=== design 1 ===
==> config.mk <==
export PLATFORM = sky130hd
export DESIGN_NAME = core_data_router
export DESIGN_NICKNAME = d
export VERILOG_FILES = /design/src/rtl/core_data_router_pkg.sv /design/src/rtl/core_data_err_slave.sv /design/src/rtl/core_data_router.sv
export SDC_FILE = /design/constraint.sdc
export NUM_CORES = 1
export LEC_CHECK = 0
export ABC_AREA = 1
export ABC_CLOCK_PERIOD_IN_PS = 2300
export CAP_MARGIN = 20
export CORE_AREA = 2 2 140 142
export CTS_CLUSTER_SIZE = 28
export DETAILED_ROUTE_END_ITERATION = 10
export DIE_AREA = 0 0 142 144
export PLACE_DENSITY_LB_ADDON = 0.12
export SLEW_MARGIN = 20
export SYNTH_ARGS = -nofsm -noshare
export SYNTH_HDL_FRONTEND = slang
export SYNTH_SLANG_ARGS = --single-unit
==> constraint.sdc <==
create_clock -name clk_i -period 2.3 [get_ports clk_i]
set_input_delay 0.46 -clock clk_i [delete_from_list [all_inputs] [get_ports clk_i]]
set_output_delay 0.46 -clock clk_i [all_outputs]
set_load 0.02 [all_outputs]
==> src/rtl/core_data_router_pkg.sv <==
// rtl/core_data_router_pkg.sv - shared core data port types, address map and target encoding
package core_data_router_pkg;

    localparam logic [31:0] L1_START_ADDR = 32'h1000_0000;
    localparam logic [31:0] L1_END_ADDR   = 32'h2000_0000;
    localparam logic [31:0] L2_START_ADDR = 32'h2000_0000;
    localparam logic [31:0] L2_END_ADDR   = 32'h3000_0000;

    typedef struct packed {
        logic        req;
        logic [31:0] addr;
        logic [5:0]  atop;
        logic [3:0]  be;
        logic [1:0]  memtype;
        logic [2:0]  prot;
        logic        dbg;
        logic [31:0] wdata;
        logic        we;
    } core_data_req_t;

    typedef struct packed {
        logic        gnt;
        logic        rvalid;
        logic [31:0] rdata;
        logic        err;
        logic        exokay;
    } core_data_rsp_t;

    typedef enum logic [1:0] {
        TGT_IDLE = 2'd0,
        TGT_L1   = 2'd1,
        TGT_L2   = 2'd2,
        TGT_ERR  = 2'd3
    } core_data_tgt_e;

    // Half-open window: lo inclusive, hi exclusive.
    function automatic logic in_window(input logic [31:0] addr,
                                       input logic [31:0] lo,
                                       input logic [31:0] hi);
        return (addr >= lo) && (addr < hi);
    endfunction

endpackage

==> src/rtl/core_data_err_slave.sv <==
// rtl/core_data_err_slave.sv - always-grant error responder with a queue of pending error responses
module core_data_err_slave
    import core_data_router_pkg::*;
#(
    parameter int unsigned N_MAX_TRAN = 1
) (
    input  logic clk_i,
    input  logic rst_ni,
    input  logic accept_i,
    output logic rvalid_o
);

    localparam int unsigned CW = $clog2(N_MAX_TRAN + 1);

    logic [CW-1:0] pend_q, pend_d;

    assign rvalid_o = (pend_q != '0);

    // One error response leaves per cycle while any are queued; a same-cycle
    // accept keeps the queue depth (and thus err_pend) unchanged.
    always_comb begin
        pend_d = pend_q;
        if (accept_i && !rvalid_o) begin
            pend_d = pend_q + CW'(1);
        end else if (!accept_i && rvalid_o) begin
            pend_d = pend_q - CW'(1);
        end
    end

    always_ff @(posedge clk_i or negedge rst_ni) begin
        if (!rst_ni) begin
            pend_q <= '0;
        end else begin
            pend_q <= pend_d;
        end
    end

endmodule

==> src/rtl/core_data_router.sv <==
// rtl/core_data_router.sv - routes core data requests to L1, L2 or the error responder, keeping responses in order
module core_data_router
    import core_data_router_pkg::*;
#(
    parameter int unsigned N_MAX_TRAN = 1,
    parameter logic [31:0] L1_START   = L1_START_ADDR,
    parameter logic [31:0] L1_END     = L1_END_ADDR,
    parameter logic [31:0] L2_START   = L2_START_ADDR,
    parameter logic [31:0] L2_END     = L2_END_ADDR
) (
    input  logic           clk_i,
    input  logic           rst_ni,
    input  core_data_req_t core_req_i,
    output core_data_rsp_t core_rsp_o,
    output core_data_req_t l1_req_o,
    input  core_data_rsp_t l1_rsp_i,
    output core_data_req_t l2_req_o,
    input  core_data_rsp_t l2_rsp_i,
    output logic           busy_o
);

    localparam int unsigned   CW      = $clog2(N_MAX_TRAN + 1);
    localparam logic [CW-1:0] CNT_MAX = CW'(N_MAX_TRAN);
    localparam logic [CW-1:0] CNT_ONE = CW'(1);

    logic [CW-1:0]  cnt_q, cnt_d;
    core_data_tgt_e sel_q, sel_d;
    core_data_tgt_e tgt;
    logic           issue_ok;
    logic           tgt_gnt;
    logic           accept;
    logic           rsp_fire;
    logic           err_accept;
    logic           err_rvalid;
    logic           stray;

    // L1 has no atomic support, so atomics into the L1 window go to the error responder.
    always_comb begin
        tgt = TGT_ERR;
        if (in_window(core_req_i.addr, L1_START, L1_END)) begin
            tgt = (core_req_i.atop != '0) ? TGT_ERR : TGT_L1;
        end else if (in_window(core_req_i.addr, L2_START, L2_END)) begin
            tgt = TGT_L2;
        end
    end

    always_comb begin
        core_rsp_o = '0;
        l1_req_o   = '0;
        l2_req_o   = '0;
        tgt_gnt    = 1'b0;

        unique case (sel_q)
            TGT_L1: begin
                core_rsp_o.rvalid = l1_rsp_i.rvalid;
                core_rsp_o.rdata  = l1_rsp_i.rdata;
                core_rsp_o.err    = l1_rsp_i.err;
                core_rsp_o.exokay = l1_rsp_i.exokay;
            end
            TGT_L2: begin
                core_rsp_o.rvalid = l2_rsp_i.rvalid;
                core_rsp_o.rdata  = l2_rsp_i.rdata;
                core_rsp_o.err    = l2_rsp_i.err;
                core_rsp_o.exokay = l2_rsp_i.exokay;
            end
            TGT_ERR: begin
                core_rsp_o.rvalid = err_rvalid;
                core_rsp_o.err    = 1'b1;
            end
            default: ;
        endcase
        rsp_fire = core_rsp_o.rvalid;

        // A response retiring this cycle frees its slot, so the next request
        // (even to another target when it was the last one) issues with no bubble.
        issue_ok = ((cnt_q < CNT_MAX) || rsp_fire)
                && ((cnt_q == '0) || (tgt == sel_q) || ((cnt_q == CNT_ONE) && rsp_fire));

        unique case (tgt)
            TGT_L1:  tgt_gnt = l1_rsp_i.gnt;
            TGT_L2:  tgt_gnt = l2_rsp_i.gnt;
            TGT_ERR: tgt_gnt = 1'b1;
            default: tgt_gnt = 1'b0;
        endcase

        core_rsp_o.gnt = core_req_i.req && issue_ok && tgt_gnt;
        accept         = core_rsp_o.gnt;
        err_accept     = accept && (tgt == TGT_ERR);

        if (tgt == TGT_L1) begin
            l1_req_o     = core_req_i;
            l1_req_o.req = core_req_i.req && issue_ok;
        end
        if (tgt == TGT_L2) begin
            l2_req_o     = core_req_i;
            l2_req_o.req = core_req_i.req && issue_ok;
        end
    end

    always_comb begin
        cnt_d = cnt_q;
        if (accept && !rsp_fire) begin
            cnt_d = cnt_q + CNT_ONE;
        end else if (!accept && rsp_fire) begin
            cnt_d = cnt_q - CNT_ONE;
        end

        sel_d = sel_q;
        if (accept && ((cnt_q == '0) || ((cnt_q == CNT_ONE) && rsp_fire))) begin
            sel_d = tgt;
        end else if (cnt_d == '0) begin
            sel_d = TGT_IDLE;
        end
    end

    always_ff @(posedge clk_i or negedge rst_ni) begin
        if (!rst_ni) begin
            cnt_q <= '0;
            sel_q <= TGT_IDLE;
        end else begin
            cnt_q <= cnt_d;
            sel_q <= sel_d;
        end
    end

    core_data_err_slave #(
        .N_MAX_TRAN (N_MAX_TRAN)
    ) u_err_slave (
        .clk_i    (clk_i),
        .rst_ni   (rst_ni),
        .accept_i (err_accept),
        .rvalid_o (err_rvalid)
    );

    assign busy_o = (cnt_q != '0);
    assign stray  = (l1_rsp_i.rvalid && (sel_q != TGT_L1))
                 || (l2_rsp_i.rvalid && (sel_q != TGT_L2));

    always @(posedge clk_i) begin
        if (rst_ni) begin
            assert (!(rsp_fire && (cnt_q == '0)))
                else $error("core_data_router: outstanding count underflow");
            assert (!stray)
                else $warning("core_data_router: stray target response dropped");
        end
    end

endmodule

Figure 1. Routing congestion (design 1).
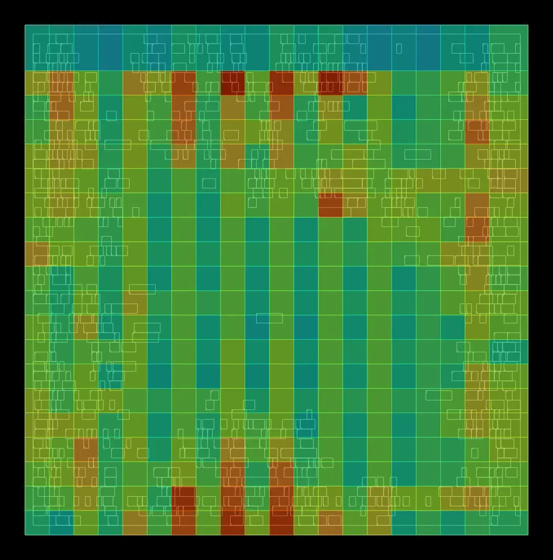
M2 GR Usage: 21.54%
Final Util: 29.39%
met3 Track Usage GR: 3.079%
layer with the highest usage: met2
gr usage total: 10.87%

==> flow_summary_export.csv <==
group,metric,value,unit
outcome,outcome,"complete, no violations",
setup_path,end_kind,"output port",
setup_path,worst-endpoint-arrival,1.80,ns
place,dpl.cell_count,1013,
yosys,synthTopCellsByCount,"146 x nor2_1, 89 x inv_1, 83 x nand2_1, 33 x a21oi_1, 15 x buf_4",
finish,buffer_area_share,61.06,%
yosys,syn_area,1932,sq um
detailed_routing,drtAntennaViolNets,0,
floorplan,core,19080,sq um
grt,first_global_vias,3508,
finish,inv_count,90,
grt,globalRouteOverflowTotal,0,
finish,flop_area,100.1,sq um
floorplan,taps,238,
setup_path,reg2reg_from,"sel_q[1]",
setup_path,crit_buf_inv,5,
floorplan,rows,51,
clock_tree,cts_inserted_buffers,3,
detailed_routing,routed.top_layer,"met4",
finish,lay_top_count,"clkdlybuf4s50_1",
detailed_routing,drc,0,
detailed_routing,via_count,3750,
yosys,synthCells,424,
detailed_routing,wl_met1,4694,um
finish,largest_reg_flops,2,
power,p_comb,0.00231,W
sta,whs,0.4425,ns
finish,regMostFlops,"sel_q",
setup_path,crit_path_end,"l1_req_o[51]",
detailed_routing,dr.pass1.iters,4,
sta,tns,0,ns
setup_path,max_stage_delay,0.29,ns
finish,logic_area,1359,sq um
detailed_routing,drtIter0Drc,88,
grt,grt_max_degree,37,
floorplan,die_w,142,um
setup_path,critPathTopFamily,"buffers and inverters",
finish,seq_share,1.785,%
finish,antenna_cells,0,
detailed_routing,viasPerCell,3.659,
floorplan,die_area,20450,sq um
yosys,ys_sh_xor,0,%
yosys,ys_sh_aoi,9.262,%
setup_path,crit_type,"in2out",
Figure 2. Routed metal, one color a layer (design 1).
The bar under the picture is 50 um long.
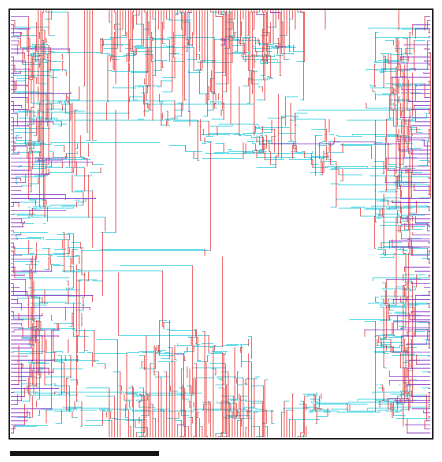
Key: met4 = blue [wire length 71.4 um]; met1 = cyan [wire length 4690 um]; met2 = red [wire length 6590 um]; met3 = purple [wire length 1330 um]


=== design 2 ===
Figure 3. M4 wires (design 2).
Cells faint in the background.
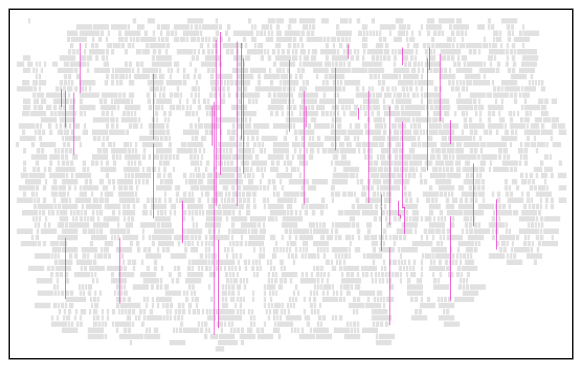
Figure 4. Where the registers sit (design 2).
Other sequential cells in the stronger gray, the rest of the logic in the fainter gray.
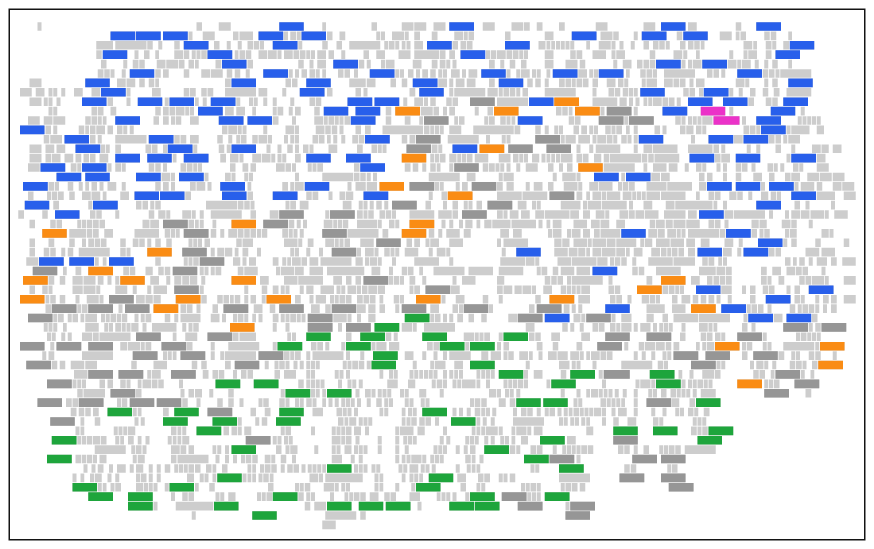
**config.mk**
```make
export PLATFORM = sky130hd
export DESIGN_NAME = apb4_archinfo_ext_flat
export DESIGN_NICKNAME = d
export VERILOG_FILES = /design/src/rtl/apb4_archinfo_ext_pkg.sv /design/src/rtl/apb4_archinfo_ext_if.sv /design/src/rtl/apb4_archinfo_ext_lock_fsm.sv /design/src/rtl/apb4_archinfo_ext.sv /design/src/flat_wrapper.sv
export SDC_FILE = /design/constraint.sdc
export NUM_CORES = 1
export LEC_CHECK = 0
export ABC_AREA = 1
export CAP_MARGIN = 20
export CORE_AREA = 2 2 245 151
export DETAILED_ROUTE_END_ITERATION = 10
export DIE_AREA = 0 0 247 153
export GPL_ROUTABILITY_DRIVEN = 0
export HOLD_SLACK_MARGIN = 0.03
export RECOVER_POWER = 100
export SYNTH_ARGS = -nofsm -noshare
export SYNTH_HDL_FRONTEND = slang
export SYNTH_HIERARCHICAL = 1
export SYNTH_SLANG_ARGS = --single-unit
```
**constraint.sdc**
```tcl
create_clock -name pclk -period 2.2 [get_ports pclk]
set_input_delay 0.33 -clock pclk [delete_from_list [all_inputs] [get_ports pclk]]
set_output_delay 0.33 -clock pclk [all_outputs]
set_load 0.01 [all_outputs]
```
**src/rtl/apb4_archinfo_ext_pkg.sv**
```systemverilog
// Shared definitions for the architecture-info slave: word map, CTRL bit
// positions, lock FSM states and a byte-strobe merge helper.
package archinfo_pkg;

  localparam int unsigned IDX_SYS  = 0;
  localparam int unsigned IDX_IDL  = 1;
  localparam int unsigned IDX_IDH  = 2;
  localparam int unsigned IDX_CTRL = 3;
  localparam int unsigned IDX_KEY  = 4;
  localparam int unsigned IDX_UPTL = 5;
  localparam int unsigned IDX_UPTH = 6;
  localparam int unsigned IDX_SCR0 = 7;

  localparam int unsigned CTRL_LOCK = 0;
  localparam int unsigned CTRL_EN   = 1;
  localparam int unsigned CTRL_CLR  = 2;

  typedef enum logic [1:0] {
    LOCKED   = 2'd0,
    KEY1     = 2'd1,
    UNLOCKED = 2'd2
  } lock_state_e;

  function automatic logic [31:0] strb_merge(input logic [31:0] old_v,
                                             input logic [31:0] new_v,
                                             input logic [3:0]  strb);
    logic [31:0] r;
    r = old_v;
    for (int b = 0; b < 4; b++)
      if (strb[b]) r[b*8 +: 8] = new_v[b*8 +: 8];
    return r;
  endfunction

endpackage

```
**src/rtl/apb4_archinfo_ext_if.sv**
```systemverilog
// APB4 completer-side bus bundle; clock and reset stay outside.
interface apb4_archinfo_ext_if #(
  parameter int unsigned ADDR_W = 8
);
  logic [ADDR_W-1:0] paddr;
  logic              psel;
  logic              penable;
  logic              pwrite;
  logic [31:0]       pwdata;
  logic [3:0]        pstrb;
  logic [2:0]        pprot;
  logic [31:0]       prdata;
  logic              pready;
  logic              pslverr;

  modport master (output paddr, psel, penable, pwrite, pwdata, pstrb, pprot,
                  input  prdata, pready, pslverr);
  modport slave  (input  paddr, psel, penable, pwrite, pwdata, pstrb, pprot,
                  output prdata, pready, pslverr);
endinterface

```
**src/rtl/apb4_archinfo_ext_lock_fsm.sv**
```systemverilog
// Two-word key unlock sequencer guarding the identity registers.
module archinfo_lock_fsm
  import archinfo_pkg::*;
#(
  parameter logic [31:0] KEY_A = 32'h5A5A_A5A5,
  parameter logic [31:0] KEY_B = 32'hC3C3_3C3C
) (
  input  logic        clk_i,
  input  logic        rst_i,
  input  logic        key_wr_i,
  input  logic [31:0] key_data_i,
  output logic        unlocked_o
);

  lock_state_e state_q, state_d;

  always_ff @(posedge clk_i) begin
    if (rst_i) state_q <= LOCKED;
    else       state_q <= state_d;
  end

  // Only KEY writes move the machine; any wrong word falls back to LOCKED.
  always_comb begin
    state_d = state_q;
    if (key_wr_i) begin
      case (state_q)
        LOCKED:  if (key_data_i == KEY_A) state_d = KEY1;
        KEY1:    state_d = (key_data_i == KEY_B) ? UNLOCKED : LOCKED;
        default: state_d = LOCKED;
      endcase
    end
  end

  assign unlocked_o = (state_q == UNLOCKED);

endmodule

```
**src/rtl/apb4_archinfo_ext.sv**
```systemverilog
// APB4 architecture-info slave: identity regs, scratch regs, 64-bit uptime
// counter with coherent high-word snapshot, key-guarded identity writes.
module apb4_archinfo_ext
  import archinfo_pkg::*;
#(
  parameter int unsigned ADDR_W  = 8,
  parameter logic [31:0] SYS_VAL = 32'h0000_0000,
  parameter logic [31:0] IDL_VAL = 32'h0000_0000,
  parameter logic [31:0] IDH_VAL = 32'h0000_0000,
  parameter int unsigned NUM_SCR = 4,
  parameter logic [31:0] KEY_A   = 32'h5A5A_A5A5,
  parameter logic [31:0] KEY_B   = 32'hC3C3_3C3C
) (
  input  logic                pclk,
  input  logic                preset,
  apb4_archinfo_ext_if.slave  apb
);

  localparam int unsigned IW = ADDR_W - 2;
  localparam logic [IW-1:0] I_SYS  = IW'(IDX_SYS);
  localparam logic [IW-1:0] I_IDL  = IW'(IDX_IDL);
  localparam logic [IW-1:0] I_IDH  = IW'(IDX_IDH);
  localparam logic [IW-1:0] I_CTRL = IW'(IDX_CTRL);
  localparam logic [IW-1:0] I_KEY  = IW'(IDX_KEY);
  localparam logic [IW-1:0] I_UPTL = IW'(IDX_UPTL);
  localparam logic [IW-1:0] I_UPTH = IW'(IDX_UPTH);
  localparam logic [IW-1:0] I_END  = IW'(IDX_SCR0 + NUM_SCR);

  logic [IW-1:0] idx;
  logic          access, wr, rd, in_map, is_id, unlocked;
  logic          ctrl_wr, cnt_clr, id_wr, err;
  logic [31:0]   rdata;

  logic [31:0]               sys_q, idl_q, idh_q, snap_q;
  logic                      cnt_en_q;
  logic [63:0]               cnt_q, cnt_d;
  logic [NUM_SCR-1:0][31:0]  scr_q;

  logic unused_apb;
  assign unused_apb = ^{apb.pprot, apb.paddr[1:0]};

  assign idx     = apb.paddr[ADDR_W-1:2];
  assign access  = apb.psel & apb.penable;
  assign wr      = access &  apb.pwrite;
  assign rd      = access & ~apb.pwrite;
  assign in_map  = (idx < I_END);
  assign is_id   = (idx == I_SYS) || (idx == I_IDL) || (idx == I_IDH);
  assign ctrl_wr = wr && (idx == I_CTRL) && apb.pstrb[0];
  assign cnt_clr = ctrl_wr && apb.pwdata[CTRL_CLR];
  assign id_wr   = wr && unlocked;

  archinfo_lock_fsm #(.KEY_A(KEY_A), .KEY_B(KEY_B)) u_lock (
    .clk_i      (pclk),
    .rst_i      (preset),
    .key_wr_i   (wr && (idx == I_KEY)),
    .key_data_i (apb.pwdata),
    .unlocked_o (unlocked)
  );

  // Clear wins over increment; the count wraps naturally at 2^64.
  always_comb begin
    cnt_d = cnt_q;
    if (cnt_clr)       cnt_d = '0;
    else if (cnt_en_q) cnt_d = cnt_q + 64'd1;
  end

  always_ff @(posedge pclk) begin
    if (preset) begin
      sys_q    <= SYS_VAL;
      idl_q    <= IDL_VAL;
      idh_q    <= IDH_VAL;
      cnt_en_q <= 1'b1;
      cnt_q    <= '0;
      snap_q   <= '0;
      scr_q    <= '0;
    end else begin
      if (id_wr && idx == I_SYS) sys_q <= strb_merge(sys_q, apb.pwdata, apb.pstrb);
      if (id_wr && idx == I_IDL) idl_q <= strb_merge(idl_q, apb.pwdata, apb.pstrb);
      if (id_wr && idx == I_IDH) idh_q <= strb_merge(idh_q, apb.pwdata, apb.pstrb);
      if (ctrl_wr) cnt_en_q <= apb.pwdata[CTRL_EN];
      cnt_q <= cnt_d;
      // High word is frozen at the UPTL read so a later UPTH read is coherent.
      if (rd && idx == I_UPTL) snap_q <= cnt_q[63:32];
      for (int i = 0; i < NUM_SCR; i++)
        if (wr && idx == IW'(IDX_SCR0 + i))
          scr_q[i] <= strb_merge(scr_q[i], apb.pwdata, apb.pstrb);
    end
  end

  always_comb begin
    rdata = '0;
    case (idx)
      I_SYS:  rdata = sys_q;
      I_IDL:  rdata = idl_q;
      I_IDH:  rdata = idh_q;
      I_CTRL: begin
        rdata[CTRL_LOCK] = ~unlocked;
        rdata[CTRL_EN]   = cnt_en_q;
      end
      I_KEY:  rdata = '0;
      I_UPTL: rdata = cnt_q[31:0];
      I_UPTH: rdata = snap_q;
      default: begin
        for (int i = 0; i < NUM_SCR; i++)
          if (idx == IW'(IDX_SCR0 + i)) rdata = scr_q[i];
      end
    endcase
  end

  always_comb begin
    err = 1'b0;
    if (access) begin
      if (!in_map)                                              err = 1'b1;
      else if (apb.pwrite && (idx == I_UPTL || idx == I_UPTH))  err = 1'b1;
      else if (apb.pwrite && is_id && !unlocked)                err = 1'b1;
    end
  end

  assign apb.prdata  = rd ? rdata : '0;
  assign apb.pslverr = err;
  assign apb.pready  = 1'b1;

endmodule
```
**src/flat_wrapper.sv**
```systemverilog
// flat-port wrapper written by rule: the top's interface ports become plain ports
module apb4_archinfo_ext_flat import archinfo_pkg::*;
#(
  parameter int unsigned ADDR_W  = 8,
  parameter logic [31:0] SYS_VAL = 32'h0000_0000,
  parameter logic [31:0] IDL_VAL = 32'h0000_0000,
  parameter logic [31:0] IDH_VAL = 32'h0000_0000,
  parameter int unsigned NUM_SCR = 4,
  parameter logic [31:0] KEY_A   = 32'h5A5A_A5A5,
  parameter logic [31:0] KEY_B   = 32'hC3C3_3C3C
)
  (pclk, preset, apb_paddr, apb_psel, apb_penable, apb_pwrite, apb_pwdata, apb_pstrb, apb_pprot, apb_prdata, apb_pready, apb_pslverr);
  apb4_archinfo_ext_if #(.ADDR_W(ADDR_W)) apb_i ();
  input  logic pclk;
  input  logic preset;
  input wire logic [$bits(apb_i.paddr)-1:0] apb_paddr;
  input wire logic [$bits(apb_i.psel)-1:0] apb_psel;
  input wire logic [$bits(apb_i.penable)-1:0] apb_penable;
  input wire logic [$bits(apb_i.pwrite)-1:0] apb_pwrite;
  input wire logic [$bits(apb_i.pwdata)-1:0] apb_pwdata;
  input wire logic [$bits(apb_i.pstrb)-1:0] apb_pstrb;
  input wire logic [$bits(apb_i.pprot)-1:0] apb_pprot;
  output wire logic [$bits(apb_i.prdata)-1:0] apb_prdata;
  output wire logic [$bits(apb_i.pready)-1:0] apb_pready;
  output wire logic [$bits(apb_i.pslverr)-1:0] apb_pslverr;
  assign apb_i.paddr = apb_paddr;
  assign apb_i.psel = apb_psel;
  assign apb_i.penable = apb_penable;
  assign apb_i.pwrite = apb_pwrite;
  assign apb_i.pwdata = apb_pwdata;
  assign apb_i.pstrb = apb_pstrb;
  assign apb_i.pprot = apb_pprot;
  assign apb_prdata = apb_i.prdata;
  assign apb_pready = apb_i.pready;
  assign apb_pslverr = apb_i.pslverr;
  apb4_archinfo_ext #(.ADDR_W(ADDR_W), .SYS_VAL(SYS_VAL), .IDL_VAL(IDL_VAL), .IDH_VAL(IDH_VAL), .NUM_SCR(NUM_SCR), .KEY_A(KEY_A), .KEY_B(KEY_B)) u_core (.pclk(pclk), .preset(preset), .apb(apb_i));
endmodule
```
==> flow_summary_export.csv <==
group,metric,value,unit
outcome,violations,"negative setup slack",
setup_path,worst-endpoint-arrival,1.95,ns
finish,ff_count,323,
yosys,synthCells,2315,
detailed_routing,viasPerCell,5.513,
floorplan,die_w,247,um
sta,fin_skew,0.006602,ns
detailed_routing,drtIter0Drc,1976,
min_path,min_from,"preset",
floorplan,core,35610,sq um
setup_path,cp_slowest_cell,"clkdlybuf4s15_2",
run,max_cap_viol_count,0,
yosys,topCombFamilyByArea,"simple AND/OR/NAND/NOR gates",
floorplan,fp.dieH,153,um
yosys,synth_cell_types,40,
finish,fin_nets,2614,
min_path,min-delay-path-class,"in2reg",
sta,max-slew-margin-rel,45.10,%
sta,fin_ws,-0.08136,ns
finish,largest_class,"logic gates",
yosys,ys_sh_aoi,19.20,%
setup_path,crit_cells,12,
clock_tree,ctsRootBufferMaster,"clkbuf_16",
sta,setup_viol,14,
power,finalPower,0.01274,W
outcome,outcome,"finished, violations left",
finish,clkbuf_count,48,
## Picture notes: Figure 3
The layer carries 1210 um of wire. 29 nets have wire on it. The longest straight run is 102 um. The wires run mostly vertical. The layer holds 2.1% of the routed length.

## Picture notes: Figure 4
Key: `u_core/scr_q` = blue [placed flops 128]; `u_core/cnt_q` = green [placed flops 64]; `u_core/sys_q` = orange [placed flops 32]; `u_core/u_lock/state_q` = magenta [placed flops 2]
Another 97 sequential cells are not colored.
Final Util: 55.95%
fraction of area in registers: 32.47%
Register Area: 6469 sq um
P_seq: 0.00586 W


=== design 3 ===
`config.mk`:
```
export PLATFORM = sky130hd
export DESIGN_NAME = serial_7seg_receiver
export DESIGN_NICKNAME = d
export VERILOG_FILES = /design/src/rtl/serial_7seg_receiver_pkg.sv /design/src/rtl/serial_7seg_receiver_seg7_to_bcd.sv /design/src/rtl/serial_7seg_receiver.sv
export SDC_FILE = /design/constraint.sdc
export NUM_CORES = 1
export LEC_CHECK = 0
export CORE_AREA = 2 2 167 103
export CTS_CLUSTER_SIZE = 20
export DETAILED_ROUTE_END_ITERATION = 10
export DIE_AREA = 0 0 169 105
export PLACE_DENSITY = 0.54
export SYNTH_ARGS = -nofsm -noshare
export SYNTH_HDL_FRONTEND = slang
export SYNTH_SLANG_ARGS = --single-unit
```
`constraint.sdc`:
```
create_clock -name i_clk -period 2.5 [get_ports i_clk]
set_input_delay 0.375 -clock i_clk [delete_from_list [all_inputs] [get_ports i_clk]]
set_output_delay 0.375 -clock i_clk [all_outputs]
set_load 0.01 [all_outputs]
```
`src/rtl/serial_7seg_receiver_pkg.sv`:
```
// serial_7seg_receiver_pkg: constants shared by the 7-segment serial receiver
// and the transmit-side encoder. These are the segment patterns for digits 0-9,
// the decimal-point bit position and the frame-state encoding.
package serial_7seg_receiver_pkg;

  // Position of the decimal point in a segment byte {dp,g,f,e,d,c,b,a}.
  localparam int DP_BIT = 7;

  // Segment patterns for digits 9 down to 0. Index the array with the digit value.
  localparam logic [9:0][7:0] SEG_CODES = {
    8'h6F, 8'h7F, 8'h07, 8'h7D, 8'h6D, 8'h66, 8'h4F, 8'h5B, 8'h06, 8'h3F
  };

  // States of the frame receiver.
  typedef enum logic [1:0] {
    FRAME_IDLE    = 2'd0,
    FRAME_SHIFT   = 2'd1,
    FRAME_OVERRUN = 2'd2
  } frame_state_t;

endpackage

```
`src/rtl/serial_7seg_receiver_seg7_to_bcd.sv`:
```
// seg7_to_bcd: combinational decoder from one digit's g..a segments to BCD.
// It is only built when SERIAL_RX_DECODE_EN is defined. A pattern that matches
// no digit gives 4'hF and sets the invalid flag.
`ifdef SERIAL_RX_DECODE_EN
module seg7_to_bcd
  import serial_7seg_receiver_pkg::*;
(
  input  logic [DP_BIT-1:0] seg,
  output logic [3:0]        bcd,
  output logic              invalid
);

  // Compare against every known digit pattern. Fall back to "invalid" when none matches.
  always_comb begin
    bcd     = 4'hF;
    invalid = 1'b1;
    for (int d = 0; d < 10; d++) begin
      if (seg == SEG_CODES[d][DP_BIT-1:0]) begin
        bcd     = 4'(d);
        invalid = 1'b0;
      end
    end
  end

endmodule
`endif

```
`src/rtl/serial_7seg_receiver.sv`:
```
// serial_7seg_receiver: receives frames of NUM_DIGITS segment bytes over an
// asynchronous three-wire link (data, shift clock, latch). A frame commits to
// o_segments only if exactly 8*NUM_DIGITS bits arrived before the latch.
// Build option: define SERIAL_RX_DECODE_EN to add per-digit BCD decoding.
// Without it, o_bcd and o_digit_invalid are tied low.
module serial_7seg_receiver
  import serial_7seg_receiver_pkg::*;
#(
  parameter int NUM_DIGITS  = 6,
  parameter int SYNC_STAGES = 2
) (
  input  logic                    i_clk,
  input  logic                    i_reset_n,
  input  logic                    i_serial_data,
  input  logic                    i_serial_clk,
  input  logic                    i_serial_latch,
  output logic [8*NUM_DIGITS-1:0] o_segments,
  output logic [4*NUM_DIGITS-1:0] o_bcd,
  output logic [NUM_DIGITS-1:0]   o_digit_invalid,
  output logic                    o_frame_stb,
  output logic                    o_frame_err,
  output logic                    o_busy
);

  localparam int FRAME_BITS = 8 * NUM_DIGITS;
  localparam int CNT_W      = $clog2(FRAME_BITS + 2);
  typedef logic [CNT_W-1:0] cnt_t;
  localparam cnt_t FRAME_CNT = cnt_t'(FRAME_BITS);
  localparam cnt_t OVER_CNT  = cnt_t'(FRAME_BITS + 1);

  logic [SYNC_STAGES-1:0] data_sync, clk_sync, latch_sync;
  logic                   clk_prev, latch_prev;
  logic                   clk_rise_q, latch_rise_q, data_q;
  logic [FRAME_BITS-1:0]  shift_q, shift_next;
  cnt_t                   cnt_q, cnt_shift;
  logic                   frame_ok;
  frame_state_t           state_q, state_next;

  // Bring the three asynchronous serial wires into the i_clk domain.
  always_ff @(posedge i_clk or negedge i_reset_n) begin
    if (!i_reset_n) begin
      data_sync  <= '0;
      clk_sync   <= '0;
      latch_sync <= '0;
    end else begin
      data_sync  <= {data_sync[SYNC_STAGES-2:0], i_serial_data};
      clk_sync   <= {clk_sync[SYNC_STAGES-2:0], i_serial_clk};
      latch_sync <= {latch_sync[SYNC_STAGES-2:0], i_serial_latch};
    end
  end

  // Register rising-edge pulses. The data bit is delayed with them so it stays aligned with its clock edge.
  always_ff @(posedge i_clk or negedge i_reset_n) begin
    if (!i_reset_n) begin
      clk_prev     <= 1'b0;
      latch_prev   <= 1'b0;
      clk_rise_q   <= 1'b0;
      latch_rise_q <= 1'b0;
      data_q       <= 1'b0;
    end else begin
      clk_prev     <= clk_sync[SYNC_STAGES-1];
      latch_prev   <= latch_sync[SYNC_STAGES-1];
      clk_rise_q   <= clk_sync[SYNC_STAGES-1] & ~clk_prev;
      latch_rise_q <= latch_sync[SYNC_STAGES-1] & ~latch_prev;
      data_q       <= data_sync[SYNC_STAGES-1];
    end
  end

  // Apply any shift before judging a latch, so a bit arriving with the latch still counts.
  always_comb begin
    shift_next = shift_q;
    cnt_shift  = cnt_q;
    if (clk_rise_q) begin
      shift_next = {shift_q[FRAME_BITS-2:0], data_q};
      cnt_shift  = (cnt_q == OVER_CNT) ? cnt_q : cnt_q + cnt_t'(1);
    end
    frame_ok = latch_rise_q && (cnt_shift == FRAME_CNT);
  end

  // Shift register, bit counter, committed frame and the one-cycle status pulses.
  always_ff @(posedge i_clk or negedge i_reset_n) begin
    if (!i_reset_n) begin
      shift_q     <= '0;
      cnt_q       <= '0;
      o_segments  <= '0;
      o_frame_stb <= 1'b0;
      o_frame_err <= 1'b0;
    end else begin
      shift_q     <= shift_next;
      cnt_q       <= latch_rise_q ? '0 : cnt_shift;
      o_frame_stb <= frame_ok;
      o_frame_err <= latch_rise_q & ~frame_ok;
      if (frame_ok) begin
        o_segments <= shift_next;
      end
    end
  end

`ifdef SERIAL_RX_DECODE_EN
  logic [4*NUM_DIGITS-1:0] bcd_next;
  logic [NUM_DIGITS-1:0]   invalid_next;

  for (genvar g = 0; g < NUM_DIGITS; g++) begin : g_decode
    seg7_to_bcd u_dec (
      .seg     (shift_next[g*8 +: DP_BIT]),
      .bcd     (bcd_next[g*4 +: 4]),
      .invalid (invalid_next[g])
    );
  end

  // Capture the decoded digits at the same moment as the segment bytes they came from.
  always_ff @(posedge i_clk or negedge i_reset_n) begin
    if (!i_reset_n) begin
      o_bcd           <= '0;
      o_digit_invalid <= '0;
    end else if (frame_ok) begin
      o_bcd           <= bcd_next;
      o_digit_invalid <= invalid_next;
    end
  end
`else
  assign o_bcd           = '0;
  assign o_digit_invalid = '0;
`endif

  // Frame state register.
  always_ff @(posedge i_clk or negedge i_reset_n) begin
    if (!i_reset_n) begin
      state_q <= FRAME_IDLE;
    end else begin
      state_q <= state_next;
    end
  end

  // A latch always returns to idle. Shift-clock edges move through the shift and overrun states.
  always_comb begin
    state_next = state_q;
    if (latch_rise_q) begin
      state_next = FRAME_IDLE;
    end else if (clk_rise_q) begin
      case (state_q)
        FRAME_IDLE:    state_next = FRAME_SHIFT;
        FRAME_SHIFT:   state_next = (cnt_shift == OVER_CNT) ? FRAME_OVERRUN : FRAME_SHIFT;
        FRAME_OVERRUN: state_next = FRAME_OVERRUN;
        default:       state_next = FRAME_IDLE;
      endcase
    end
  end

  // Busy whenever a frame is partially or over-received.
  always_comb begin
    o_busy = (state_q != FRAME_IDLE);
  end

endmodule
```
Figure 5. Ports around the boundary (design 3).
Pins as bars across the die edge, other pins in gray.
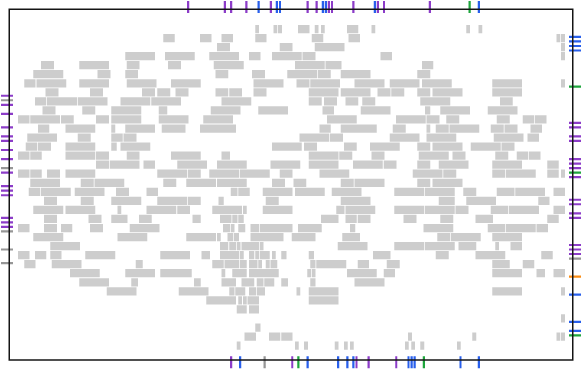
Key: `o_digit_invalid` = green [pins 6, direction output, edge 3 right, 2 bottom, 1 top]; `o_bcd` = blue [pins 24, direction output, edge 10 bottom, 7 top, 7 right]; `i_reset_n` = orange [pins 1, direction input, edge right]; `o_segments` = purple [pins 48, direction output, edge 15 left, 15 right, 13 top, 5 bottom]

==> flow_summary_export.csv <==
group,metric,value,unit
outcome,outcome,"complete, no violations",
finish,fin_nets,391,
yosys,ys_sh_aoi,2.218,%
finish,layout_top_cells,"116 x dfrtp_1, 87 x mux2_2, 54 x clkdlybuf4s50_1",
setup_path,cp-start-kind,"register",
floorplan,die_area,17750,sq um
power,p_sw_share,22.51,%
power,power.internal,0.003719,W
min_path,hold_path_depth,0,
grt,grt_first_pass_wirelength,14660,um
place,port_buffers,55,
clock_tree,cts.sinks,117,
grt,use_met3,4.659,%
setup_path,startpoint,"cnt_q[0]",
sta,tightest_slew,0.6396,ns
sta,hold_viol,0,
grt,met2_usage,14.87,%
yosys,synth_top_area_share,61.05,%
finish,lay_top_count,"dfrtp_1",
setup_path,worstPathRequired,2.78,ns
setup_path,crit_path_end,"o_segments[37]",
yosys,ys_chip_area,4796,sq um
yosys,ff_type,"dfrtp_1",
sta,setup_viol,0,
setup_path,crit_cells,7,
sta,fin_ws,0.1921,ns
sta,max-slew-margin-rel,57.36,%
sta,slew_viol_final,0,
power,seq-power,0.00212,W
detailed_routing,drtIter0Drc,101,
finish,utilization,37.67,%
detailed_routing,drc,0,
detailed_routing,wl_met2,3646,um
clock_tree,path_clk_slew,0.05,ns
yosys,top_cells_by_area,"dfrtp_1 61%, mux2_2 20%, buf_4 5.3%",
floorplan,fp.dieH,105,um
clock_tree,cts_setup_buffers,0,
power,p_clk_share,49.2,%
finish,antenna_cells,0,
yosys,avgSynthCellArea,15.08,sq um
finish,layout-drive-gt1-share,35.01,%

=== design 4 ===
File: src/rtl/input_port_arbiter_if.sv
// input_port_arbiter_if: stream bundle between per-port converters,
// the arbiter and the downstream packet FIFO.
// Signals:
//   s_axis_*    NUM_PORTS packed input streams (port i at slice i)
//   must_read   per-port urgency, conv_error per-port overflow pulse
//   m_axis_*    merged output stream, grant_port granted index
// Modports: slave = arbiter side, master = driver/monitor side.
interface input_port_arbiter_if #(
  parameter int NUM_PORTS  = 4,
  parameter int DATA_WIDTH = 256,
  parameter int KEEP_WIDTH = 32,
  parameter int USER_WIDTH = 1
);
  localparam int PW = $clog2(NUM_PORTS);

  logic [NUM_PORTS*DATA_WIDTH-1:0] s_axis_tdata;
  logic [NUM_PORTS*KEEP_WIDTH-1:0] s_axis_tkeep;
  logic [NUM_PORTS*USER_WIDTH-1:0] s_axis_tuser;
  logic [NUM_PORTS-1:0]            s_axis_tvalid;
  logic [NUM_PORTS-1:0]            s_axis_tready;
  logic [NUM_PORTS-1:0]            s_axis_tlast;
  logic [NUM_PORTS-1:0]            must_read;
  logic [NUM_PORTS-1:0]            conv_error;

  logic [DATA_WIDTH-1:0]           m_axis_tdata;
  logic [KEEP_WIDTH-1:0]           m_axis_tkeep;
  logic [USER_WIDTH-1:0]           m_axis_tuser;
  logic                            m_axis_tvalid;
  logic                            m_axis_tready;
  logic                            m_axis_tlast;
  logic [PW-1:0]                   grant_port;

  modport slave (
    input  s_axis_tdata, s_axis_tkeep, s_axis_tuser,
    input  s_axis_tvalid, s_axis_tlast,
    input  must_read, conv_error, m_axis_tready,
    output s_axis_tready,
    output m_axis_tdata, m_axis_tkeep, m_axis_tuser,
    output m_axis_tvalid, m_axis_tlast, grant_port
  );

  modport master (
    output s_axis_tdata, s_axis_tkeep, s_axis_tuser,
    output s_axis_tvalid, s_axis_tlast,
    output must_read, conv_error, m_axis_tready,
    input  s_axis_tready,
    input  m_axis_tdata, m_axis_tkeep, m_axis_tuser,
    input  m_axis_tvalid, m_axis_tlast, grant_port
  );
endinterface

File: src/rtl/input_port_arbiter.sv
// input_port_arbiter: packet-granular round-robin merge of NUM_PORTS
// AXI-Stream inputs, with must_read urgency taking priority.
// Ports:
//   axi_aclk, axi_resetn (async, active-low)
//   bus  input_port_arbiter_if.slave (s_axis_*, must_read,
//        conv_error, m_axis_*, grant_port)
// Option INPUT_PORT_ARBITER_STATS_EN adds stat_pkt_cnt,
// stat_err_cnt and stat_urgent_cnt counter outputs.
module input_port_arbiter #(
  parameter int NUM_PORTS  = 4,
  parameter int DATA_WIDTH = 256,
  parameter int KEEP_WIDTH = 32,
  parameter int USER_WIDTH = 1
) (
  input  logic axi_aclk,
  input  logic axi_resetn,
  input_port_arbiter_if.slave bus
`ifdef INPUT_PORT_ARBITER_STATS_EN
  ,
  output logic [NUM_PORTS*32-1:0] stat_pkt_cnt,
  output logic [NUM_PORTS*16-1:0] stat_err_cnt,
  output logic [31:0]             stat_urgent_cnt
`endif
);
  localparam int PW = $clog2(NUM_PORTS);

  typedef enum logic {IDLE, GRANT} state_t;

  state_t        state_q, state_d;
  logic [PW-1:0] rr_ptr_q, rr_ptr_d;
  logic [PW-1:0] grant_q, grant_d;

  logic [NUM_PORTS-1:0] req;
  logic [NUM_PORTS-1:0] urg;
  logic                 pick_vld;
  logic [PW-1:0]        pick_idx;
  logic                 pick_urg;
  logic                 hs;
  logic                 pkt_done;

  // First set bit of vec at or after ptr, cyclic; MSB = found.
  // Scanning k downward lets the smallest offset win.
  function automatic logic [PW:0] first_from(
    input logic [NUM_PORTS-1:0] vec,
    input logic [PW-1:0]        ptr
  );
    logic [PW:0]   r;
    logic [PW-1:0] idx;
    r = '0;
    for (int k = NUM_PORTS - 1; k >= 0; k--) begin
      idx = PW'((int'(ptr) + k) % NUM_PORTS);
      if (vec[idx]) r = {1'b1, idx};
    end
    return r;
  endfunction

  always_comb begin
    req      = bus.s_axis_tvalid;
    urg      = req & bus.must_read;
    pick_urg = |urg;
    {pick_vld, pick_idx} = pick_urg ?
      first_from(urg, rr_ptr_q) :
      first_from(req, rr_ptr_q);

    state_d  = state_q;
    rr_ptr_d = rr_ptr_q;
    grant_d  = grant_q;
    hs       = 1'b0;
    pkt_done = 1'b0;

    bus.m_axis_tdata  = '0;
    bus.m_axis_tkeep  = '0;
    bus.m_axis_tuser  = '0;
    bus.m_axis_tvalid = 1'b0;
    bus.m_axis_tlast  = 1'b0;
    bus.s_axis_tready = '0;
    bus.grant_port    = grant_q;

    unique case (state_q)
      IDLE: begin
        if (pick_vld) begin
          grant_d = pick_idx;
          state_d = GRANT;
        end
      end
      GRANT: begin
        bus.m_axis_tvalid = bus.s_axis_tvalid[grant_q];
        bus.m_axis_tlast  = bus.s_axis_tlast[grant_q];
        bus.m_axis_tdata  =
          bus.s_axis_tdata[grant_q*DATA_WIDTH +: DATA_WIDTH];
        bus.m_axis_tkeep  =
          bus.s_axis_tkeep[grant_q*KEEP_WIDTH +: KEEP_WIDTH];
        bus.m_axis_tuser  =
          bus.s_axis_tuser[grant_q*USER_WIDTH +: USER_WIDTH];
        bus.s_axis_tready[grant_q] = bus.m_axis_tready;
        hs = bus.s_axis_tvalid[grant_q] & bus.m_axis_tready;
        pkt_done = hs & bus.s_axis_tlast[grant_q];
        if (pkt_done) begin
          rr_ptr_d = (grant_q == PW'(NUM_PORTS - 1)) ?
            '0 : grant_q + 1'b1;
          state_d  = IDLE;
        end
      end
      default: state_d = IDLE;
    endcase
  end

  always_ff @(posedge axi_aclk or negedge axi_resetn) begin
    if (!axi_resetn) begin
      state_q  <= IDLE;
      rr_ptr_q <= '0;
      grant_q  <= '0;
    end else begin
      state_q  <= state_d;
      rr_ptr_q <= rr_ptr_d;
      grant_q  <= grant_d;
    end
  end

`ifdef INPUT_PORT_ARBITER_STATS_EN
  logic [31:0] pkt_cnt_q [NUM_PORTS];
  logic [31:0] pkt_cnt_d [NUM_PORTS];
  logic [15:0] err_cnt_q [NUM_PORTS];
  logic [15:0] err_cnt_d [NUM_PORTS];
  logic [31:0] urg_cnt_q, urg_cnt_d;

  always_comb begin
    for (int i = 0; i < NUM_PORTS; i++) begin
      pkt_cnt_d[i] = pkt_cnt_q[i];
      if (pkt_done && grant_q == PW'(i))
        pkt_cnt_d[i] = pkt_cnt_q[i] + 32'd1;
      err_cnt_d[i] = err_cnt_q[i] + 16'(bus.conv_error[i]);
    end
    urg_cnt_d = urg_cnt_q;
    if (state_q == IDLE && pick_vld && pick_urg)
      urg_cnt_d = urg_cnt_q + 32'd1;
  end

  always_ff @(posedge axi_aclk or negedge axi_resetn) begin
    if (!axi_resetn) begin
      for (int i = 0; i < NUM_PORTS; i++) begin
        pkt_cnt_q[i] <= '0;
        err_cnt_q[i] <= '0;
      end
      urg_cnt_q <= '0;
    end else begin
      for (int i = 0; i < NUM_PORTS; i++) begin
        pkt_cnt_q[i] <= pkt_cnt_d[i];
        err_cnt_q[i] <= err_cnt_d[i];
      end
      urg_cnt_q <= urg_cnt_d;
    end
  end

  always_comb begin
    stat_pkt_cnt = '0;
    stat_err_cnt = '0;
    for (int i = 0; i < NUM_PORTS; i++) begin
      stat_pkt_cnt[i*32 +: 32] = pkt_cnt_q[i];
      stat_err_cnt[i*16 +: 16] = err_cnt_q[i];
    end
  end

  assign stat_urgent_cnt = urg_cnt_q;
`endif

endmodule
File: src/flat_wrapper.sv
// flat-port wrapper written by rule: the top's interface ports become plain ports
module input_port_arbiter_flat 
#(
  parameter int NUM_PORTS  = 4,
  parameter int DATA_WIDTH = 256,
  parameter int KEEP_WIDTH = 32,
  parameter int USER_WIDTH = 1
)
  (axi_aclk, axi_resetn, bus_s_axis_tdata, bus_s_axis_tkeep, bus_s_axis_tuser, bus_s_axis_tvalid, bus_s_axis_tlast, bus_must_read, bus_conv_error, bus_m_axis_tready, bus_s_axis_tready, bus_m_axis_tdata, bus_m_axis_tkeep, bus_m_axis_tuser, bus_m_axis_tvalid, bus_m_axis_tlast, bus_grant_port);
  input_port_arbiter_if #(.NUM_PORTS(NUM_PORTS), .DATA_WIDTH(DATA_WIDTH), .KEEP_WIDTH(KEEP_WIDTH), .USER_WIDTH(USER_WIDTH)) bus_i ();
  input  logic axi_aclk;
  input  logic axi_resetn;
  input wire logic [$bits(bus_i.s_axis_tdata)-1:0] bus_s_axis_tdata;
  input wire logic [$bits(bus_i.s_axis_tkeep)-1:0] bus_s_axis_tkeep;
  input wire logic [$bits(bus_i.s_axis_tuser)-1:0] bus_s_axis_tuser;
  input wire logic [$bits(bus_i.s_axis_tvalid)-1:0] bus_s_axis_tvalid;
  input wire logic [$bits(bus_i.s_axis_tlast)-1:0] bus_s_axis_tlast;
  input wire logic [$bits(bus_i.must_read)-1:0] bus_must_read;
  input wire logic [$bits(bus_i.conv_error)-1:0] bus_conv_error;
  input wire logic [$bits(bus_i.m_axis_tready)-1:0] bus_m_axis_tready;
  output wire logic [$bits(bus_i.s_axis_tready)-1:0] bus_s_axis_tready;
  output wire logic [$bits(bus_i.m_axis_tdata)-1:0] bus_m_axis_tdata;
  output wire logic [$bits(bus_i.m_axis_tkeep)-1:0] bus_m_axis_tkeep;
  output wire logic [$bits(bus_i.m_axis_tuser)-1:0] bus_m_axis_tuser;
  output wire logic [$bits(bus_i.m_axis_tvalid)-1:0] bus_m_axis_tvalid;
  output wire logic [$bits(bus_i.m_axis_tlast)-1:0] bus_m_axis_tlast;
  output wire logic [$bits(bus_i.grant_port)-1:0] bus_grant_port;
  assign bus_i.s_axis_tdata = bus_s_axis_tdata;
  assign bus_i.s_axis_tkeep = bus_s_axis_tkeep;
  assign bus_i.s_axis_tuser = bus_s_axis_tuser;
  assign bus_i.s_axis_tvalid = bus_s_axis_tvalid;
  assign bus_i.s_axis_tlast = bus_s_axis_tlast;
  assign bus_i.must_read = bus_must_read;
  assign bus_i.conv_error = bus_conv_error;
  assign bus_i.m_axis_tready = bus_m_axis_tready;
  assign bus_s_axis_tready = bus_i.s_axis_tready;
  assign bus_m_axis_tdata = bus_i.m_axis_tdata;
  assign bus_m_axis_tkeep = bus_i.m_axis_tkeep;
  assign bus_m_axis_tuser = bus_i.m_axis_tuser;
  assign bus_m_axis_tvalid = bus_i.m_axis_tvalid;
  assign bus_m_axis_tlast = bus_i.m_axis_tlast;
  assign bus_grant_port = bus_i.grant_port;
  input_port_arbiter #(.NUM_PORTS(NUM_PORTS), .DATA_WIDTH(DATA_WIDTH), .KEEP_WIDTH(KEEP_WIDTH), .USER_WIDTH(USER_WIDTH)) u_core (.axi_aclk(axi_aclk), .axi_resetn(axi_resetn), .bus(bus_i));
endmodule
File: config.mk
export PLATFORM = sky130hd
export DESIGN_NAME = input_port_arbiter_flat
export DESIGN_NICKNAME = d
export VERILOG_FILES = /design/src/rtl/input_port_arbiter_if.sv /design/src/rtl/input_port_arbiter.sv /design/src/flat_wrapper.sv
export SDC_FILE = /design/constraint.sdc
export NUM_CORES = 1
export LEC_CHECK = 0
export CORE_AREA = 2 2 581 583
export DETAILED_ROUTE_END_ITERATION = 16
export DIE_AREA = 0 0 583 585
export GPL_TIMING_DRIVEN = 0
export HOLD_SLACK_MARGIN = 0.05
export PLACE_DENSITY = 0.3
export SKIP_CTS_REPAIR_TIMING = 1
export SLEW_MARGIN = 20
export SYNTH_ARGS = -nofsm -noshare
export SYNTH_HDL_FRONTEND = slang
export SYNTH_SLANG_ARGS = --single-unit
export TNS_END_PERCENT = 100
File: constraint.sdc
create_clock -name axi_aclk -period 3.54 [get_ports axi_aclk]
set_input_delay 0.708 -clock axi_aclk [delete_from_list [all_inputs] [get_ports axi_aclk]]
set_output_delay 0.708 -clock axi_aclk [all_outputs]
set_load 0.1 [all_outputs]
Figure 6. Clock network drawn from the DEF (design 4).
The bar under the picture is 200 um long.
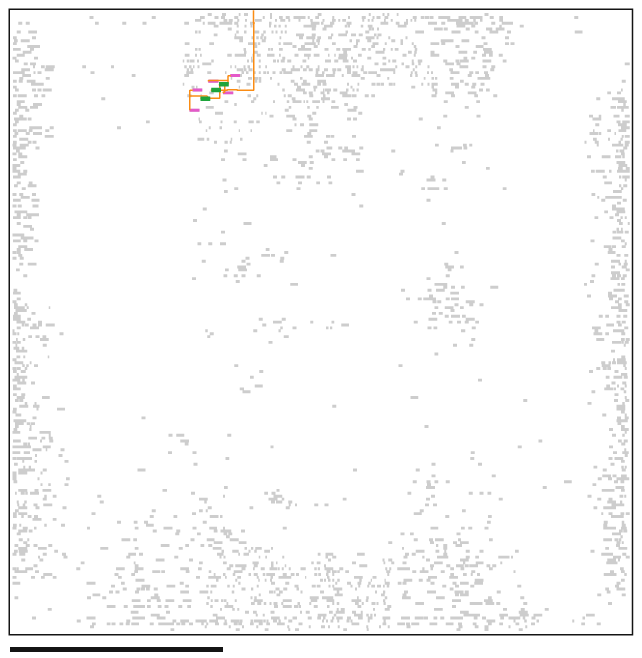
Key: flip-flops = magenta [count 5]; cells driving clock nets = green [count 3]; clock wires = orange [length 227 um]
There are 4 routed clock nets.

Figure 7. Routed metal, one color a layer (design 4).
The bar under the picture is 200 um long.
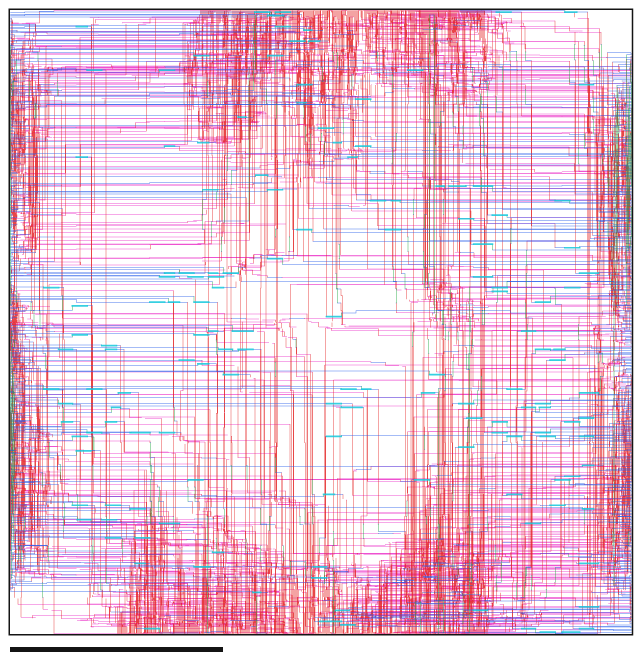
Key: met4 = green [wire length 7210 um]; met2 = red [wire length 128 mm]; met5 = cyan [wire length 1950 um]; met1 = magenta [wire length 108 mm]; met3 = blue [wire length 46.7 mm]
routed vias: 17132
gr usage total: 16.42%
drt total wl: 291200 um

Figure 8. Routing congestion (design 4).
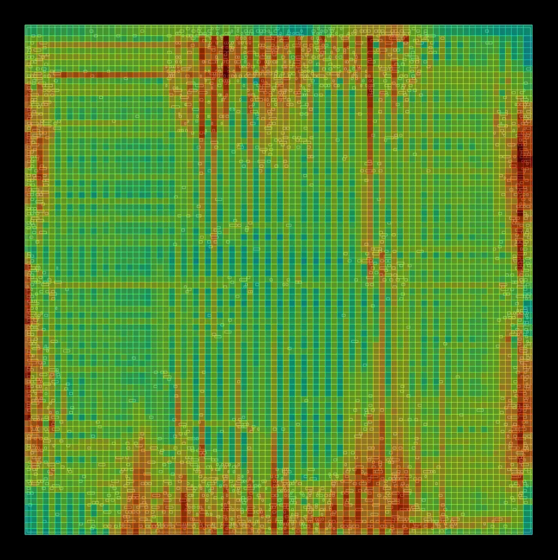
met1 track demand over resource: 18.10%
M2 GR Usage: 26.22%
Final Util: 8.681%

==> flow_summary_export.csv <==
group,metric,value,unit
min_path,hold_path_depth,2,
clock_tree,cts.sinks,5,
finish,buffer_area_share,49.62,%
setup_path,critPathMaxFanout,10,
yosys,top_cells_by_area,"mux4_2 67%, and2_1 19%, buf_12 4.7%",
setup_path,critPathTopFamily,"buffers and inverters",
sta,fin_skew,0.0004621,ns
outcome,outcome,"complete, no violations",
setup_path,critPathMostFrequentCell,"buf_4",
power,finalPower,0.03018,W
detailed_routing,wl_per_cell,43.37,um
setup_path,rr_endpoint,"u_core.rr_ptr_q[1]",
grt,grt_busiest_layer,"met2",
power,power_leakage,9.350,nW
finish,clock_cell_area_share,0.2708,%
finish,fin_nets,3394,
finish,layout_top_cells,"1172 x clkdlybuf4s50_1, 291 x mux4_2, 291 x and2_1",
power,sequentialPowerShare,0.5,%
finish,antenna_cells,93,
floorplan,rows,213,
clock_tree,ctsRootBufferMaster,"clkbuf_16",
run,max_cap_viol_count,0,
run,log.warning_count,34,
floorplan,fp.dieH,585,um
detailed_routing,wl_met2,127600,um
setup_path,worstRegToRegCells,6,
yosys,synthAdderAreaFrac,0.5147,%
sta,rsz0062_at_grt,"yes",
grt,grt_max_degree,11,
power,p_comb,0.0298,W
detailed_routing,drtIter0Drc,975,
power,pg_clk,0.000189,W
place,dpl.cell_count,6617,
clock_tree,path_clk_slew,0.04,ns
finish,seq_share,0.4385,%
finish,comb_share,29.88,%
setup_path,cp_slowest_cell,"clkbuf_2",
yosys,yosysWarnings,0,
yosys,synth_top_area_share,67.40,%
grt,globalRouteOverflowTotal,0,
yosys,top_area_cell,"mux4_2",
setup_path,worst-endpoint-arrival,2.79,ns

=== design 5 ===
File: src/rtl/cordic_engine.sv
// cordic_engine: iterative CORDIC core, one micro-rotation per clock.
//   mode 0 (rotation):  drives z toward 0; x_out/y_out = cos/sin scaled by |(x,y)|.
//   mode 1 (vectoring): drives y toward 0; x_out = magnitude, z_out = z_in + atan2(y,x).
// Full-circle range comes from a quadrant pre-rotation (PRE) before the
// iterations; optional 1/K gain compensation and saturation happen in POST.
// Ports:
//   clk, reset          rising-edge clock, asynchronous active-high reset
//   start, mode         request (sampled only in IDLE) and operation select
//   x_in, y_in          signed Q2.(WIDTH-2), latched with start
//   z_in                signed Q3.(WIDTH-3) radians, latched with start
//   busy                high while PRE/ITER/POST are running
//   done                one-cycle pulse, x_out/y_out/z_out valid and held
module cordic_engine #(
    parameter int WIDTH     = 16,
    parameter int ITERS     = 14,
    parameter int GAIN_COMP = 1
) (
    input  logic             clk,
    input  logic             reset,
    input  logic             start,
    input  logic             mode,
    input  logic [WIDTH-1:0] x_in,
    input  logic [WIDTH-1:0] y_in,
    input  logic [WIDTH-1:0] z_in,
    output logic             busy,
    output logic             done,
    output logic [WIDTH-1:0] x_out,
    output logic [WIDTH-1:0] y_out,
    output logic [WIDTH-1:0] z_out
);

    localparam int IW   = WIDTH + 2;          // x/y guard for gain * sqrt(2)
    localparam int FRAC = WIDTH - 3;          // fractional bits of z
    localparam int CW   = $clog2(ITERS);
    localparam int PW   = IW + WIDTH + 1;     // gain-compensation product width

    // Angles are kept as Q.30 integers and rounded to nearest into z format.
    function automatic longint q30_to_z(input longint v);
        return (v + (longint'(1) <<< (29 - FRAC))) >>> (30 - FRAC);
    endfunction

    // atan(2^-i) * 2^30; beyond i=7 the series 2^-i - 2^-3i/3 is exact
    // to well under one Q.30 LSB.
    function automatic longint atan_q30(input int i);
        longint v;
        case (i)
            0:       v = 64'sd843314857;
            1:       v = 64'sd497837829;
            2:       v = 64'sd263043837;
            3:       v = 64'sd133525159;
            4:       v = 64'sd67021687;
            5:       v = 64'sd33543516;
            6:       v = 64'sd16775851;
            7:       v = 64'sd8388437;
            default: begin
                v = longint'(1) <<< (30 - i);
                if (i <= 10) v = v - ((longint'(1) <<< (30 - 3 * i)) / 3);
            end
        endcase
        return v;
    endfunction

    function automatic logic [WIDTH-1:0] sat(input logic signed [PW-1:0] v);
        if ((&v[PW-1:WIDTH-1]) || !(|v[PW-1:WIDTH-1])) return v[WIDTH-1:0];
        return v[PW-1] ? {1'b1, {(WIDTH-1){1'b0}}} : {1'b0, {(WIDTH-1){1'b1}}};
    endfunction

    localparam logic signed [WIDTH-1:0] HALF_PI = WIDTH'(q30_to_z(64'sd1686629713));
    // round(2^(WIDTH-2) / 1.646760) in integer arithmetic
    localparam longint GAIN_L =
        ((longint'(1) <<< (WIDTH - 2)) * 1000000 + 823380) / 1646760;
    localparam logic signed [WIDTH:0] GAIN_C = (WIDTH+1)'(GAIN_L);

    typedef enum logic [1:0] {IDLE, PRE, ITER, POST} state_t;

    state_t                  state, state_nxt;
    logic signed [IW-1:0]    xr, yr;
    logic signed [WIDTH-1:0] zr;
    logic                    mode_r;
    logic [CW-1:0]           cnt;

    logic signed [WIDTH-1:0] atan_tab [ITERS];
    for (genvar g = 0; g < ITERS; g++) begin : g_atan
        assign atan_tab[g] = WIDTH'(q30_to_z(atan_q30(g)));
    end

    // ---------------- FSM ----------------
    always_ff @(posedge clk or posedge reset) begin
        if (reset) state <= IDLE;
        else       state <= state_nxt;
    end

    always_comb begin
        state_nxt = state;
        case (state)
            IDLE:    if (start) state_nxt = PRE;
            PRE:     state_nxt = ITER;
            ITER:    if (cnt == CW'(ITERS - 1)) state_nxt = POST;
            POST:    state_nxt = IDLE;
            default: state_nxt = IDLE;
        endcase
    end

    assign busy = (state != IDLE);

    // ---------------- quadrant pre-rotation ----------------
    logic signed [IW-1:0]    x_pre, y_pre;
    logic signed [WIDTH-1:0] z_pre;

    always_comb begin
        x_pre = xr;
        y_pre = yr;
        z_pre = zr;
        if (!mode_r) begin
            if (zr > HALF_PI) begin
                x_pre = -yr; y_pre = xr;  z_pre = zr - HALF_PI;
            end else if (zr < -HALF_PI) begin
                x_pre = yr;  y_pre = -xr; z_pre = zr + HALF_PI;
            end
        end else if (xr[IW-1]) begin
            // left half-plane: rotate into the right half, account in z
            if (!yr[IW-1]) begin
                x_pre = yr;  y_pre = -xr; z_pre = zr + HALF_PI;
            end else begin
                x_pre = -yr; y_pre = xr;  z_pre = zr - HALF_PI;
            end
        end
    end

    // ---------------- micro-rotation ----------------
    logic                    d_pos;
    logic signed [IW-1:0]    x_sh, y_sh, x_it, y_it;
    logic signed [WIDTH-1:0] z_it;

    always_comb begin
        d_pos = mode_r ? yr[IW-1] : ~zr[WIDTH-1];
        x_sh  = xr >>> cnt;
        y_sh  = yr >>> cnt;
        x_it  = d_pos ? xr - y_sh : xr + y_sh;
        y_it  = d_pos ? yr + x_sh : yr - x_sh;
        z_it  = d_pos ? zr - atan_tab[cnt] : zr + atan_tab[cnt];
    end

    // ---------------- gain compensation ----------------
    logic signed [PW-1:0] x_prod, y_prod, x_scl, y_scl;

    always_comb begin
        x_prod = PW'(xr) * PW'(GAIN_C);
        y_prod = PW'(yr) * PW'(GAIN_C);
        if (GAIN_COMP != 0) begin
            x_scl = x_prod >>> (WIDTH - 2);
            y_scl = y_prod >>> (WIDTH - 2);
        end else begin
            x_scl = PW'(xr);
            y_scl = PW'(yr);
        end
    end

    // ---------------- datapath registers ----------------
    always_ff @(posedge clk or posedge reset) begin
        if (reset) begin
            xr     <= '0;
            yr     <= '0;
            zr     <= '0;
            mode_r <= 1'b0;
            cnt    <= '0;
            done   <= 1'b0;
            x_out  <= '0;
            y_out  <= '0;
            z_out  <= '0;
        end else begin
            done <= 1'b0;
            case (state)
                IDLE: if (start) begin
                    xr     <= IW'($signed(x_in));
                    yr     <= IW'($signed(y_in));
                    zr     <= $signed(z_in);
                    mode_r <= mode;
                    cnt    <= '0;
                end
                PRE: begin
                    xr <= x_pre;
                    yr <= y_pre;
                    zr <= z_pre;
                end
                ITER: begin
                    xr  <= x_it;
                    yr  <= y_it;
                    zr  <= z_it;
                    cnt <= cnt + 1'b1;
                end
                POST: begin
                    x_out <= sat(x_scl);
                    y_out <= sat(y_scl);
                    z_out <= zr;
                    done  <= 1'b1;
                end
                default: ;
            endcase
        end
    end

endmodule
File: config.mk
export PLATFORM = sky130hd
export DESIGN_NAME = cordic_engine
export DESIGN_NICKNAME = d
export VERILOG_FILES = /design/src/rtl/cordic_engine.sv
export SDC_FILE = /design/constraint.sdc
export NUM_CORES = 1
export LEC_CHECK = 0
export CAP_MARGIN = 10
export CELL_PAD_IN_SITES_DETAIL_PLACEMENT = 1
export CELL_PAD_IN_SITES_GLOBAL_PLACEMENT = 1
export CORE_ASPECT_RATIO = 1.4
export CORE_MARGIN = 5
export CORE_UTILIZATION = 49
export CTS_CLUSTER_SIZE = 14
export DETAILED_ROUTE_END_ITERATION = 6
export GPL_TIMING_DRIVEN = 0
export HOLD_SLACK_MARGIN = 0.02
export PLACE_DENSITY = 0.88
export REMOVE_ABC_BUFFERS = 1
export SYNTH_ARGS = -nofsm -noshare
export SYNTH_HDL_FRONTEND = slang
export SYNTH_SLANG_ARGS = --single-unit
export TNS_END_PERCENT = 50
File: constraint.sdc
create_clock -name clk -period 8.9 [get_ports clk]
set_clock_uncertainty 0.05 [all_clocks]
set_input_delay 1.78 -clock clk [delete_from_list [all_inputs] [get_ports clk]]
set_output_delay 1.78 -clock clk [all_outputs]
set_load 0.01 [all_outputs]
Figure 9. Ports around the boundary (design 5).
Pins as bars across the die edge, other pins in gray.
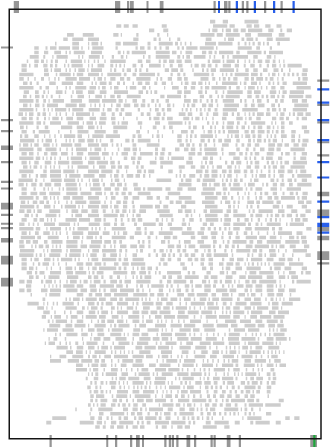
Key: `z_out` = blue [pins 16, direction output, edge 11 right, 5 top]; `reset` = green [pins 1, direction input, edge bottom]
All pins by edge: 30 right, 25 top, 24 left, 23 bottom.
die height: 264.2 um
die width: 191.6 um
PortBufs: 101

==> flow_summary_export.csv <==
group,metric,value,unit
yosys,syn_area,22620,sq um
detailed_routing,wl_per_cell,24.27,um
yosys,synthTopCellsByCount,"514 x inv_1, 324 x ha_1, 234 x fa_1, 147 x nor2_1, 138 x o21ai_0",
place,dp_worst_setup_slack,0.5523,ns
finish,logic_area,17570,sq um
setup_path,startpoint,"xr[10]",
yosys,synth_top_area_share,20.71,%
finish,layout.cells.non_filler,3223,
finish,buffer_area_share,5.407,%
yosys,synth-seq-cells,108,
yosys,synthMuxAreaShare,5.676,%
setup_path,r2r_slack,0.36,ns
sta,tns,0,ns
sta,fin_crit,8.539,ns
sta,fmax,117.1,MHz
clock_tree,ctsRootBufferMaster,"clkbuf_16",
outcome,outcome,"complete, no violations",
detailed_routing,via_count,19795,
setup_path,cp_slowest_cell,"a311oi_2",
setup_path,crit_type,"reg2reg",
floorplan,fp_util,49.33,%
detailed_routing,wl_met1,28440,um
floorplan,core,45850,sq um
sta,tightest_slew,1.185,ns
finish,layout-drive-gt1-share,4.797,%
setup_path,worst-endpoint-arrival,8.73,ns
grt,grt_busiest_layer,"met2",

=== design 6 ===
`config.mk`:
```
export PLATFORM = sky130hd
export DESIGN_NAME = projectile_pool_ctrl
export DESIGN_NICKNAME = d
export VERILOG_FILES = /design/src/rtl/projectile_pool_ctrl.sv
export SDC_FILE = /design/constraint.sdc
export NUM_CORES = 1
export LEC_CHECK = 0
export CAP_MARGIN = 20
export CORE_MARGIN = 1.5
export CORE_UTILIZATION = 40
export CTS_CLUSTER_DIAMETER = 60
export DETAILED_ROUTE_END_ITERATION = 6
export GPL_ROUTABILITY_DRIVEN = 0
export HOLD_SLACK_MARGIN = 0.12
export MAX_ROUTING_LAYER = met4
export PLACE_DENSITY = 0.72
export SLEW_MARGIN = 25
export SYNTH_ARGS = -nofsm -noshare
export SYNTH_HDL_FRONTEND = slang
export SYNTH_SLANG_ARGS = --single-unit
```
`constraint.sdc`:
```
create_clock -name clk -period 2.54 [get_ports clk]
set_input_delay 0.508 -clock clk [delete_from_list [all_inputs] [get_ports clk]]
set_output_delay 0.508 -clock clk [all_outputs]
set_load 0.02 [all_outputs]
```
`src/rtl/projectile_pool_ctrl.sv`:
```
// Projectile pool controller: player/alien slot allocation,
// refire cooldown and alien shooter column/row scan.
module projectile_pool_ctrl #(
  parameter int N_PLAYER     = 2,
  parameter int N_ALIEN      = 3,
  parameter int GRID_COLS    = 14,
  parameter int GRID_ROWS    = 6,
  parameter int CELL         = 32,
  parameter int PLAYER_XOFF  = 32,
  parameter int PLAYER_SPEED = -192,
  parameter int COOLDOWN     = 4
) (
  input  logic                clk,
  input  logic                resetN,
  input  logic                startOfFrame,
  input  logic                playerFire,
  input  logic signed [10:0]  playerTLX,
  input  logic signed [10:0]  playerTLY,
  input  logic                shootPulse,
  input  logic [3:0]          randCol,
  input  logic [1:0]          randSpeed,
  input  logic                alienPresent,
  input  logic signed [10:0]  aliensTLX,
  input  logic signed [10:0]  aliensTLY,
  input  logic [N_PLAYER-1:0] pKill,
  input  logic [N_ALIEN-1:0]  aKill,
  output logic [3:0]          colIdx,
  output logic [2:0]          rowIdx,
  output logic [N_PLAYER-1:0] activePlayer,
  output logic [N_ALIEN-1:0]  activeAlien,
  output logic                spawnValid,
  output logic                spawnIsAlien,
  output logic [2:0]          spawnIdx,
  output logic signed [10:0]  initialX,
  output logic signed [10:0]  initialY,
  output logic signed [10:0]  initialSpeed,
  output logic                scanBusy
);

  localparam logic [4:0] COLS5 = 5'(GRID_COLS);
  localparam logic [3:0] COL_LAST = 4'(GRID_COLS - 1);
  localparam logic [2:0] ROW_TOP = 3'(GRID_ROWS - 1);
  localparam logic [7:0] CELLS8 = 8'(GRID_COLS * GRID_ROWS);
  localparam logic [7:0] CD_RELOAD = 8'(COOLDOWN);
  localparam logic signed [10:0] XOFF11 = 11'(PLAYER_XOFF);
  localparam logic signed [10:0] PSPD11 = 11'(PLAYER_SPEED);
  localparam logic signed [10:0] CELL11 = 11'(CELL);
  localparam logic signed [10:0] HALF11 = 11'(CELL / 2);

  typedef enum logic {
    IDLE,
    SCAN
  } state_t;

  state_t state_q, state_d;

  logic [3:0] col_d;
  logic [2:0] row_d;
  logic [7:0] cnt_q, cnt_d;
  logic [7:0] cd_q;

  logic       p_free, a_free;
  logic [2:0] p_idx, a_idx;
  logic       p_go, a_go;

  logic [N_PLAYER-1:0] p_set;
  logic [N_ALIEN-1:0]  a_set;

  logic signed [10:0] px, ax, ay, aspd;

  // lowest-index free player slot, from start-of-cycle flags
  always_comb begin
    p_free = 1'b0;
    p_idx  = 3'd0;
    for (int i = N_PLAYER - 1; i >= 0; i--) begin
      if (!activePlayer[i]) begin
        p_free = 1'b1;
        p_idx  = 3'(i);
      end
    end
  end

  // lowest-index free alien slot, from start-of-cycle flags
  always_comb begin
    a_free = 1'b0;
    a_idx  = 3'd0;
    for (int i = N_ALIEN - 1; i >= 0; i--) begin
      if (!activeAlien[i]) begin
        a_free = 1'b1;
        a_idx  = 3'(i);
      end
    end
  end

  assign p_go = playerFire && p_free && (cd_q == 8'd0);

  assign p_set = p_go ? (N_PLAYER'(1) << p_idx) : '0;
  assign a_set = a_go ? (N_ALIEN'(1) << a_idx) : '0;

  // spawn coordinates, wrapping 11-bit signed arithmetic
  always_comb begin
    px   = playerTLX + XOFF11;
    ax   = aliensTLX + CELL11 * $signed({7'd0, colIdx}) + HALF11;
    ay   = aliensTLY + CELL11 * $signed({8'd0, rowIdx}) + CELL11;
    aspd = $signed({2'b00, {1'b0, randSpeed} + 3'd1, 6'd0});
  end

  // scan FSM next state; a player spawn stalls a hit for a cycle
  always_comb begin
    state_d = state_q;
    col_d   = colIdx;
    row_d   = rowIdx;
    cnt_d   = cnt_q;
    a_go    = 1'b0;
    unique case (state_q)
      IDLE: begin
        if (shootPulse && a_free) begin
          state_d = SCAN;
          col_d   = ({1'b0, randCol} >= COLS5) ? 4'd0 : randCol;
          row_d   = ROW_TOP;
          cnt_d   = 8'd0;
        end
      end
      SCAN: begin
        if (alienPresent) begin
          if (!p_go) begin
            state_d = IDLE;
            a_go    = a_free;
          end
        end else begin
          cnt_d = cnt_q + 8'd1;
          if (rowIdx == 3'd0) begin
            row_d = ROW_TOP;
            col_d = (colIdx == COL_LAST) ? 4'd0 : colIdx + 4'd1;
          end else begin
            row_d = rowIdx - 3'd1;
          end
          if (cnt_d == CELLS8) begin
            state_d = IDLE;
          end
        end
      end
    endcase
  end

  // scan state and indices
  always_ff @(posedge clk) begin
    if (!resetN) begin
      state_q <= IDLE;
      colIdx  <= 4'd0;
      rowIdx  <= 3'd0;
      cnt_q   <= 8'd0;
    end else begin
      state_q <= state_d;
      colIdx  <= col_d;
      rowIdx  <= row_d;
      cnt_q   <= cnt_d;
    end
  end

  // refire cooldown, reloaded on each player spawn
  always_ff @(posedge clk) begin
    if (!resetN) begin
      cd_q <= 8'd0;
    end else if (p_go) begin
      cd_q <= CD_RELOAD;
    end else if (startOfFrame && cd_q != 8'd0) begin
      cd_q <= cd_q - 8'd1;
    end
  end

  // slot flags: kills always apply, spawns set a free slot
  always_ff @(posedge clk) begin
    if (!resetN) begin
      activePlayer <= '0;
      activeAlien  <= '0;
    end else begin
      activePlayer <= (activePlayer & ~pKill) | p_set;
      activeAlien  <= (activeAlien & ~aKill) | a_set;
    end
  end

  // spawn strobe and held spawn parameters
  always_ff @(posedge clk) begin
    if (!resetN) begin
      spawnValid   <= 1'b0;
      spawnIsAlien <= 1'b0;
      spawnIdx     <= 3'd0;
      initialX     <= '0;
      initialY     <= '0;
      initialSpeed <= '0;
    end else begin
      spawnValid <= p_go | a_go;
      if (p_go) begin
        spawnIsAlien <= 1'b0;
        spawnIdx     <= p_idx;
        initialX     <= px;
        initialY     <= playerTLY;
        initialSpeed <= PSPD11;
      end else if (a_go) begin
        spawnIsAlien <= 1'b1;
        spawnIdx     <= a_idx;
        initialX     <= ax;
        initialY     <= ay;
        initialSpeed <= aspd;
      end
    end
  end

  assign scanBusy = (state_q == SCAN);

endmodule
```
Figure 10. Ports around the boundary (design 6).
Pins as bars across the die edge, other pins in gray.
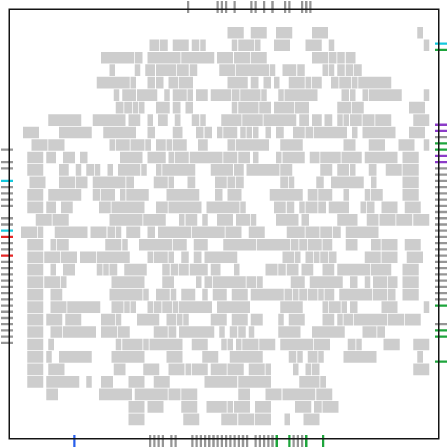
Key: `pKill` = red [pins 2, direction input, edge left]; `colIdx` = purple [pins 4, direction output, edge right]; `clk` = blue [pins 1, direction input, edge bottom]; `initialSpeed` = green [pins 11, direction output, edge 7 right, 4 bottom]; `spawnIdx` = cyan [pins 3, direction output, edge 2 left, 1 right]
All pins by edge: 36 right, 33 bottom, 29 left, 14 top.

Figure 11. M4 wires (design 6).
Cells faint in the background.
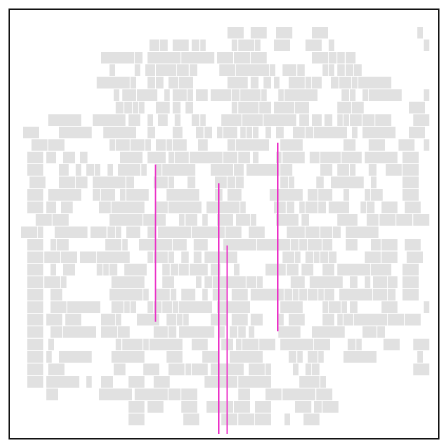
The longest straight run is 54.4 um. The layer carries 170 um of wire. 3 nets have wire on it.
drt total wl: 9094 um
routed vias: 3286

==> flow_summary_export.csv <==
group,metric,value,unit
outcome,outcome,"complete, no violations",
sta,whs,0.4526,ns
finish,nNonClkBuffers,115,
setup_path,crit_cells,12,
run,max_cap_viol_count,0,
yosys,ys_sh_aoi,19.65,%
setup_path,rr_endpoint,"initialY[10]",
yosys,top_area_cell,"dfxtp_1",
floorplan,top_level_ports,112,
detailed_routing,drtIter0Drc,155,
clock_tree,clk_path_buf_depth,2,
grt,grt_busiest_layer,"met2",
setup_path,startpoint,"aliensTLY[5]",
setup_path,crit_path_end,"initialY[10]",
detailed_routing,wl_per_cell,14.86,um
place,dp_worst_setup_slack,-0.1124,ns
detailed_routing,drtAntennaViolNets,0,
yosys,synth_top_area_share,36.15,%
run,log.warning_count,27,
setup_path,worstRegToRegCells,11,
finish,buffer_area_share,24.93,%
finish,utilization,59.01,%
clock_tree,ctsHtreeMaxLevel,3,
floorplan,fp.dieH,93.37,um
yosys,ys_chip_area,3267,sq um
sta,fin_crit,2.282,ns
yosys,synth_cell_types,52,
floorplan,die_area,8718,sq um
yosys,synthCells,399,
finish,inv_count,20,
place,dp_hpwl,6712,um
setup_path,worstPathRequired,2.78,ns
sta,slew_viol_final,0,
setup_path,critPathMaxFanout,2,
finish,lay_top_count,"clkdlybuf4s50_1",
finish,clkbuf_count,13,
yosys,ys_cells,399,

=== design 7 ===
Figure 12. Routing congestion (design 7).
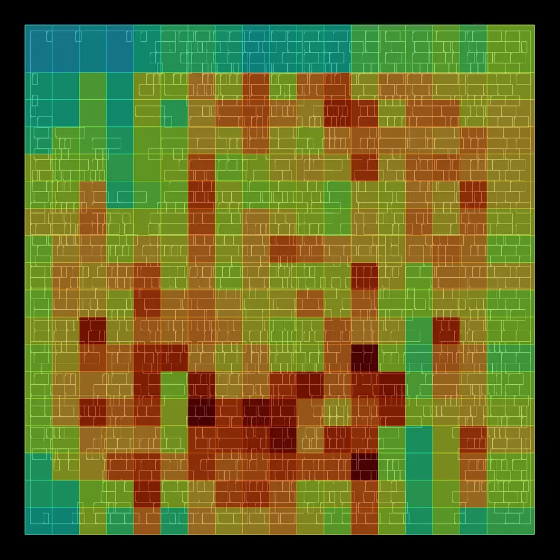
Figure 13. Clock network drawn from the DEF (design 7).
The bar under the picture is 50 um long.
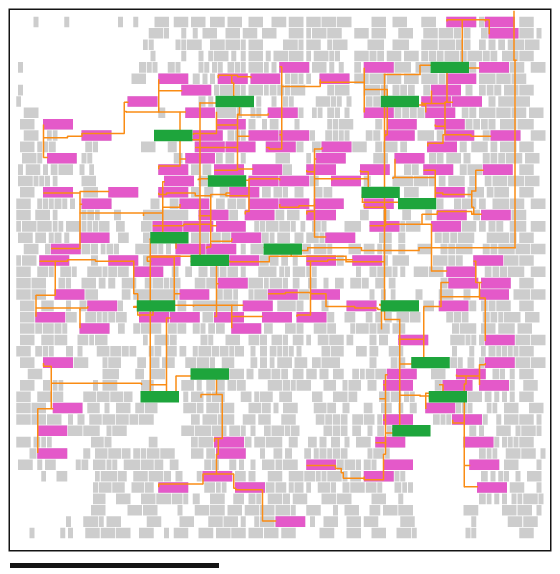
==> src/rtl/mem_access.sv <==
// MEM stage: turns a load/store into a data-bus request, aligns store data, checks alignment, owns the LL/SC link bit.
// Latency: the request issues in the same cycle the op is valid; an ack that same cycle completes with no added latency.
// Backpressure: stallreq holds the pipeline while a request waits for dbus_ack; fields stay stable until ack.
module mem_access #(
  parameter int ACK_TIMEOUT = 256
) (
  input  logic        clk,
  input  logic        rst,
  input  logic        valid,
  input  logic        adv,
  input  logic        flush,
  input  logic        llclr,
  input  logic [4:0]  aluop,
  input  logic [31:0] alures,
  input  logic [31:0] rt_data,
  input  logic        dbus_ack,
  input  logic [31:0] dbus_rdata,
  output logic        dbus_req,
  output logic [3:0]  dbus_wen,
  output logic [31:0] dbus_addr,
  output logic [31:0] dbus_wdata,
  output logic [31:0] m_vaddr,
  output logic [31:0] m_rdata,
  output logic [31:0] sc_res,
  output logic        exc_adel,
  output logic        exc_ades,
  output logic        bus_err,
  output logic        stallreq
);

  localparam logic [4:0] ALU_LB  = 5'h10, ALU_LBU = 5'h11, ALU_LH  = 5'h12, ALU_LHU = 5'h13;
  localparam logic [4:0] ALU_LW  = 5'h14, ALU_LWL = 5'h15, ALU_LWR = 5'h16, ALU_LL  = 5'h17;
  localparam logic [4:0] ALU_SB  = 5'h18, ALU_SH  = 5'h19, ALU_SW  = 5'h1a, ALU_SWL = 5'h1b;
  localparam logic [4:0] ALU_SWR = 5'h1c, ALU_SC  = 5'h1d;
  localparam logic [31:0] TIMEOUT = ACK_TIMEOUT;

  typedef enum logic [1:0] {IDLE, WAIT, DONE, DRAIN} state_t;
  state_t state, nxt;

  logic [31:0] rdata_q, addr_q, wdata_q, timer;
  logic [3:0]  wen_q;
  logic        llbit, ll_q, sc_q;

  logic        is_load, is_store, is_ll, is_sc, mis, memop, busy, live_ack;
  logic [1:0]  a;
  logic [3:0]  st_wen;
  logic [31:0] st_wdata;

  assign a       = alures[1:0];
  assign m_vaddr = alures;
  assign busy    = (state == WAIT) || (state == DRAIN);

  // Decode the op class, alignment fault, and lane-aligned store data/enables
  always_comb begin
    is_load  = (aluop >= ALU_LB) && (aluop <= ALU_LL);
    is_store = (aluop >= ALU_SB) && (aluop <= ALU_SC);
    is_ll    = (aluop == ALU_LL);
    is_sc    = (aluop == ALU_SC);
    mis      = 1'b0;
    st_wen   = 4'b0000;
    st_wdata = rt_data;
    case (aluop)
      ALU_LH, ALU_LHU:        mis = a[0];
      ALU_LW, ALU_LL:         mis = (a != 2'b00);
      ALU_SB: begin
        st_wen   = 4'b0001 << a;
        st_wdata = {4{rt_data[7:0]}};
      end
      ALU_SH: begin
        mis      = a[0];
        st_wen   = a[1] ? 4'b1100 : 4'b0011;
        st_wdata = {2{rt_data[15:0]}};
      end
      ALU_SW, ALU_SC: begin
        mis    = (a != 2'b00);
        st_wen = 4'b1111;
      end
      ALU_SWL: begin
        st_wen   = 4'b1111 >> (2'd3 - a);
        st_wdata = rt_data >> (8 * (2'd3 - a));
      end
      ALU_SWR: begin
        st_wen   = 4'b1111 << a;
        st_wdata = rt_data << (8 * a);
      end
      default: ;
    endcase
    // A failed SC never reaches the bus
    memop = valid && !flush && (is_load || is_store) && !mis && !(is_sc && !llbit);
  end

  // State register
  always_ff @(posedge clk) begin
    if (rst) state <= IDLE;
    else     state <= nxt;
  end

  // Next-state: one request per instruction, drain a flushed request before reuse
  always_comb begin
    nxt = state;
    case (state)
      IDLE:  if (memop) nxt = dbus_ack ? (adv ? IDLE : DONE) : WAIT;
      WAIT: begin
        if (dbus_ack)   nxt = (adv || flush) ? IDLE : DONE;
        else if (flush) nxt = DRAIN;
      end
      DONE:  if (adv || flush) nxt = IDLE;
      DRAIN: if (dbus_ack) nxt = IDLE;
      default: nxt = IDLE;
    endcase
  end

  // Outputs: live fields when issuing from IDLE, captured fields while outstanding
  always_comb begin
    dbus_req   = 1'b0;
    dbus_addr  = addr_q;
    dbus_wen   = wen_q;
    dbus_wdata = wdata_q;
    stallreq   = 1'b0;
    sc_res     = {31'b0, sc_q};
    case (state)
      IDLE: begin
        dbus_req   = memop;
        dbus_addr  = {alures[31:2], 2'b00};
        dbus_wen   = st_wen;
        dbus_wdata = st_wdata;
        stallreq   = memop && !dbus_ack;
        sc_res     = {31'b0, memop && is_sc};
      end
      WAIT: begin
        dbus_req = 1'b1;
        stallreq = !dbus_ack;
      end
      DRAIN: begin
        dbus_req = 1'b1;
        stallreq = 1'b1;
      end
      default: ;
    endcase
    m_rdata  = (dbus_req && dbus_ack) ? dbus_rdata : rdata_q;
    exc_adel = valid && is_load && mis;
    exc_ades = valid && is_store && mis;
    bus_err  = busy && (TIMEOUT != 32'd0) && (timer == TIMEOUT);
  end

  // An ack that lands on a flushed or drained request updates nothing
  assign live_ack = dbus_req && dbus_ack && (state != DRAIN) && !flush;

  // Datapath: request capture, read data, link bit, ack timer
  always_ff @(posedge clk) begin
    if (rst) begin
      rdata_q <= 32'd0;
      addr_q  <= 32'd0;
      wdata_q <= 32'd0;
      wen_q   <= 4'd0;
      ll_q    <= 1'b0;
      sc_q    <= 1'b0;
      llbit   <= 1'b0;
      timer   <= 32'd0;
    end else begin
      if (state == IDLE && memop) begin
        addr_q  <= {alures[31:2], 2'b00};
        wen_q   <= st_wen;
        wdata_q <= st_wdata;
        ll_q    <= is_ll;
        sc_q    <= is_sc;
      end else if (state == DONE && (adv || flush)) begin
        sc_q    <= 1'b0;
      end
      if (live_ack) rdata_q <= dbus_rdata;
      // Clear beats set
      if (llclr || flush || (live_ack && ((state == IDLE) ? is_sc : sc_q)))
        llbit <= 1'b0;
      else if (live_ack && ((state == IDLE) ? is_ll : ll_q))
        llbit <= 1'b1;
      // Saturates one past the limit so bus_err pulses only once
      if (!busy || dbus_ack)       timer <= 32'd0;
      else if (timer <= TIMEOUT)   timer <= timer + 32'd1;
    end
  end

endmodule

==> config.mk <==
export PLATFORM = sky130hd
export DESIGN_NAME = mem_access
export DESIGN_NICKNAME = d
export VERILOG_FILES = /design/src/rtl/mem_access.sv
export SDC_FILE = /design/constraint.sdc
export NUM_CORES = 1
export LEC_CHECK = 0
export CAP_MARGIN = 10
export CORE_UTILIZATION = 50
export DETAILED_ROUTE_END_ITERATION = 8
export PLACE_DENSITY = 0.87
export RECOVER_POWER = 100
export SYNTH_ARGS = -nofsm -noshare
export SYNTH_HDL_FRONTEND = slang
export SYNTH_SLANG_ARGS = --single-unit
==> constraint.sdc <==
create_clock -name clk -period 10.28 [get_ports clk]
set_clock_uncertainty 0.2 [all_clocks]
set_input_delay 2.57 -clock clk [delete_from_list [all_inputs] [get_ports clk]]
set_output_delay 2.57 -clock clk [all_outputs]
set_load 0.01 [all_outputs]
==> flow_summary_export.csv <==
group,metric,value,unit
outcome,outcome,"finished, violations left",
outcome,violations,"max-capacitance violations, max-slew violations",
sta,slew_viol_final,192,
sta,fin_crit,9.704,ns
sta,tightest_slew,2.523,ns
setup_path,cp_slowest_cell,"clkbuf_1",
run,max_cap_viol_count,5,
sta,rsz0062_at_grt,"no",
yosys,ys_chip_area,8109,sq um
clock_tree,cts_tree,"yes",
floorplan,rows,46,
power,seq-power,0.000542,W
yosys,synth_cell_types,66,
yosys,syn_area,8109,sq um
power,vdd_drop_max,0.1379,mV
power,sequentialPowerShare,37.4,%
setup_path,reg2reg_from,"llbit",
finish,buffer_area_share,23.34,%
finish,nNonClkBuffers,253,
finish,logic_area,4609,sq um
finish,fin_nets,1339,
power,p_comb,0.000285,W
power,p_sw_share,26.94,%
## Picture notes: Figure 12
Final Util: 67.47%
wire per inst: 16.81 um
layer with the highest usage: met2

## Picture notes: Figure 13
Key: clock wires = orange [length 1650 um]; flip-flops = magenta [count 135]; cells driving clock nets = green [count 17]
There are 18 routed clock nets. Position of the flops: widely spread.
clock network power share: 42.9%
clock group total power: 0.000621 W
Latency at later pin: 0.42 ns


=== design 8 ===
$ cat config.mk
export PLATFORM = sky130hd
export DESIGN_NAME = tdm_demux
export DESIGN_NICKNAME = d
export VERILOG_FILES = /design/src/rtl/tdm_demux.sv
export SDC_FILE = /design/constraint.sdc
export NUM_CORES = 1
export LEC_CHECK = 0
export ABC_AREA = 1
export CORE_UTILIZATION = 25
export CTS_CLUSTER_SIZE = 20
export DETAILED_ROUTE_END_ITERATION = 12
export PLACE_DENSITY_LB_ADDON = 0.3
export SYNTH_ARGS = -nofsm -noshare
export SYNTH_HDL_FRONTEND = slang
export SYNTH_SLANG_ARGS = --single-unit
export TNS_END_PERCENT = 20
$ cat constraint.sdc
create_clock -name clk -period 2.2 [get_ports clk]
set_clock_uncertainty 0.1 [all_clocks]
set_input_delay 0.44 -clock clk [delete_from_list [all_inputs] [get_ports clk]]
set_output_delay 0.44 -clock clk [all_outputs]
set_load 0.05 [all_outputs]
$ cat src/rtl/tdm_demux.sv
// Time-division demultiplexer: steers framed beats of one valid/ready stream
// to per-slot output channels, each behind a one-entry skid register.

module tdm_demux_ch #(
  parameter int WIDTH = 8
) (
  input  logic             clk,
  input  logic             rst_n,
  input  logic             load,
  input  logic [WIDTH-1:0] ld_data,
  input  logic             ready,
  output logic             valid,
  output logic [WIDTH-1:0] data
);
  logic             valid_q, valid_d;
  logic [WIDTH-1:0] data_q, data_d;

  // A load wins over a drain: the held beat leaves in the same cycle.
  always_comb begin
    valid_d = valid_q;
    data_d  = data_q;
    if (load) begin
      valid_d = 1'b1;
      data_d  = ld_data;
    end else if (ready) begin
      valid_d = 1'b0;
    end
  end

  always_ff @(posedge clk or negedge rst_n) begin
    if (!rst_n) begin
      valid_q <= 1'b0;
      data_q  <= '0;
    end else begin
      valid_q <= valid_d;
      data_q  <= data_d;
    end
  end

  assign valid = valid_q;
  assign data  = data_q;
endmodule

module tdm_demux #(
  parameter  int WIDTH = 8,
  parameter  int N_CH  = 8,
  localparam int SEL_W = $clog2(N_CH)
) (
  input  logic                  clk,
  input  logic                  rst_n,
  input  logic [WIDTH-1:0]      in_data,
  input  logic                  in_sof,
  input  logic                  in_valid,
  output logic                  in_ready,
  output logic [N_CH*WIDTH-1:0] out_data,
  output logic [N_CH-1:0]       out_valid,
  input  logic [N_CH-1:0]       out_ready,
  output logic [SEL_W-1:0]      slot,
  output logic [15:0]           frame_cnt,
  output logic                  sync_err
);
  typedef enum logic {HUNT, ROUTE} state_e;
  typedef struct packed {
    logic             sof;
    logic [WIDTH-1:0] data;
  } beat_t;

  state_e                     state_q, state_d;
  logic [SEL_W-1:0]           slot_q, slot_d;
  logic [15:0]                frame_cnt_q, frame_cnt_d;
  logic                       sync_err_q, sync_err_d;
  logic [N_CH-1:0]            load;
  logic [N_CH-1:0][WIDTH-1:0] ch_data;
  logic [SEL_W-1:0]           tgt;
  logic                       tgt_free, acc;
  beat_t                      in_beat;

  assign in_beat = '{sof: in_sof, data: in_data};

  // Only the targeted channel throttles the input; HUNT drops non-SOF beats freely.
  always_comb begin
    tgt      = in_beat.sof ? '0 : slot_q;
    tgt_free = ~out_valid[tgt] | out_ready[tgt];
    if (state_q == HUNT) in_ready = rst_n & (~in_beat.sof | tgt_free);
    else                 in_ready = rst_n & tgt_free;
  end

  assign acc = in_valid & in_ready;

  always_comb begin
    state_d     = state_q;
    slot_d      = slot_q;
    frame_cnt_d = frame_cnt_q;
    sync_err_d  = 1'b0;
    load        = '0;
    if (acc) begin
      case (state_q)
        HUNT: begin
          if (in_beat.sof) begin
            load[0] = 1'b1;
            slot_d  = SEL_W'(1);
            state_d = ROUTE;
          end
        end
        default: begin
          if (in_beat.sof) begin
            // Early SOF abandons the partial frame without counting it.
            load[0]    = 1'b1;
            slot_d     = SEL_W'(1);
            sync_err_d = (slot_q != '0);
          end else if (slot_q == '0) begin
            sync_err_d = 1'b1;
            state_d    = HUNT;
          end else begin
            load[slot_q] = 1'b1;
            slot_d       = slot_q + 1'b1;
            if (slot_q == SEL_W'(N_CH-1)) frame_cnt_d = frame_cnt_q + 16'd1;
          end
        end
      endcase
    end
  end

  always_ff @(posedge clk or negedge rst_n) begin
    if (!rst_n) begin
      state_q     <= HUNT;
      slot_q      <= '0;
      frame_cnt_q <= '0;
      sync_err_q  <= 1'b0;
    end else begin
      state_q     <= state_d;
      slot_q      <= slot_d;
      frame_cnt_q <= frame_cnt_d;
      sync_err_q  <= sync_err_d;
    end
  end

  for (genvar k = 0; k < N_CH; k++) begin : g_ch
    tdm_demux_ch #(.WIDTH(WIDTH)) u_ch (
      .clk    (clk),
      .rst_n  (rst_n),
      .load   (load[k]),
      .ld_data(in_beat.data),
      .ready  (out_ready[k]),
      .valid  (out_valid[k]),
      .data   (ch_data[k])
    );
  end

  assign out_data  = ch_data;
  assign slot      = slot_q;
  assign frame_cnt = frame_cnt_q;
  assign sync_err  = sync_err_q;
endmodule
Figure 14. Routing congestion (design 8).
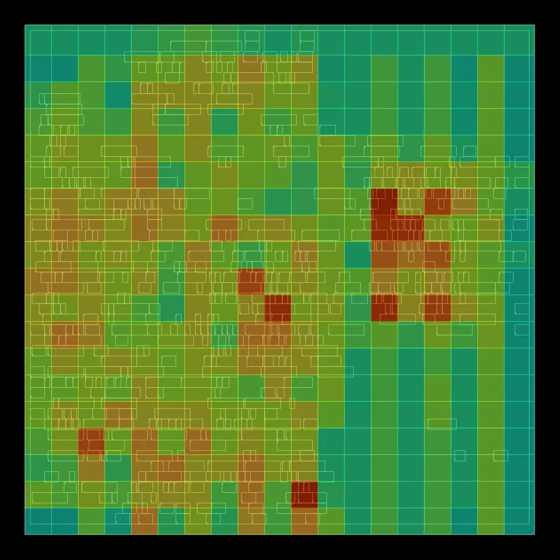
met1 track demand over resource: 18.92%
met3 Track Usage GR: 5.190%
Final Util: 36.25%

Figure 15. Clock network drawn from the DEF (design 8).
The bar under the picture is 50 um long.
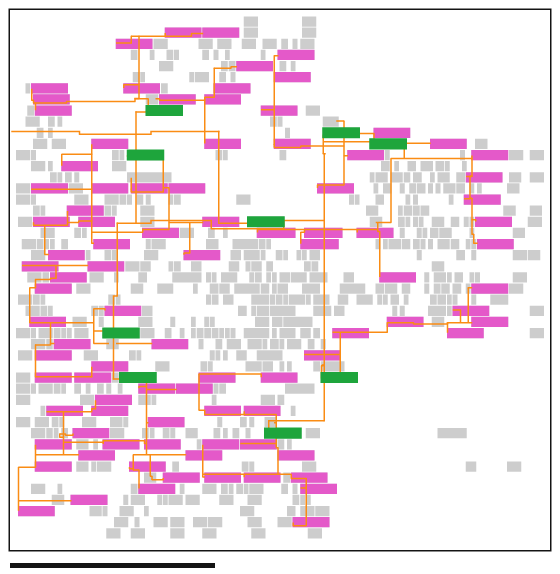
Key: clock wires = orange [length 1270 um]; flip-flops = magenta [count 93]; cells driving clock nets = green [count 9]
There are 10 routed clock nets. Position of the flops: widely spread.
Latency at later pin: 0.35 ns
clock group total power: 0.00165 W
clock network power share: 22.9%

==> flow_summary_export.csv <==
group,metric,value,unit
finish,area_delta_synth_final,41.74,%
grt,grt_max_degree,78,
setup_path,r2r_slack,0.06,ns
finish,seq_share,38.91,%
clock_tree,cts_resized,17,
floorplan,taps,220,
setup_path,crit_path_end,"in_ready",
finish,clkbuf_count,9,
setup_path,crit_type,"reg2out",
yosys,ys_chip_area,4227,sq um
setup_path,critPathMostFrequentCell,"nand2_1",
yosys,top_cell,"nand2_1",
setup_path,crit_path_cell_trace,"buf_4 > nand2_4 > nand2_1 > nand3_1 > nand2_1 > nand2_1 > nand3_2 > nand2_2 > inv_2 > buf_12",
run,max_cap_viol_count,0,
detailed_routing,wl_met2,5102,um
power,p_sw_share,44.10,%
finish,ff_count,93,
yosys,synthCells,450,
setup_path,critPathMaxFanout,7,
min_path,hold_path_depth,2,
clock_tree,cts.sinks,93,
setup_path,cp-start-kind,"register",
outcome,outcome,"complete, no violations",
grt,antenna_found_initial,1,
setup_path,critPathTopFamily,"simple AND/OR/NAND/NOR gates",
yosys,synthAdderAreaFrac,1.480,%
finish,layout.cells.non_filler,794,
yosys,avgSynthCellArea,9.392,sq um
min_path,min_from,"g_ch[4].u_ch.data[4]",
yosys,ff_type,"dfrtp_1",
setup_path,crit_buf_inv,3,
clock_tree,path_clk_slew,0.07,ns
detailed_routing,routed.top_layer,"met4",
finish,antenna_cells,1,
clock_tree,ctsHtreeMaxLevel,3,
run,log.warning_count,28,
place,port_buffers,112,
setup_path,crit_cells,10,
yosys,synth_cell_types,30,
floorplan,die_area,17430,sq um
finish,buffer_area_share,21.22,%
detailed_routing,drtIter0Drc,168,
grt,met2_usage,20.99,%

=== design 9 ===
Figure 16. Ports around the boundary (design 9).
Pins as bars across the die edge, other pins in gray.
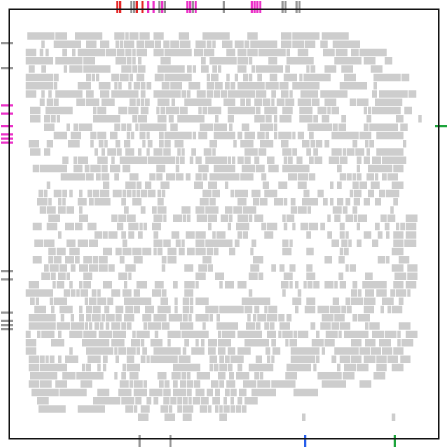
Figure 17. Routing congestion (design 9).
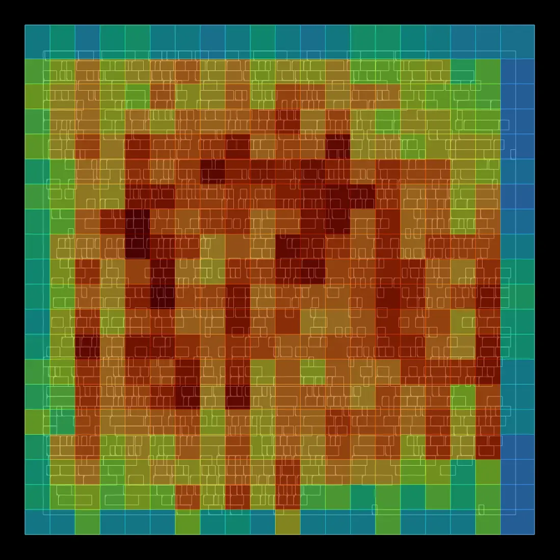
Figure 18. Where the registers sit (design 9).
Other sequential cells in the stronger gray, the rest of the logic in the fainter gray.
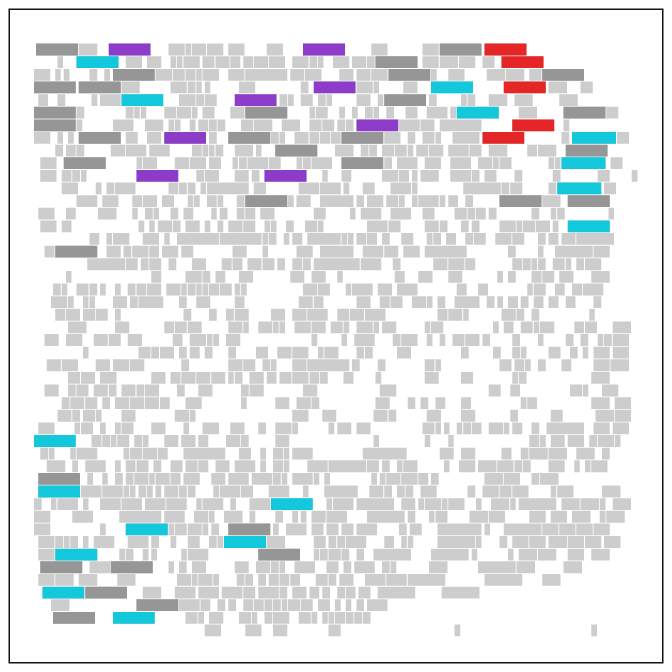
$ cat config.mk
export PLATFORM = sky130hd
export DESIGN_NAME = argon_alu_mc_flat
export DESIGN_NICKNAME = d
export VERILOG_FILES = /design/src/rtl/argon_alu_mc_pkg.sv /design/src/rtl/argon_alu_mc_if.sv /design/src/rtl/argon_muldiv_seq.sv /design/src/rtl/argon_alu_mc.sv /design/src/flat_wrapper.sv
export SDC_FILE = /design/constraint.sdc
export NUM_CORES = 1
export LEC_CHECK = 0
export CORE_MARGIN = 5
export CORE_UTILIZATION = 53
export DETAILED_ROUTE_END_ITERATION = 10
export MAX_ROUTING_LAYER = met4
export PLACE_DENSITY = 0.8
export RECOVER_POWER = 25
export SLEW_MARGIN = 5
export SYNTH_ARGS = -nofsm -noshare
export SYNTH_HDL_FRONTEND = slang
export SYNTH_HIERARCHICAL = 1
export SYNTH_SLANG_ARGS = --single-unit
$ cat constraint.sdc
create_clock -name i_Clk -period 11 [get_ports i_Clk]
set_input_delay 3.3 -clock i_Clk [delete_from_list [all_inputs] [get_ports i_Clk]]
set_output_delay 3.3 -clock i_Clk [all_outputs]
set_load 0.01 [all_outputs]
$ cat src/rtl/argon_alu_mc_pkg.sv
// Shared definitions for the Argon ALU: opcodes, bus commands, flag bit indices and sequencer states.
// Used by argon_alu_mc and argon_muldiv_seq; MUL/DIVU exist only when ARGON_ALU_MULDIV_EN is defined.
package argon_alu_mc_pkg;

  typedef enum logic [4:0] {
    ALU_ADD  = 5'd0,
    ALU_ADC  = 5'd1,
    ALU_SBC  = 5'd2,
    ALU_CMP  = 5'd3,
    ALU_INC  = 5'd4,
    ALU_DEC  = 5'd5,
    ALU_NAND = 5'd6,
    ALU_AND  = 5'd7,
    ALU_OR   = 5'd8,
    ALU_NOR  = 5'd9,
    ALU_XOR  = 5'd10,
    ALU_LSH  = 5'd11,
    ALU_RSH  = 5'd12,
    ALU_ROL  = 5'd13,
    ALU_ROR  = 5'd14,
    ALU_MUL  = 5'd15,
    ALU_DIVU = 5'd16
  } op_e;

  typedef enum logic [3:0] {
    COM_NOP     = 4'd0,
    COM_LATCHA  = 4'd1,
    COM_LATCHB  = 4'd2,
    COM_LATCHF  = 4'd3,
    COM_LATCHOP = 4'd4,
    COM_COMPUTE = 4'd5,
    COM_OUTPUTY = 4'd6,
    COM_OUTPUTF = 4'd7,
    COM_OUTPUTH = 4'd8
  } com_e;

  typedef enum logic [1:0] {
    ST_IDLE = 2'd0,
    ST_MUL  = 2'd1,
    ST_DIV  = 2'd2
  } state_e;

  localparam int F_CARRY   = 0;
  localparam int F_ZERO    = 1;
  localparam int F_EQUAL   = 2;
  localparam int F_GREATER = 3;
  localparam int F_LESS    = 4;
  localparam int F_ERROR   = 7;

endpackage

$ cat src/rtl/argon_alu_mc_if.sv
// Command bus between the CPU datapath (master) and the Argon ALU (slave).
// Writes qualify on i_valid and land only while o_busy is low; reads are combinational from i_command.
interface argon_alu_mc_if #(
  parameter int WIDTH = 16
);
  logic [3:0]       i_command;
  logic             i_valid;
  logic [WIDTH-1:0] i_data;
  logic [WIDTH-1:0] o_data;
  logic             o_valid;
  logic             o_busy;
  logic [1:0]       o_dbg_state;

  modport slave (
    input  i_command, i_valid, i_data,
    output o_data, o_valid, o_busy, o_dbg_state
  );

  modport master (
    output i_command, i_valid, i_data,
    input  o_data, o_valid, o_busy, o_dbg_state
  );
endinterface

$ cat src/rtl/argon_muldiv_seq.sv
// Iterative unsigned multiplier (shift-add) and restoring divider; one iteration per busy cycle.
// hi_o/lo_o present the post-iteration values so the owner can capture them on the done edge.
module argon_muldiv_seq
  import argon_alu_mc_pkg::*;
#(
  parameter int WIDTH = 16
) (
  input  logic             clk,
  input  logic             rst,
  input  logic             start_i,
  input  logic             div_i,
  input  logic [WIDTH-1:0] a_i,
  input  logic [WIDTH-1:0] b_i,
  output logic             busy_o,
  output logic             done_o,
  output logic [WIDTH-1:0] hi_o,
  output logic [WIDTH-1:0] lo_o,
  output logic [1:0]       state_o
);
  localparam int CW = $clog2(WIDTH);

  state_e           state_q, state_d;
  logic [CW-1:0]    cnt_q, cnt_d;
  logic [WIDTH-1:0] hi_q, hi_d, lo_q, lo_d, opnd_q, opnd_d;
  logic [WIDTH-1:0] hi_step, lo_step;
  logic [WIDTH:0]   mul_sum, div_trial;
  logic             last;

  assign last = (state_q != ST_IDLE) && (cnt_q == CW'(WIDTH - 1));

  always_ff @(posedge clk or posedge rst) begin
    if (rst) begin
      state_q <= ST_IDLE;
      cnt_q   <= '0;
      hi_q    <= '0;
      lo_q    <= '0;
      opnd_q  <= '0;
    end else begin
      state_q <= state_d;
      cnt_q   <= cnt_d;
      hi_q    <= hi_d;
      lo_q    <= lo_d;
      opnd_q  <= opnd_d;
    end
  end

  always_comb begin
    state_d = state_q;
    case (state_q)
      ST_IDLE: if (start_i) state_d = div_i ? ST_DIV : ST_MUL;
      ST_MUL,
      ST_DIV:  if (last) state_d = ST_IDLE;
      default: state_d = ST_IDLE;
    endcase
  end

  // {hi,lo} is the product accumulator for MUL and the {remainder,quotient} pair for DIV.
  always_comb begin
    mul_sum   = {1'b0, hi_q} + (lo_q[0] ? {1'b0, opnd_q} : '0);
    div_trial = {hi_q, lo_q[WIDTH-1]} - {1'b0, opnd_q};
    hi_step   = hi_q;
    lo_step   = lo_q;
    if (state_q == ST_MUL) begin
      {hi_step, lo_step} = {mul_sum, lo_q[WIDTH-1:1]};
    end else if (state_q == ST_DIV) begin
      if (!div_trial[WIDTH]) begin
        hi_step = div_trial[WIDTH-1:0];
        lo_step = {lo_q[WIDTH-2:0], 1'b1};
      end else begin
        hi_step = {hi_q[WIDTH-2:0], lo_q[WIDTH-1]};
        lo_step = {lo_q[WIDTH-2:0], 1'b0};
      end
    end
  end

  always_comb begin
    cnt_d  = cnt_q;
    hi_d   = hi_q;
    lo_d   = lo_q;
    opnd_d = opnd_q;
    if (state_q == ST_IDLE) begin
      if (start_i) begin
        cnt_d  = '0;
        hi_d   = '0;
        lo_d   = a_i;
        opnd_d = b_i;
      end
    end else begin
      cnt_d = cnt_q + CW'(1);
      hi_d  = hi_step;
      lo_d  = lo_step;
    end
  end

  always_comb begin
    busy_o  = (state_q != ST_IDLE);
    done_o  = last;
    hi_o    = hi_step;
    lo_o    = lo_step;
    state_o = state_q;
  end

endmodule

$ cat src/rtl/argon_alu_mc.sv
// Argon ALU bus slave: register file rA/rB/rOp/rF/rY/rH, single-cycle ops and optional multi-cycle MUL/DIVU.
// Define ARGON_ALU_MULDIV_EN to build the MUL/DIVU sequencer; otherwise those opcodes report F_ERROR.
module argon_alu_mc
  import argon_alu_mc_pkg::*;
#(
  parameter int WIDTH = 16
) (
  input  logic          i_Clk,
  input  logic          i_Reset,
  argon_alu_mc_if.slave bus
);
  localparam int SHW = $clog2(WIDTH);

  logic [WIDTH-1:0]   a_q, a_d, b_q, b_d, y_q, y_d, h_q, h_d;
  logic [7:0]         f_q, f_d;
  op_e                op_q, op_d;
  com_e               cmd;
  logic               wr_en, compute_fire;
  logic [WIDTH-1:0]   y_res, h_res;
  logic [7:0]         f_res, md_flags;
  logic               zero_en, md_start;
  logic [WIDTH:0]     add_w;
  logic [2*WIDTH-1:0] rot_w;
  logic [SHW-1:0]     sh;
  logic               md_busy, md_done;
  logic [WIDTH-1:0]   md_hi, md_lo;
  logic [WIDTH-1:0]   rd_data;
  logic               rd_cmd;

  assign cmd          = com_e'(bus.i_command);
  assign wr_en        = bus.i_valid && !md_busy;
  assign compute_fire = wr_en && (cmd == COM_COMPUTE);
  assign sh           = b_q[SHW-1:0];

`ifdef ARGON_ALU_MULDIV_EN
  argon_muldiv_seq #(.WIDTH(WIDTH)) u_muldiv (
    .clk     (i_Clk),
    .rst     (i_Reset),
    .start_i (compute_fire && md_start),
    .div_i   (op_q == ALU_DIVU),
    .a_i     (a_q),
    .b_i     (b_q),
    .busy_o  (md_busy),
    .done_o  (md_done),
    .hi_o    (md_hi),
    .lo_o    (md_lo),
    .state_o (bus.o_dbg_state)
  );
`else
  assign md_busy         = 1'b0;
  assign md_done         = 1'b0;
  assign md_hi           = '0;
  assign md_lo           = '0;
  assign bus.o_dbg_state = ST_IDLE;
`endif

  always_comb begin
    y_res    = y_q;
    h_res    = h_q;
    f_res    = '0;
    zero_en  = 1'b1;
    md_start = 1'b0;
    add_w    = '0;
    rot_w    = '0;
    case (op_q)
      ALU_ADD: add_w = {1'b0, a_q} + {1'b0, b_q};
      ALU_ADC: add_w = {1'b0, a_q} + {1'b0, b_q} + {{WIDTH{1'b0}}, f_q[F_CARRY]};
      ALU_SBC: add_w = {1'b0, a_q} + {1'b0, ~b_q} + {{WIDTH{1'b0}}, f_q[F_CARRY]};
      ALU_INC: add_w = {1'b0, a_q} + {{WIDTH{1'b0}}, 1'b1};
      ALU_DEC: add_w = {1'b0, a_q} + {1'b0, {WIDTH{1'b1}}};
      ALU_CMP: begin
        f_res[F_EQUAL]   = (a_q == b_q);
        f_res[F_GREATER] = (a_q > b_q);
        f_res[F_LESS]    = (a_q < b_q);
      end
      ALU_NAND: y_res = ~(a_q & b_q);
      ALU_AND:  y_res = a_q & b_q;
      ALU_OR:   y_res = a_q | b_q;
      ALU_NOR:  y_res = ~(a_q | b_q);
      ALU_XOR:  y_res = a_q ^ b_q;
      ALU_LSH:  y_res = a_q << sh;
      ALU_RSH:  y_res = a_q >> sh;
      ALU_ROL: begin
        rot_w = {a_q, a_q} << sh;
        y_res = rot_w[2*WIDTH-1:WIDTH];
      end
      ALU_ROR: begin
        rot_w = {a_q, a_q} >> sh;
        y_res = rot_w[WIDTH-1:0];
      end
`ifdef ARGON_ALU_MULDIV_EN
      ALU_MUL: md_start = 1'b1;
      ALU_DIVU: begin
        // Divide-by-zero finishes immediately instead of running the sequencer.
        if (b_q == '0) begin
          y_res          = '1;
          h_res          = a_q;
          f_res[F_ERROR] = 1'b1;
          zero_en        = 1'b0;
        end else begin
          md_start = 1'b1;
        end
      end
`endif
      default: begin
        y_res          = '0;
        f_res[F_ERROR] = 1'b1;
        zero_en        = 1'b0;
      end
    endcase
    if (op_q inside {ALU_ADD, ALU_ADC, ALU_SBC, ALU_INC, ALU_DEC}) begin
      y_res          = add_w[WIDTH-1:0];
      f_res[F_CARRY] = add_w[WIDTH];
    end
    if (zero_en) f_res[F_ZERO] = (y_res == '0);
  end

  always_comb begin
    md_flags = '0;
    if (op_q == ALU_MUL) begin
      md_flags[F_CARRY] = (md_hi != '0);
      md_flags[F_ZERO]  = ({md_hi, md_lo} == '0);
    end else begin
      md_flags[F_ZERO]  = (md_lo == '0);
    end
  end

  always_comb begin
    a_d  = a_q;
    b_d  = b_q;
    y_d  = y_q;
    h_d  = h_q;
    f_d  = f_q;
    op_d = op_q;
    if (wr_en) begin
      case (cmd)
        COM_LATCHA:  a_d  = bus.i_data;
        COM_LATCHB:  b_d  = bus.i_data;
        COM_LATCHF:  f_d  = bus.i_data[7:0];
        COM_LATCHOP: op_d = op_e'(bus.i_data[4:0]);
        COM_COMPUTE: begin
          if (!md_start) begin
            y_d = y_res;
            h_d = h_res;
            f_d = f_res;
          end
        end
        default: ;
      endcase
    end
    if (md_done) begin
      y_d = md_lo;
      h_d = md_hi;
      f_d = md_flags;
    end
  end

  always_ff @(posedge i_Clk or posedge i_Reset) begin
    if (i_Reset) begin
      a_q  <= '0;
      b_q  <= '0;
      y_q  <= '0;
      h_q  <= '0;
      f_q  <= '0;
      op_q <= ALU_ADD;
    end else begin
      a_q  <= a_d;
      b_q  <= b_d;
      y_q  <= y_d;
      h_q  <= h_d;
      f_q  <= f_d;
      op_q <= op_d;
    end
  end

  always_comb begin
    rd_data = '0;
    rd_cmd  = 1'b1;
    case (cmd)
      COM_OUTPUTY: rd_data = y_q;
      COM_OUTPUTH: rd_data = h_q;
      COM_OUTPUTF: rd_data = {{(WIDTH-8){1'b0}}, f_q};
      default:     rd_cmd  = 1'b0;
    endcase
    bus.o_busy  = md_busy;
    bus.o_valid = rd_cmd && !md_busy;
    bus.o_data  = (rd_cmd && !md_busy) ? rd_data : '0;
  end

endmodule

$ cat src/flat_wrapper.sv
// flat-port wrapper written by rule: the top's interface ports become plain ports
module argon_alu_mc_flat import argon_alu_mc_pkg::*;
#(
  parameter int WIDTH = 16
)
  (i_Clk, i_Reset, bus_i_command, bus_i_valid, bus_i_data, bus_o_data, bus_o_valid, bus_o_busy, bus_o_dbg_state);
  argon_alu_mc_if #(.WIDTH(WIDTH)) bus_i ();
  input  logic i_Clk;
  input  logic i_Reset;
  input wire logic [$bits(bus_i.i_command)-1:0] bus_i_command;
  input wire logic [$bits(bus_i.i_valid)-1:0] bus_i_valid;
  input wire logic [$bits(bus_i.i_data)-1:0] bus_i_data;
  output wire logic [$bits(bus_i.o_data)-1:0] bus_o_data;
  output wire logic [$bits(bus_i.o_valid)-1:0] bus_o_valid;
  output wire logic [$bits(bus_i.o_busy)-1:0] bus_o_busy;
  output wire logic [$bits(bus_i.o_dbg_state)-1:0] bus_o_dbg_state;
  assign bus_i.i_command = bus_i_command;
  assign bus_i.i_valid = bus_i_valid;
  assign bus_i.i_data = bus_i_data;
  assign bus_o_data = bus_i.o_data;
  assign bus_o_valid = bus_i.o_valid;
  assign bus_o_busy = bus_i.o_busy;
  assign bus_o_dbg_state = bus_i.o_dbg_state;
  argon_alu_mc #(.WIDTH(WIDTH)) u_core (.i_Clk(i_Clk), .i_Reset(i_Reset), .bus(bus_i));
endmodule
==> flow_summary_export.csv <==
group,metric,value,unit
outcome,outcome,"finished, violations left",
outcome,violations,"max-capacitance violations, max-slew violations",
min_path,hold_path_depth,2,
yosys,ys_sh_aoi,27.46,%
grt,first_global_vias,8898,
clock_tree,cts_inserted_buffers,9,
clock_tree,cts_hold_buf,0,
run,max_cap_viol_count,1,
yosys,synthCells,1106,
finish,largest_registers,"u_core/a_q x16, u_core/b_q x16, u_core/y_q x16",
setup_path,max_stage_delay,0.75,ns
sta,slew_viol_final,62,
yosys,ys_cells,1106,
detailed_routing,drc,0,
power,seq-power,0.000419,W
sta,tightest_slew,3.372,ns
yosys,synth_cell_types,88,
power,power.internal,0.001022,W
floorplan,top_level_ports,43,
finish,clock_cell_area_share,2.811,%
finish,lay_top_count,"nand2_1",
finish,seq_share,15.70,%
grt,grt_first_pass_wirelength,54700,um
place,place_congestion,1.096,
power,combPwrFrac,68.9,%
About Figure 16:
Key: `bus_o_data` = magenta [pins 16, direction output, edge 10 top, 6 left]; `bus_i_command` = red [pins 4, direction input, edge top]; `bus_o_dbg_state` = green [pins 2, direction output, edge 1 bottom, 1 right]; `bus_o_busy` = blue [pins 1, direction output, edge bottom]
All pins by edge: 24 top, 14 left, 4 bottom, 1 right.
die width: 140.4 um
PortBufs: 39

About Figure 17:
met1 track demand over resource: 48.63%
layer with the highest usage: met2

About Figure 18:
Key: `u_core/op_q` = red [placed flops 5, where upper right]; `u_core/f_q` = purple [placed flops 8]; `u_core/b_q` = cyan [placed flops 16, where widely spread]
Final Util: 58.57%
Register Area: 1530 sq um


=== design 10 ===
**src/rtl/rf_wb_arbiter.sv**
```systemverilog
// Write-back arbiter and hazard scoreboard for the 32x32 register file.
// Define RF_ARB_RR_EN for round-robin arbitration (default: A over B).
module rf_wb_arbiter #(
  parameter int DW = 32,
  parameter int AW = 5
) (
  input  logic          clk,
  input  logic          rst,
  input  logic          a_valid,
  input  logic [AW-1:0] a_reg,
  input  logic [DW-1:0] a_data,
  output logic          a_ready,
  input  logic          b_valid,
  input  logic [AW-1:0] b_reg,
  input  logic [DW-1:0] b_data,
  output logic          b_ready,
  input  logic          issue_valid,
  input  logic [AW-1:0] issue_reg,
  input  logic [AW-1:0] rs1,
  input  logic [AW-1:0] rs2,
  output logic          stall,
  output logic          rf_we,
  output logic [AW-1:0] rf_waddr,
  output logic [DW-1:0] rf_wdata
);

  localparam int NR = 1 << AW;

  logic [NR-1:0] busy_q;
  logic [NR-1:0] busy_d;
  logic          a_pick;
  logic          a_go;
  logic          b_go;
  logic          set_en;

`ifdef RF_ARB_RR_EN
  logic b_last_q;

  // A wins unless B is also asking and A had the last grant
  always_comb begin
    a_pick = a_valid && (!b_valid || b_last_q);
  end

  // last-granted pointer, moves on every transfer
  always_ff @(posedge clk) begin
    if (rst) begin
      b_last_q <= 1'b1;
    end else if (a_go) begin
      b_last_q <= 1'b0;
    end else if (b_go) begin
      b_last_q <= 1'b1;
    end
  end
`else
  // fixed priority: A always wins
  always_comb begin
    a_pick = a_valid;
  end
`endif

  assign a_ready = !rst && a_pick;
  assign b_ready = !rst && b_valid && !a_pick;
  assign a_go    = a_valid && a_ready;
  assign b_go    = b_valid && b_ready;

  assign stall = busy_q[rs1] || busy_q[rs2] ||
                 (issue_valid && busy_q[issue_reg]);

  assign set_en = issue_valid && !stall &&
                  (issue_reg != '0);

  // clear retiring write, then set new producer so set wins
  always_comb begin
    busy_d = busy_q;
    if (rf_we) begin
      busy_d[rf_waddr] = 1'b0;
    end
    if (set_en) begin
      busy_d[issue_reg] = 1'b1;
    end
    busy_d[0] = 1'b0;
  end

  // scoreboard register
  always_ff @(posedge clk) begin
    if (rst) begin
      busy_q <= '0;
    end else begin
      busy_q <= busy_d;
    end
  end

  // output stage: register the winning write; x0 is accepted, never written
  always_ff @(posedge clk) begin
    if (rst) begin
      rf_we    <= 1'b0;
      rf_waddr <= '0;
      rf_wdata <= '0;
    end else if (a_go) begin
      rf_we    <= (a_reg != '0);
      rf_waddr <= a_reg;
      rf_wdata <= a_data;
    end else if (b_go) begin
      rf_we    <= (b_reg != '0);
      rf_waddr <= b_reg;
      rf_wdata <= b_data;
    end else begin
      rf_we    <= 1'b0;
    end
  end

endmodule

```
**config.mk**
```make
export PLATFORM = sky130hd
export DESIGN_NAME = rf_wb_arbiter
export DESIGN_NICKNAME = d
export VERILOG_FILES = /design/src/rtl/rf_wb_arbiter.sv
export SDC_FILE = /design/constraint.sdc
export NUM_CORES = 1
export LEC_CHECK = 0
export CORE_UTILIZATION = 47
export CTS_CLUSTER_DIAMETER = 40
export DETAILED_ROUTE_END_ITERATION = 12
export MAX_ROUTING_LAYER = met4
export PLACE_DENSITY_LB_ADDON = 0.05
export SLEW_MARGIN = 40
export SYNTH_ARGS = -nofsm -noshare
export SYNTH_HDL_FRONTEND = slang
export SYNTH_SLANG_ARGS = --single-unit
```
**constraint.sdc**
```tcl
create_clock -name clk -period 3.9 [get_ports clk]
set_clock_uncertainty 0.05 [all_clocks]
set_input_delay 0.78 -clock clk [delete_from_list [all_inputs] [get_ports clk]]
set_output_delay 0.78 -clock clk [all_outputs]
set_load 0.02 [all_outputs]
```
Figure 19. M4 wires (design 10).
Cells faint in the background.
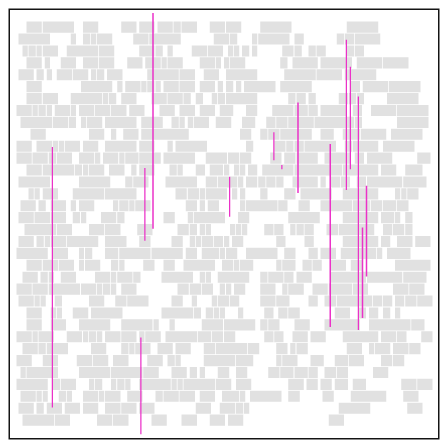
12 nets have wire on it. The layer carries 375 um of wire.
routed vias: 4332
drt total wl: 13490 um

==> flow_summary_export.csv <==
group,metric,value,unit
finish,lay_top_count,"clkdlybuf4s50_1",
yosys,ys_sh_xor,0,%
yosys,ys_cells,500,
yosys,ys_sh_aoi,19.66,%
yosys,synthArstFlopShare,0,%
clock_tree,cts_resized,15,
detailed_routing,wl_per_cell,18.32,um
clock_tree,cts_tree,"yes",
finish,inv_count,5,
place,port_buffers,134,
sta,hold_viol,0,
place,dpl.cell_count,720,
outcome,outcome,"finished, violations left",
yosys,syn_area,4309,sq um
clock_tree,cts_hold_buf,0,
sta,fmax,266.5,MHz
outcome,violations,"design-rule violations",
detailed_routing,drc,6,
finish,stdcell_area,6032,sq um


==> layout pictures side by side <==
M4 wires.
Cells faint in the background.
image #1
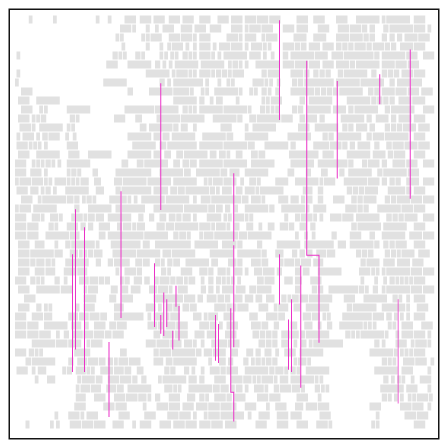
image #2
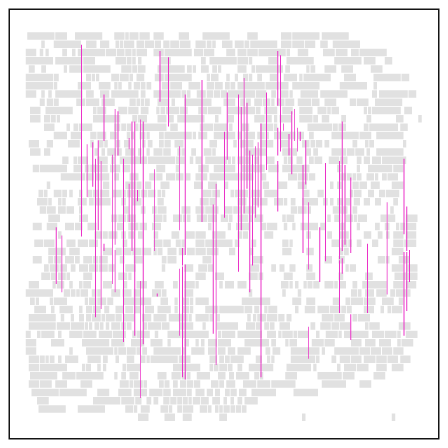
image #3
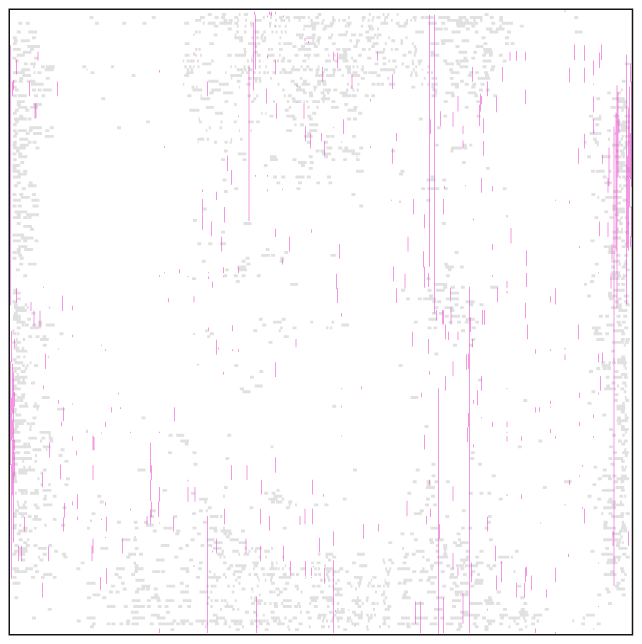
image #4
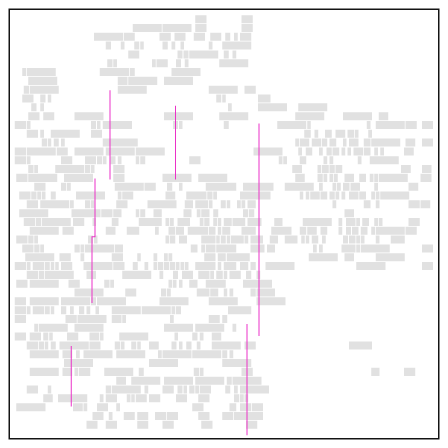
image #5
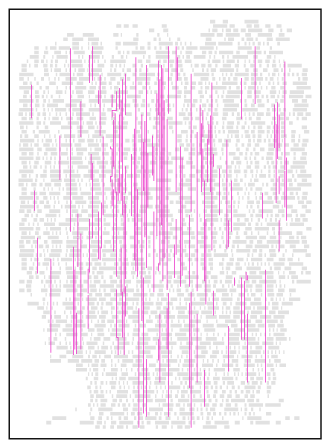
For design 8, see image #4.
For design 5, see image #5.
For design 4, see image #3.
For design 7, see image #1.
For design 9, see image #2.


## Gallery

Clock network drawn from the DEF.
Plate I
The bar under the picture is 50 um long.
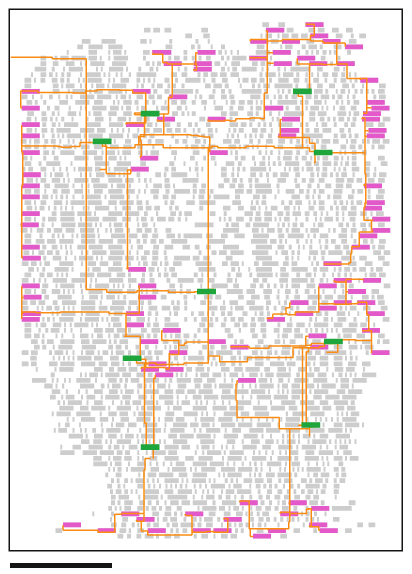
Plate II
The bar under the picture is 50 um long.
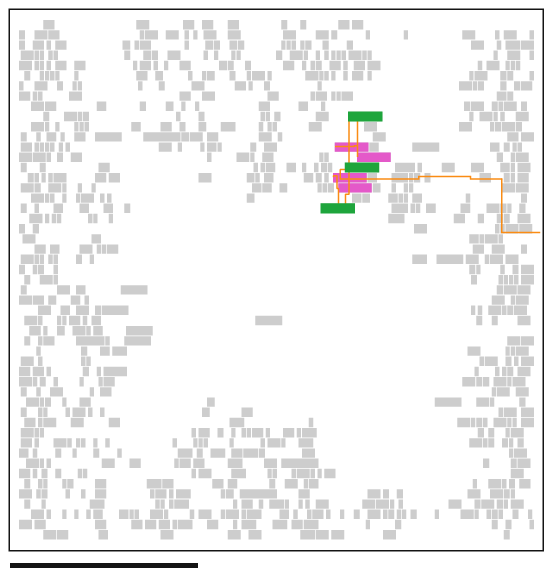
Plate III
The bar under the picture is 50 um long.
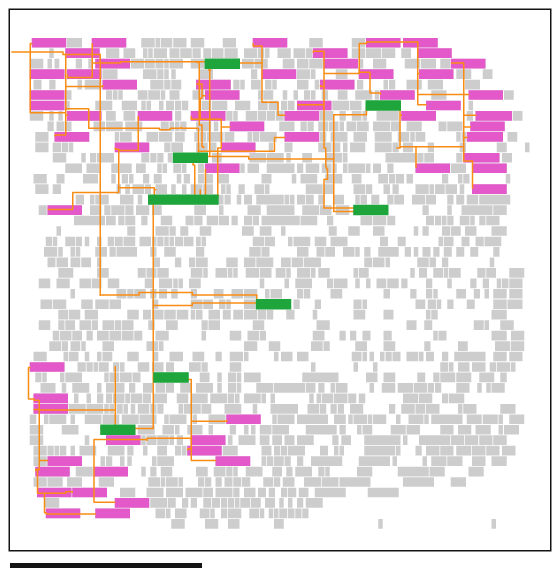
Plate IV
The bar under the picture is 50 um long.
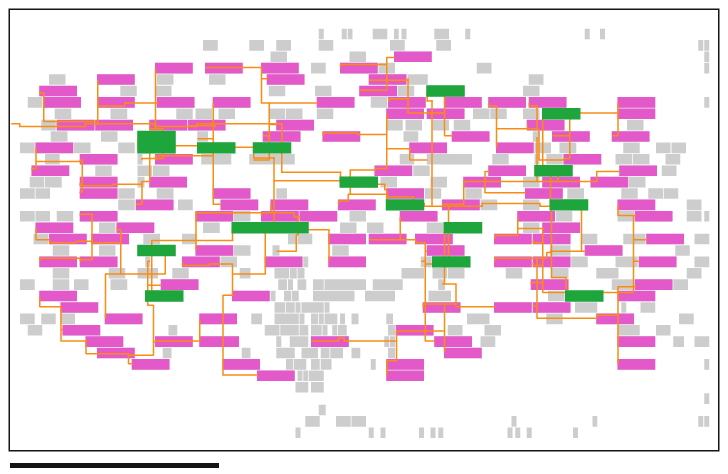
Plate V
The bar under the picture is 50 um long.
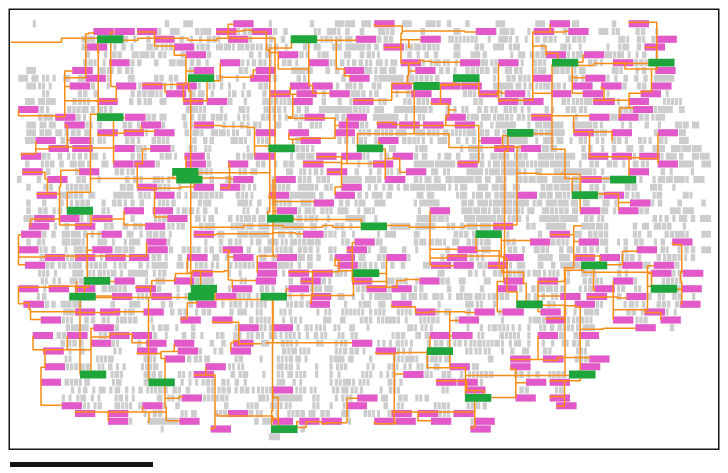
Plate VI
The bar under the picture is 20 um long.
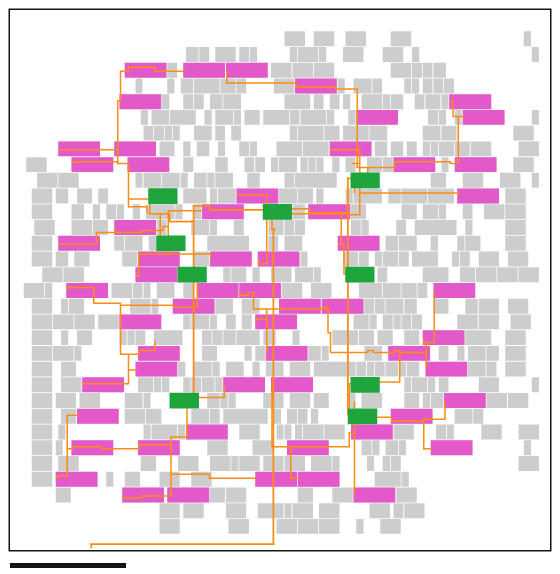
For design 5, see Plate I.
For design 3, see Plate IV.
For design 6, see Plate VI.
For design 2, see Plate V.
For design 9, see Plate III.
For design 1, see Plate II.
Of these, smallest die: Plate VI
Of these, fewest sequential cells: Plate II

Power and IR drop assume default switching activity.
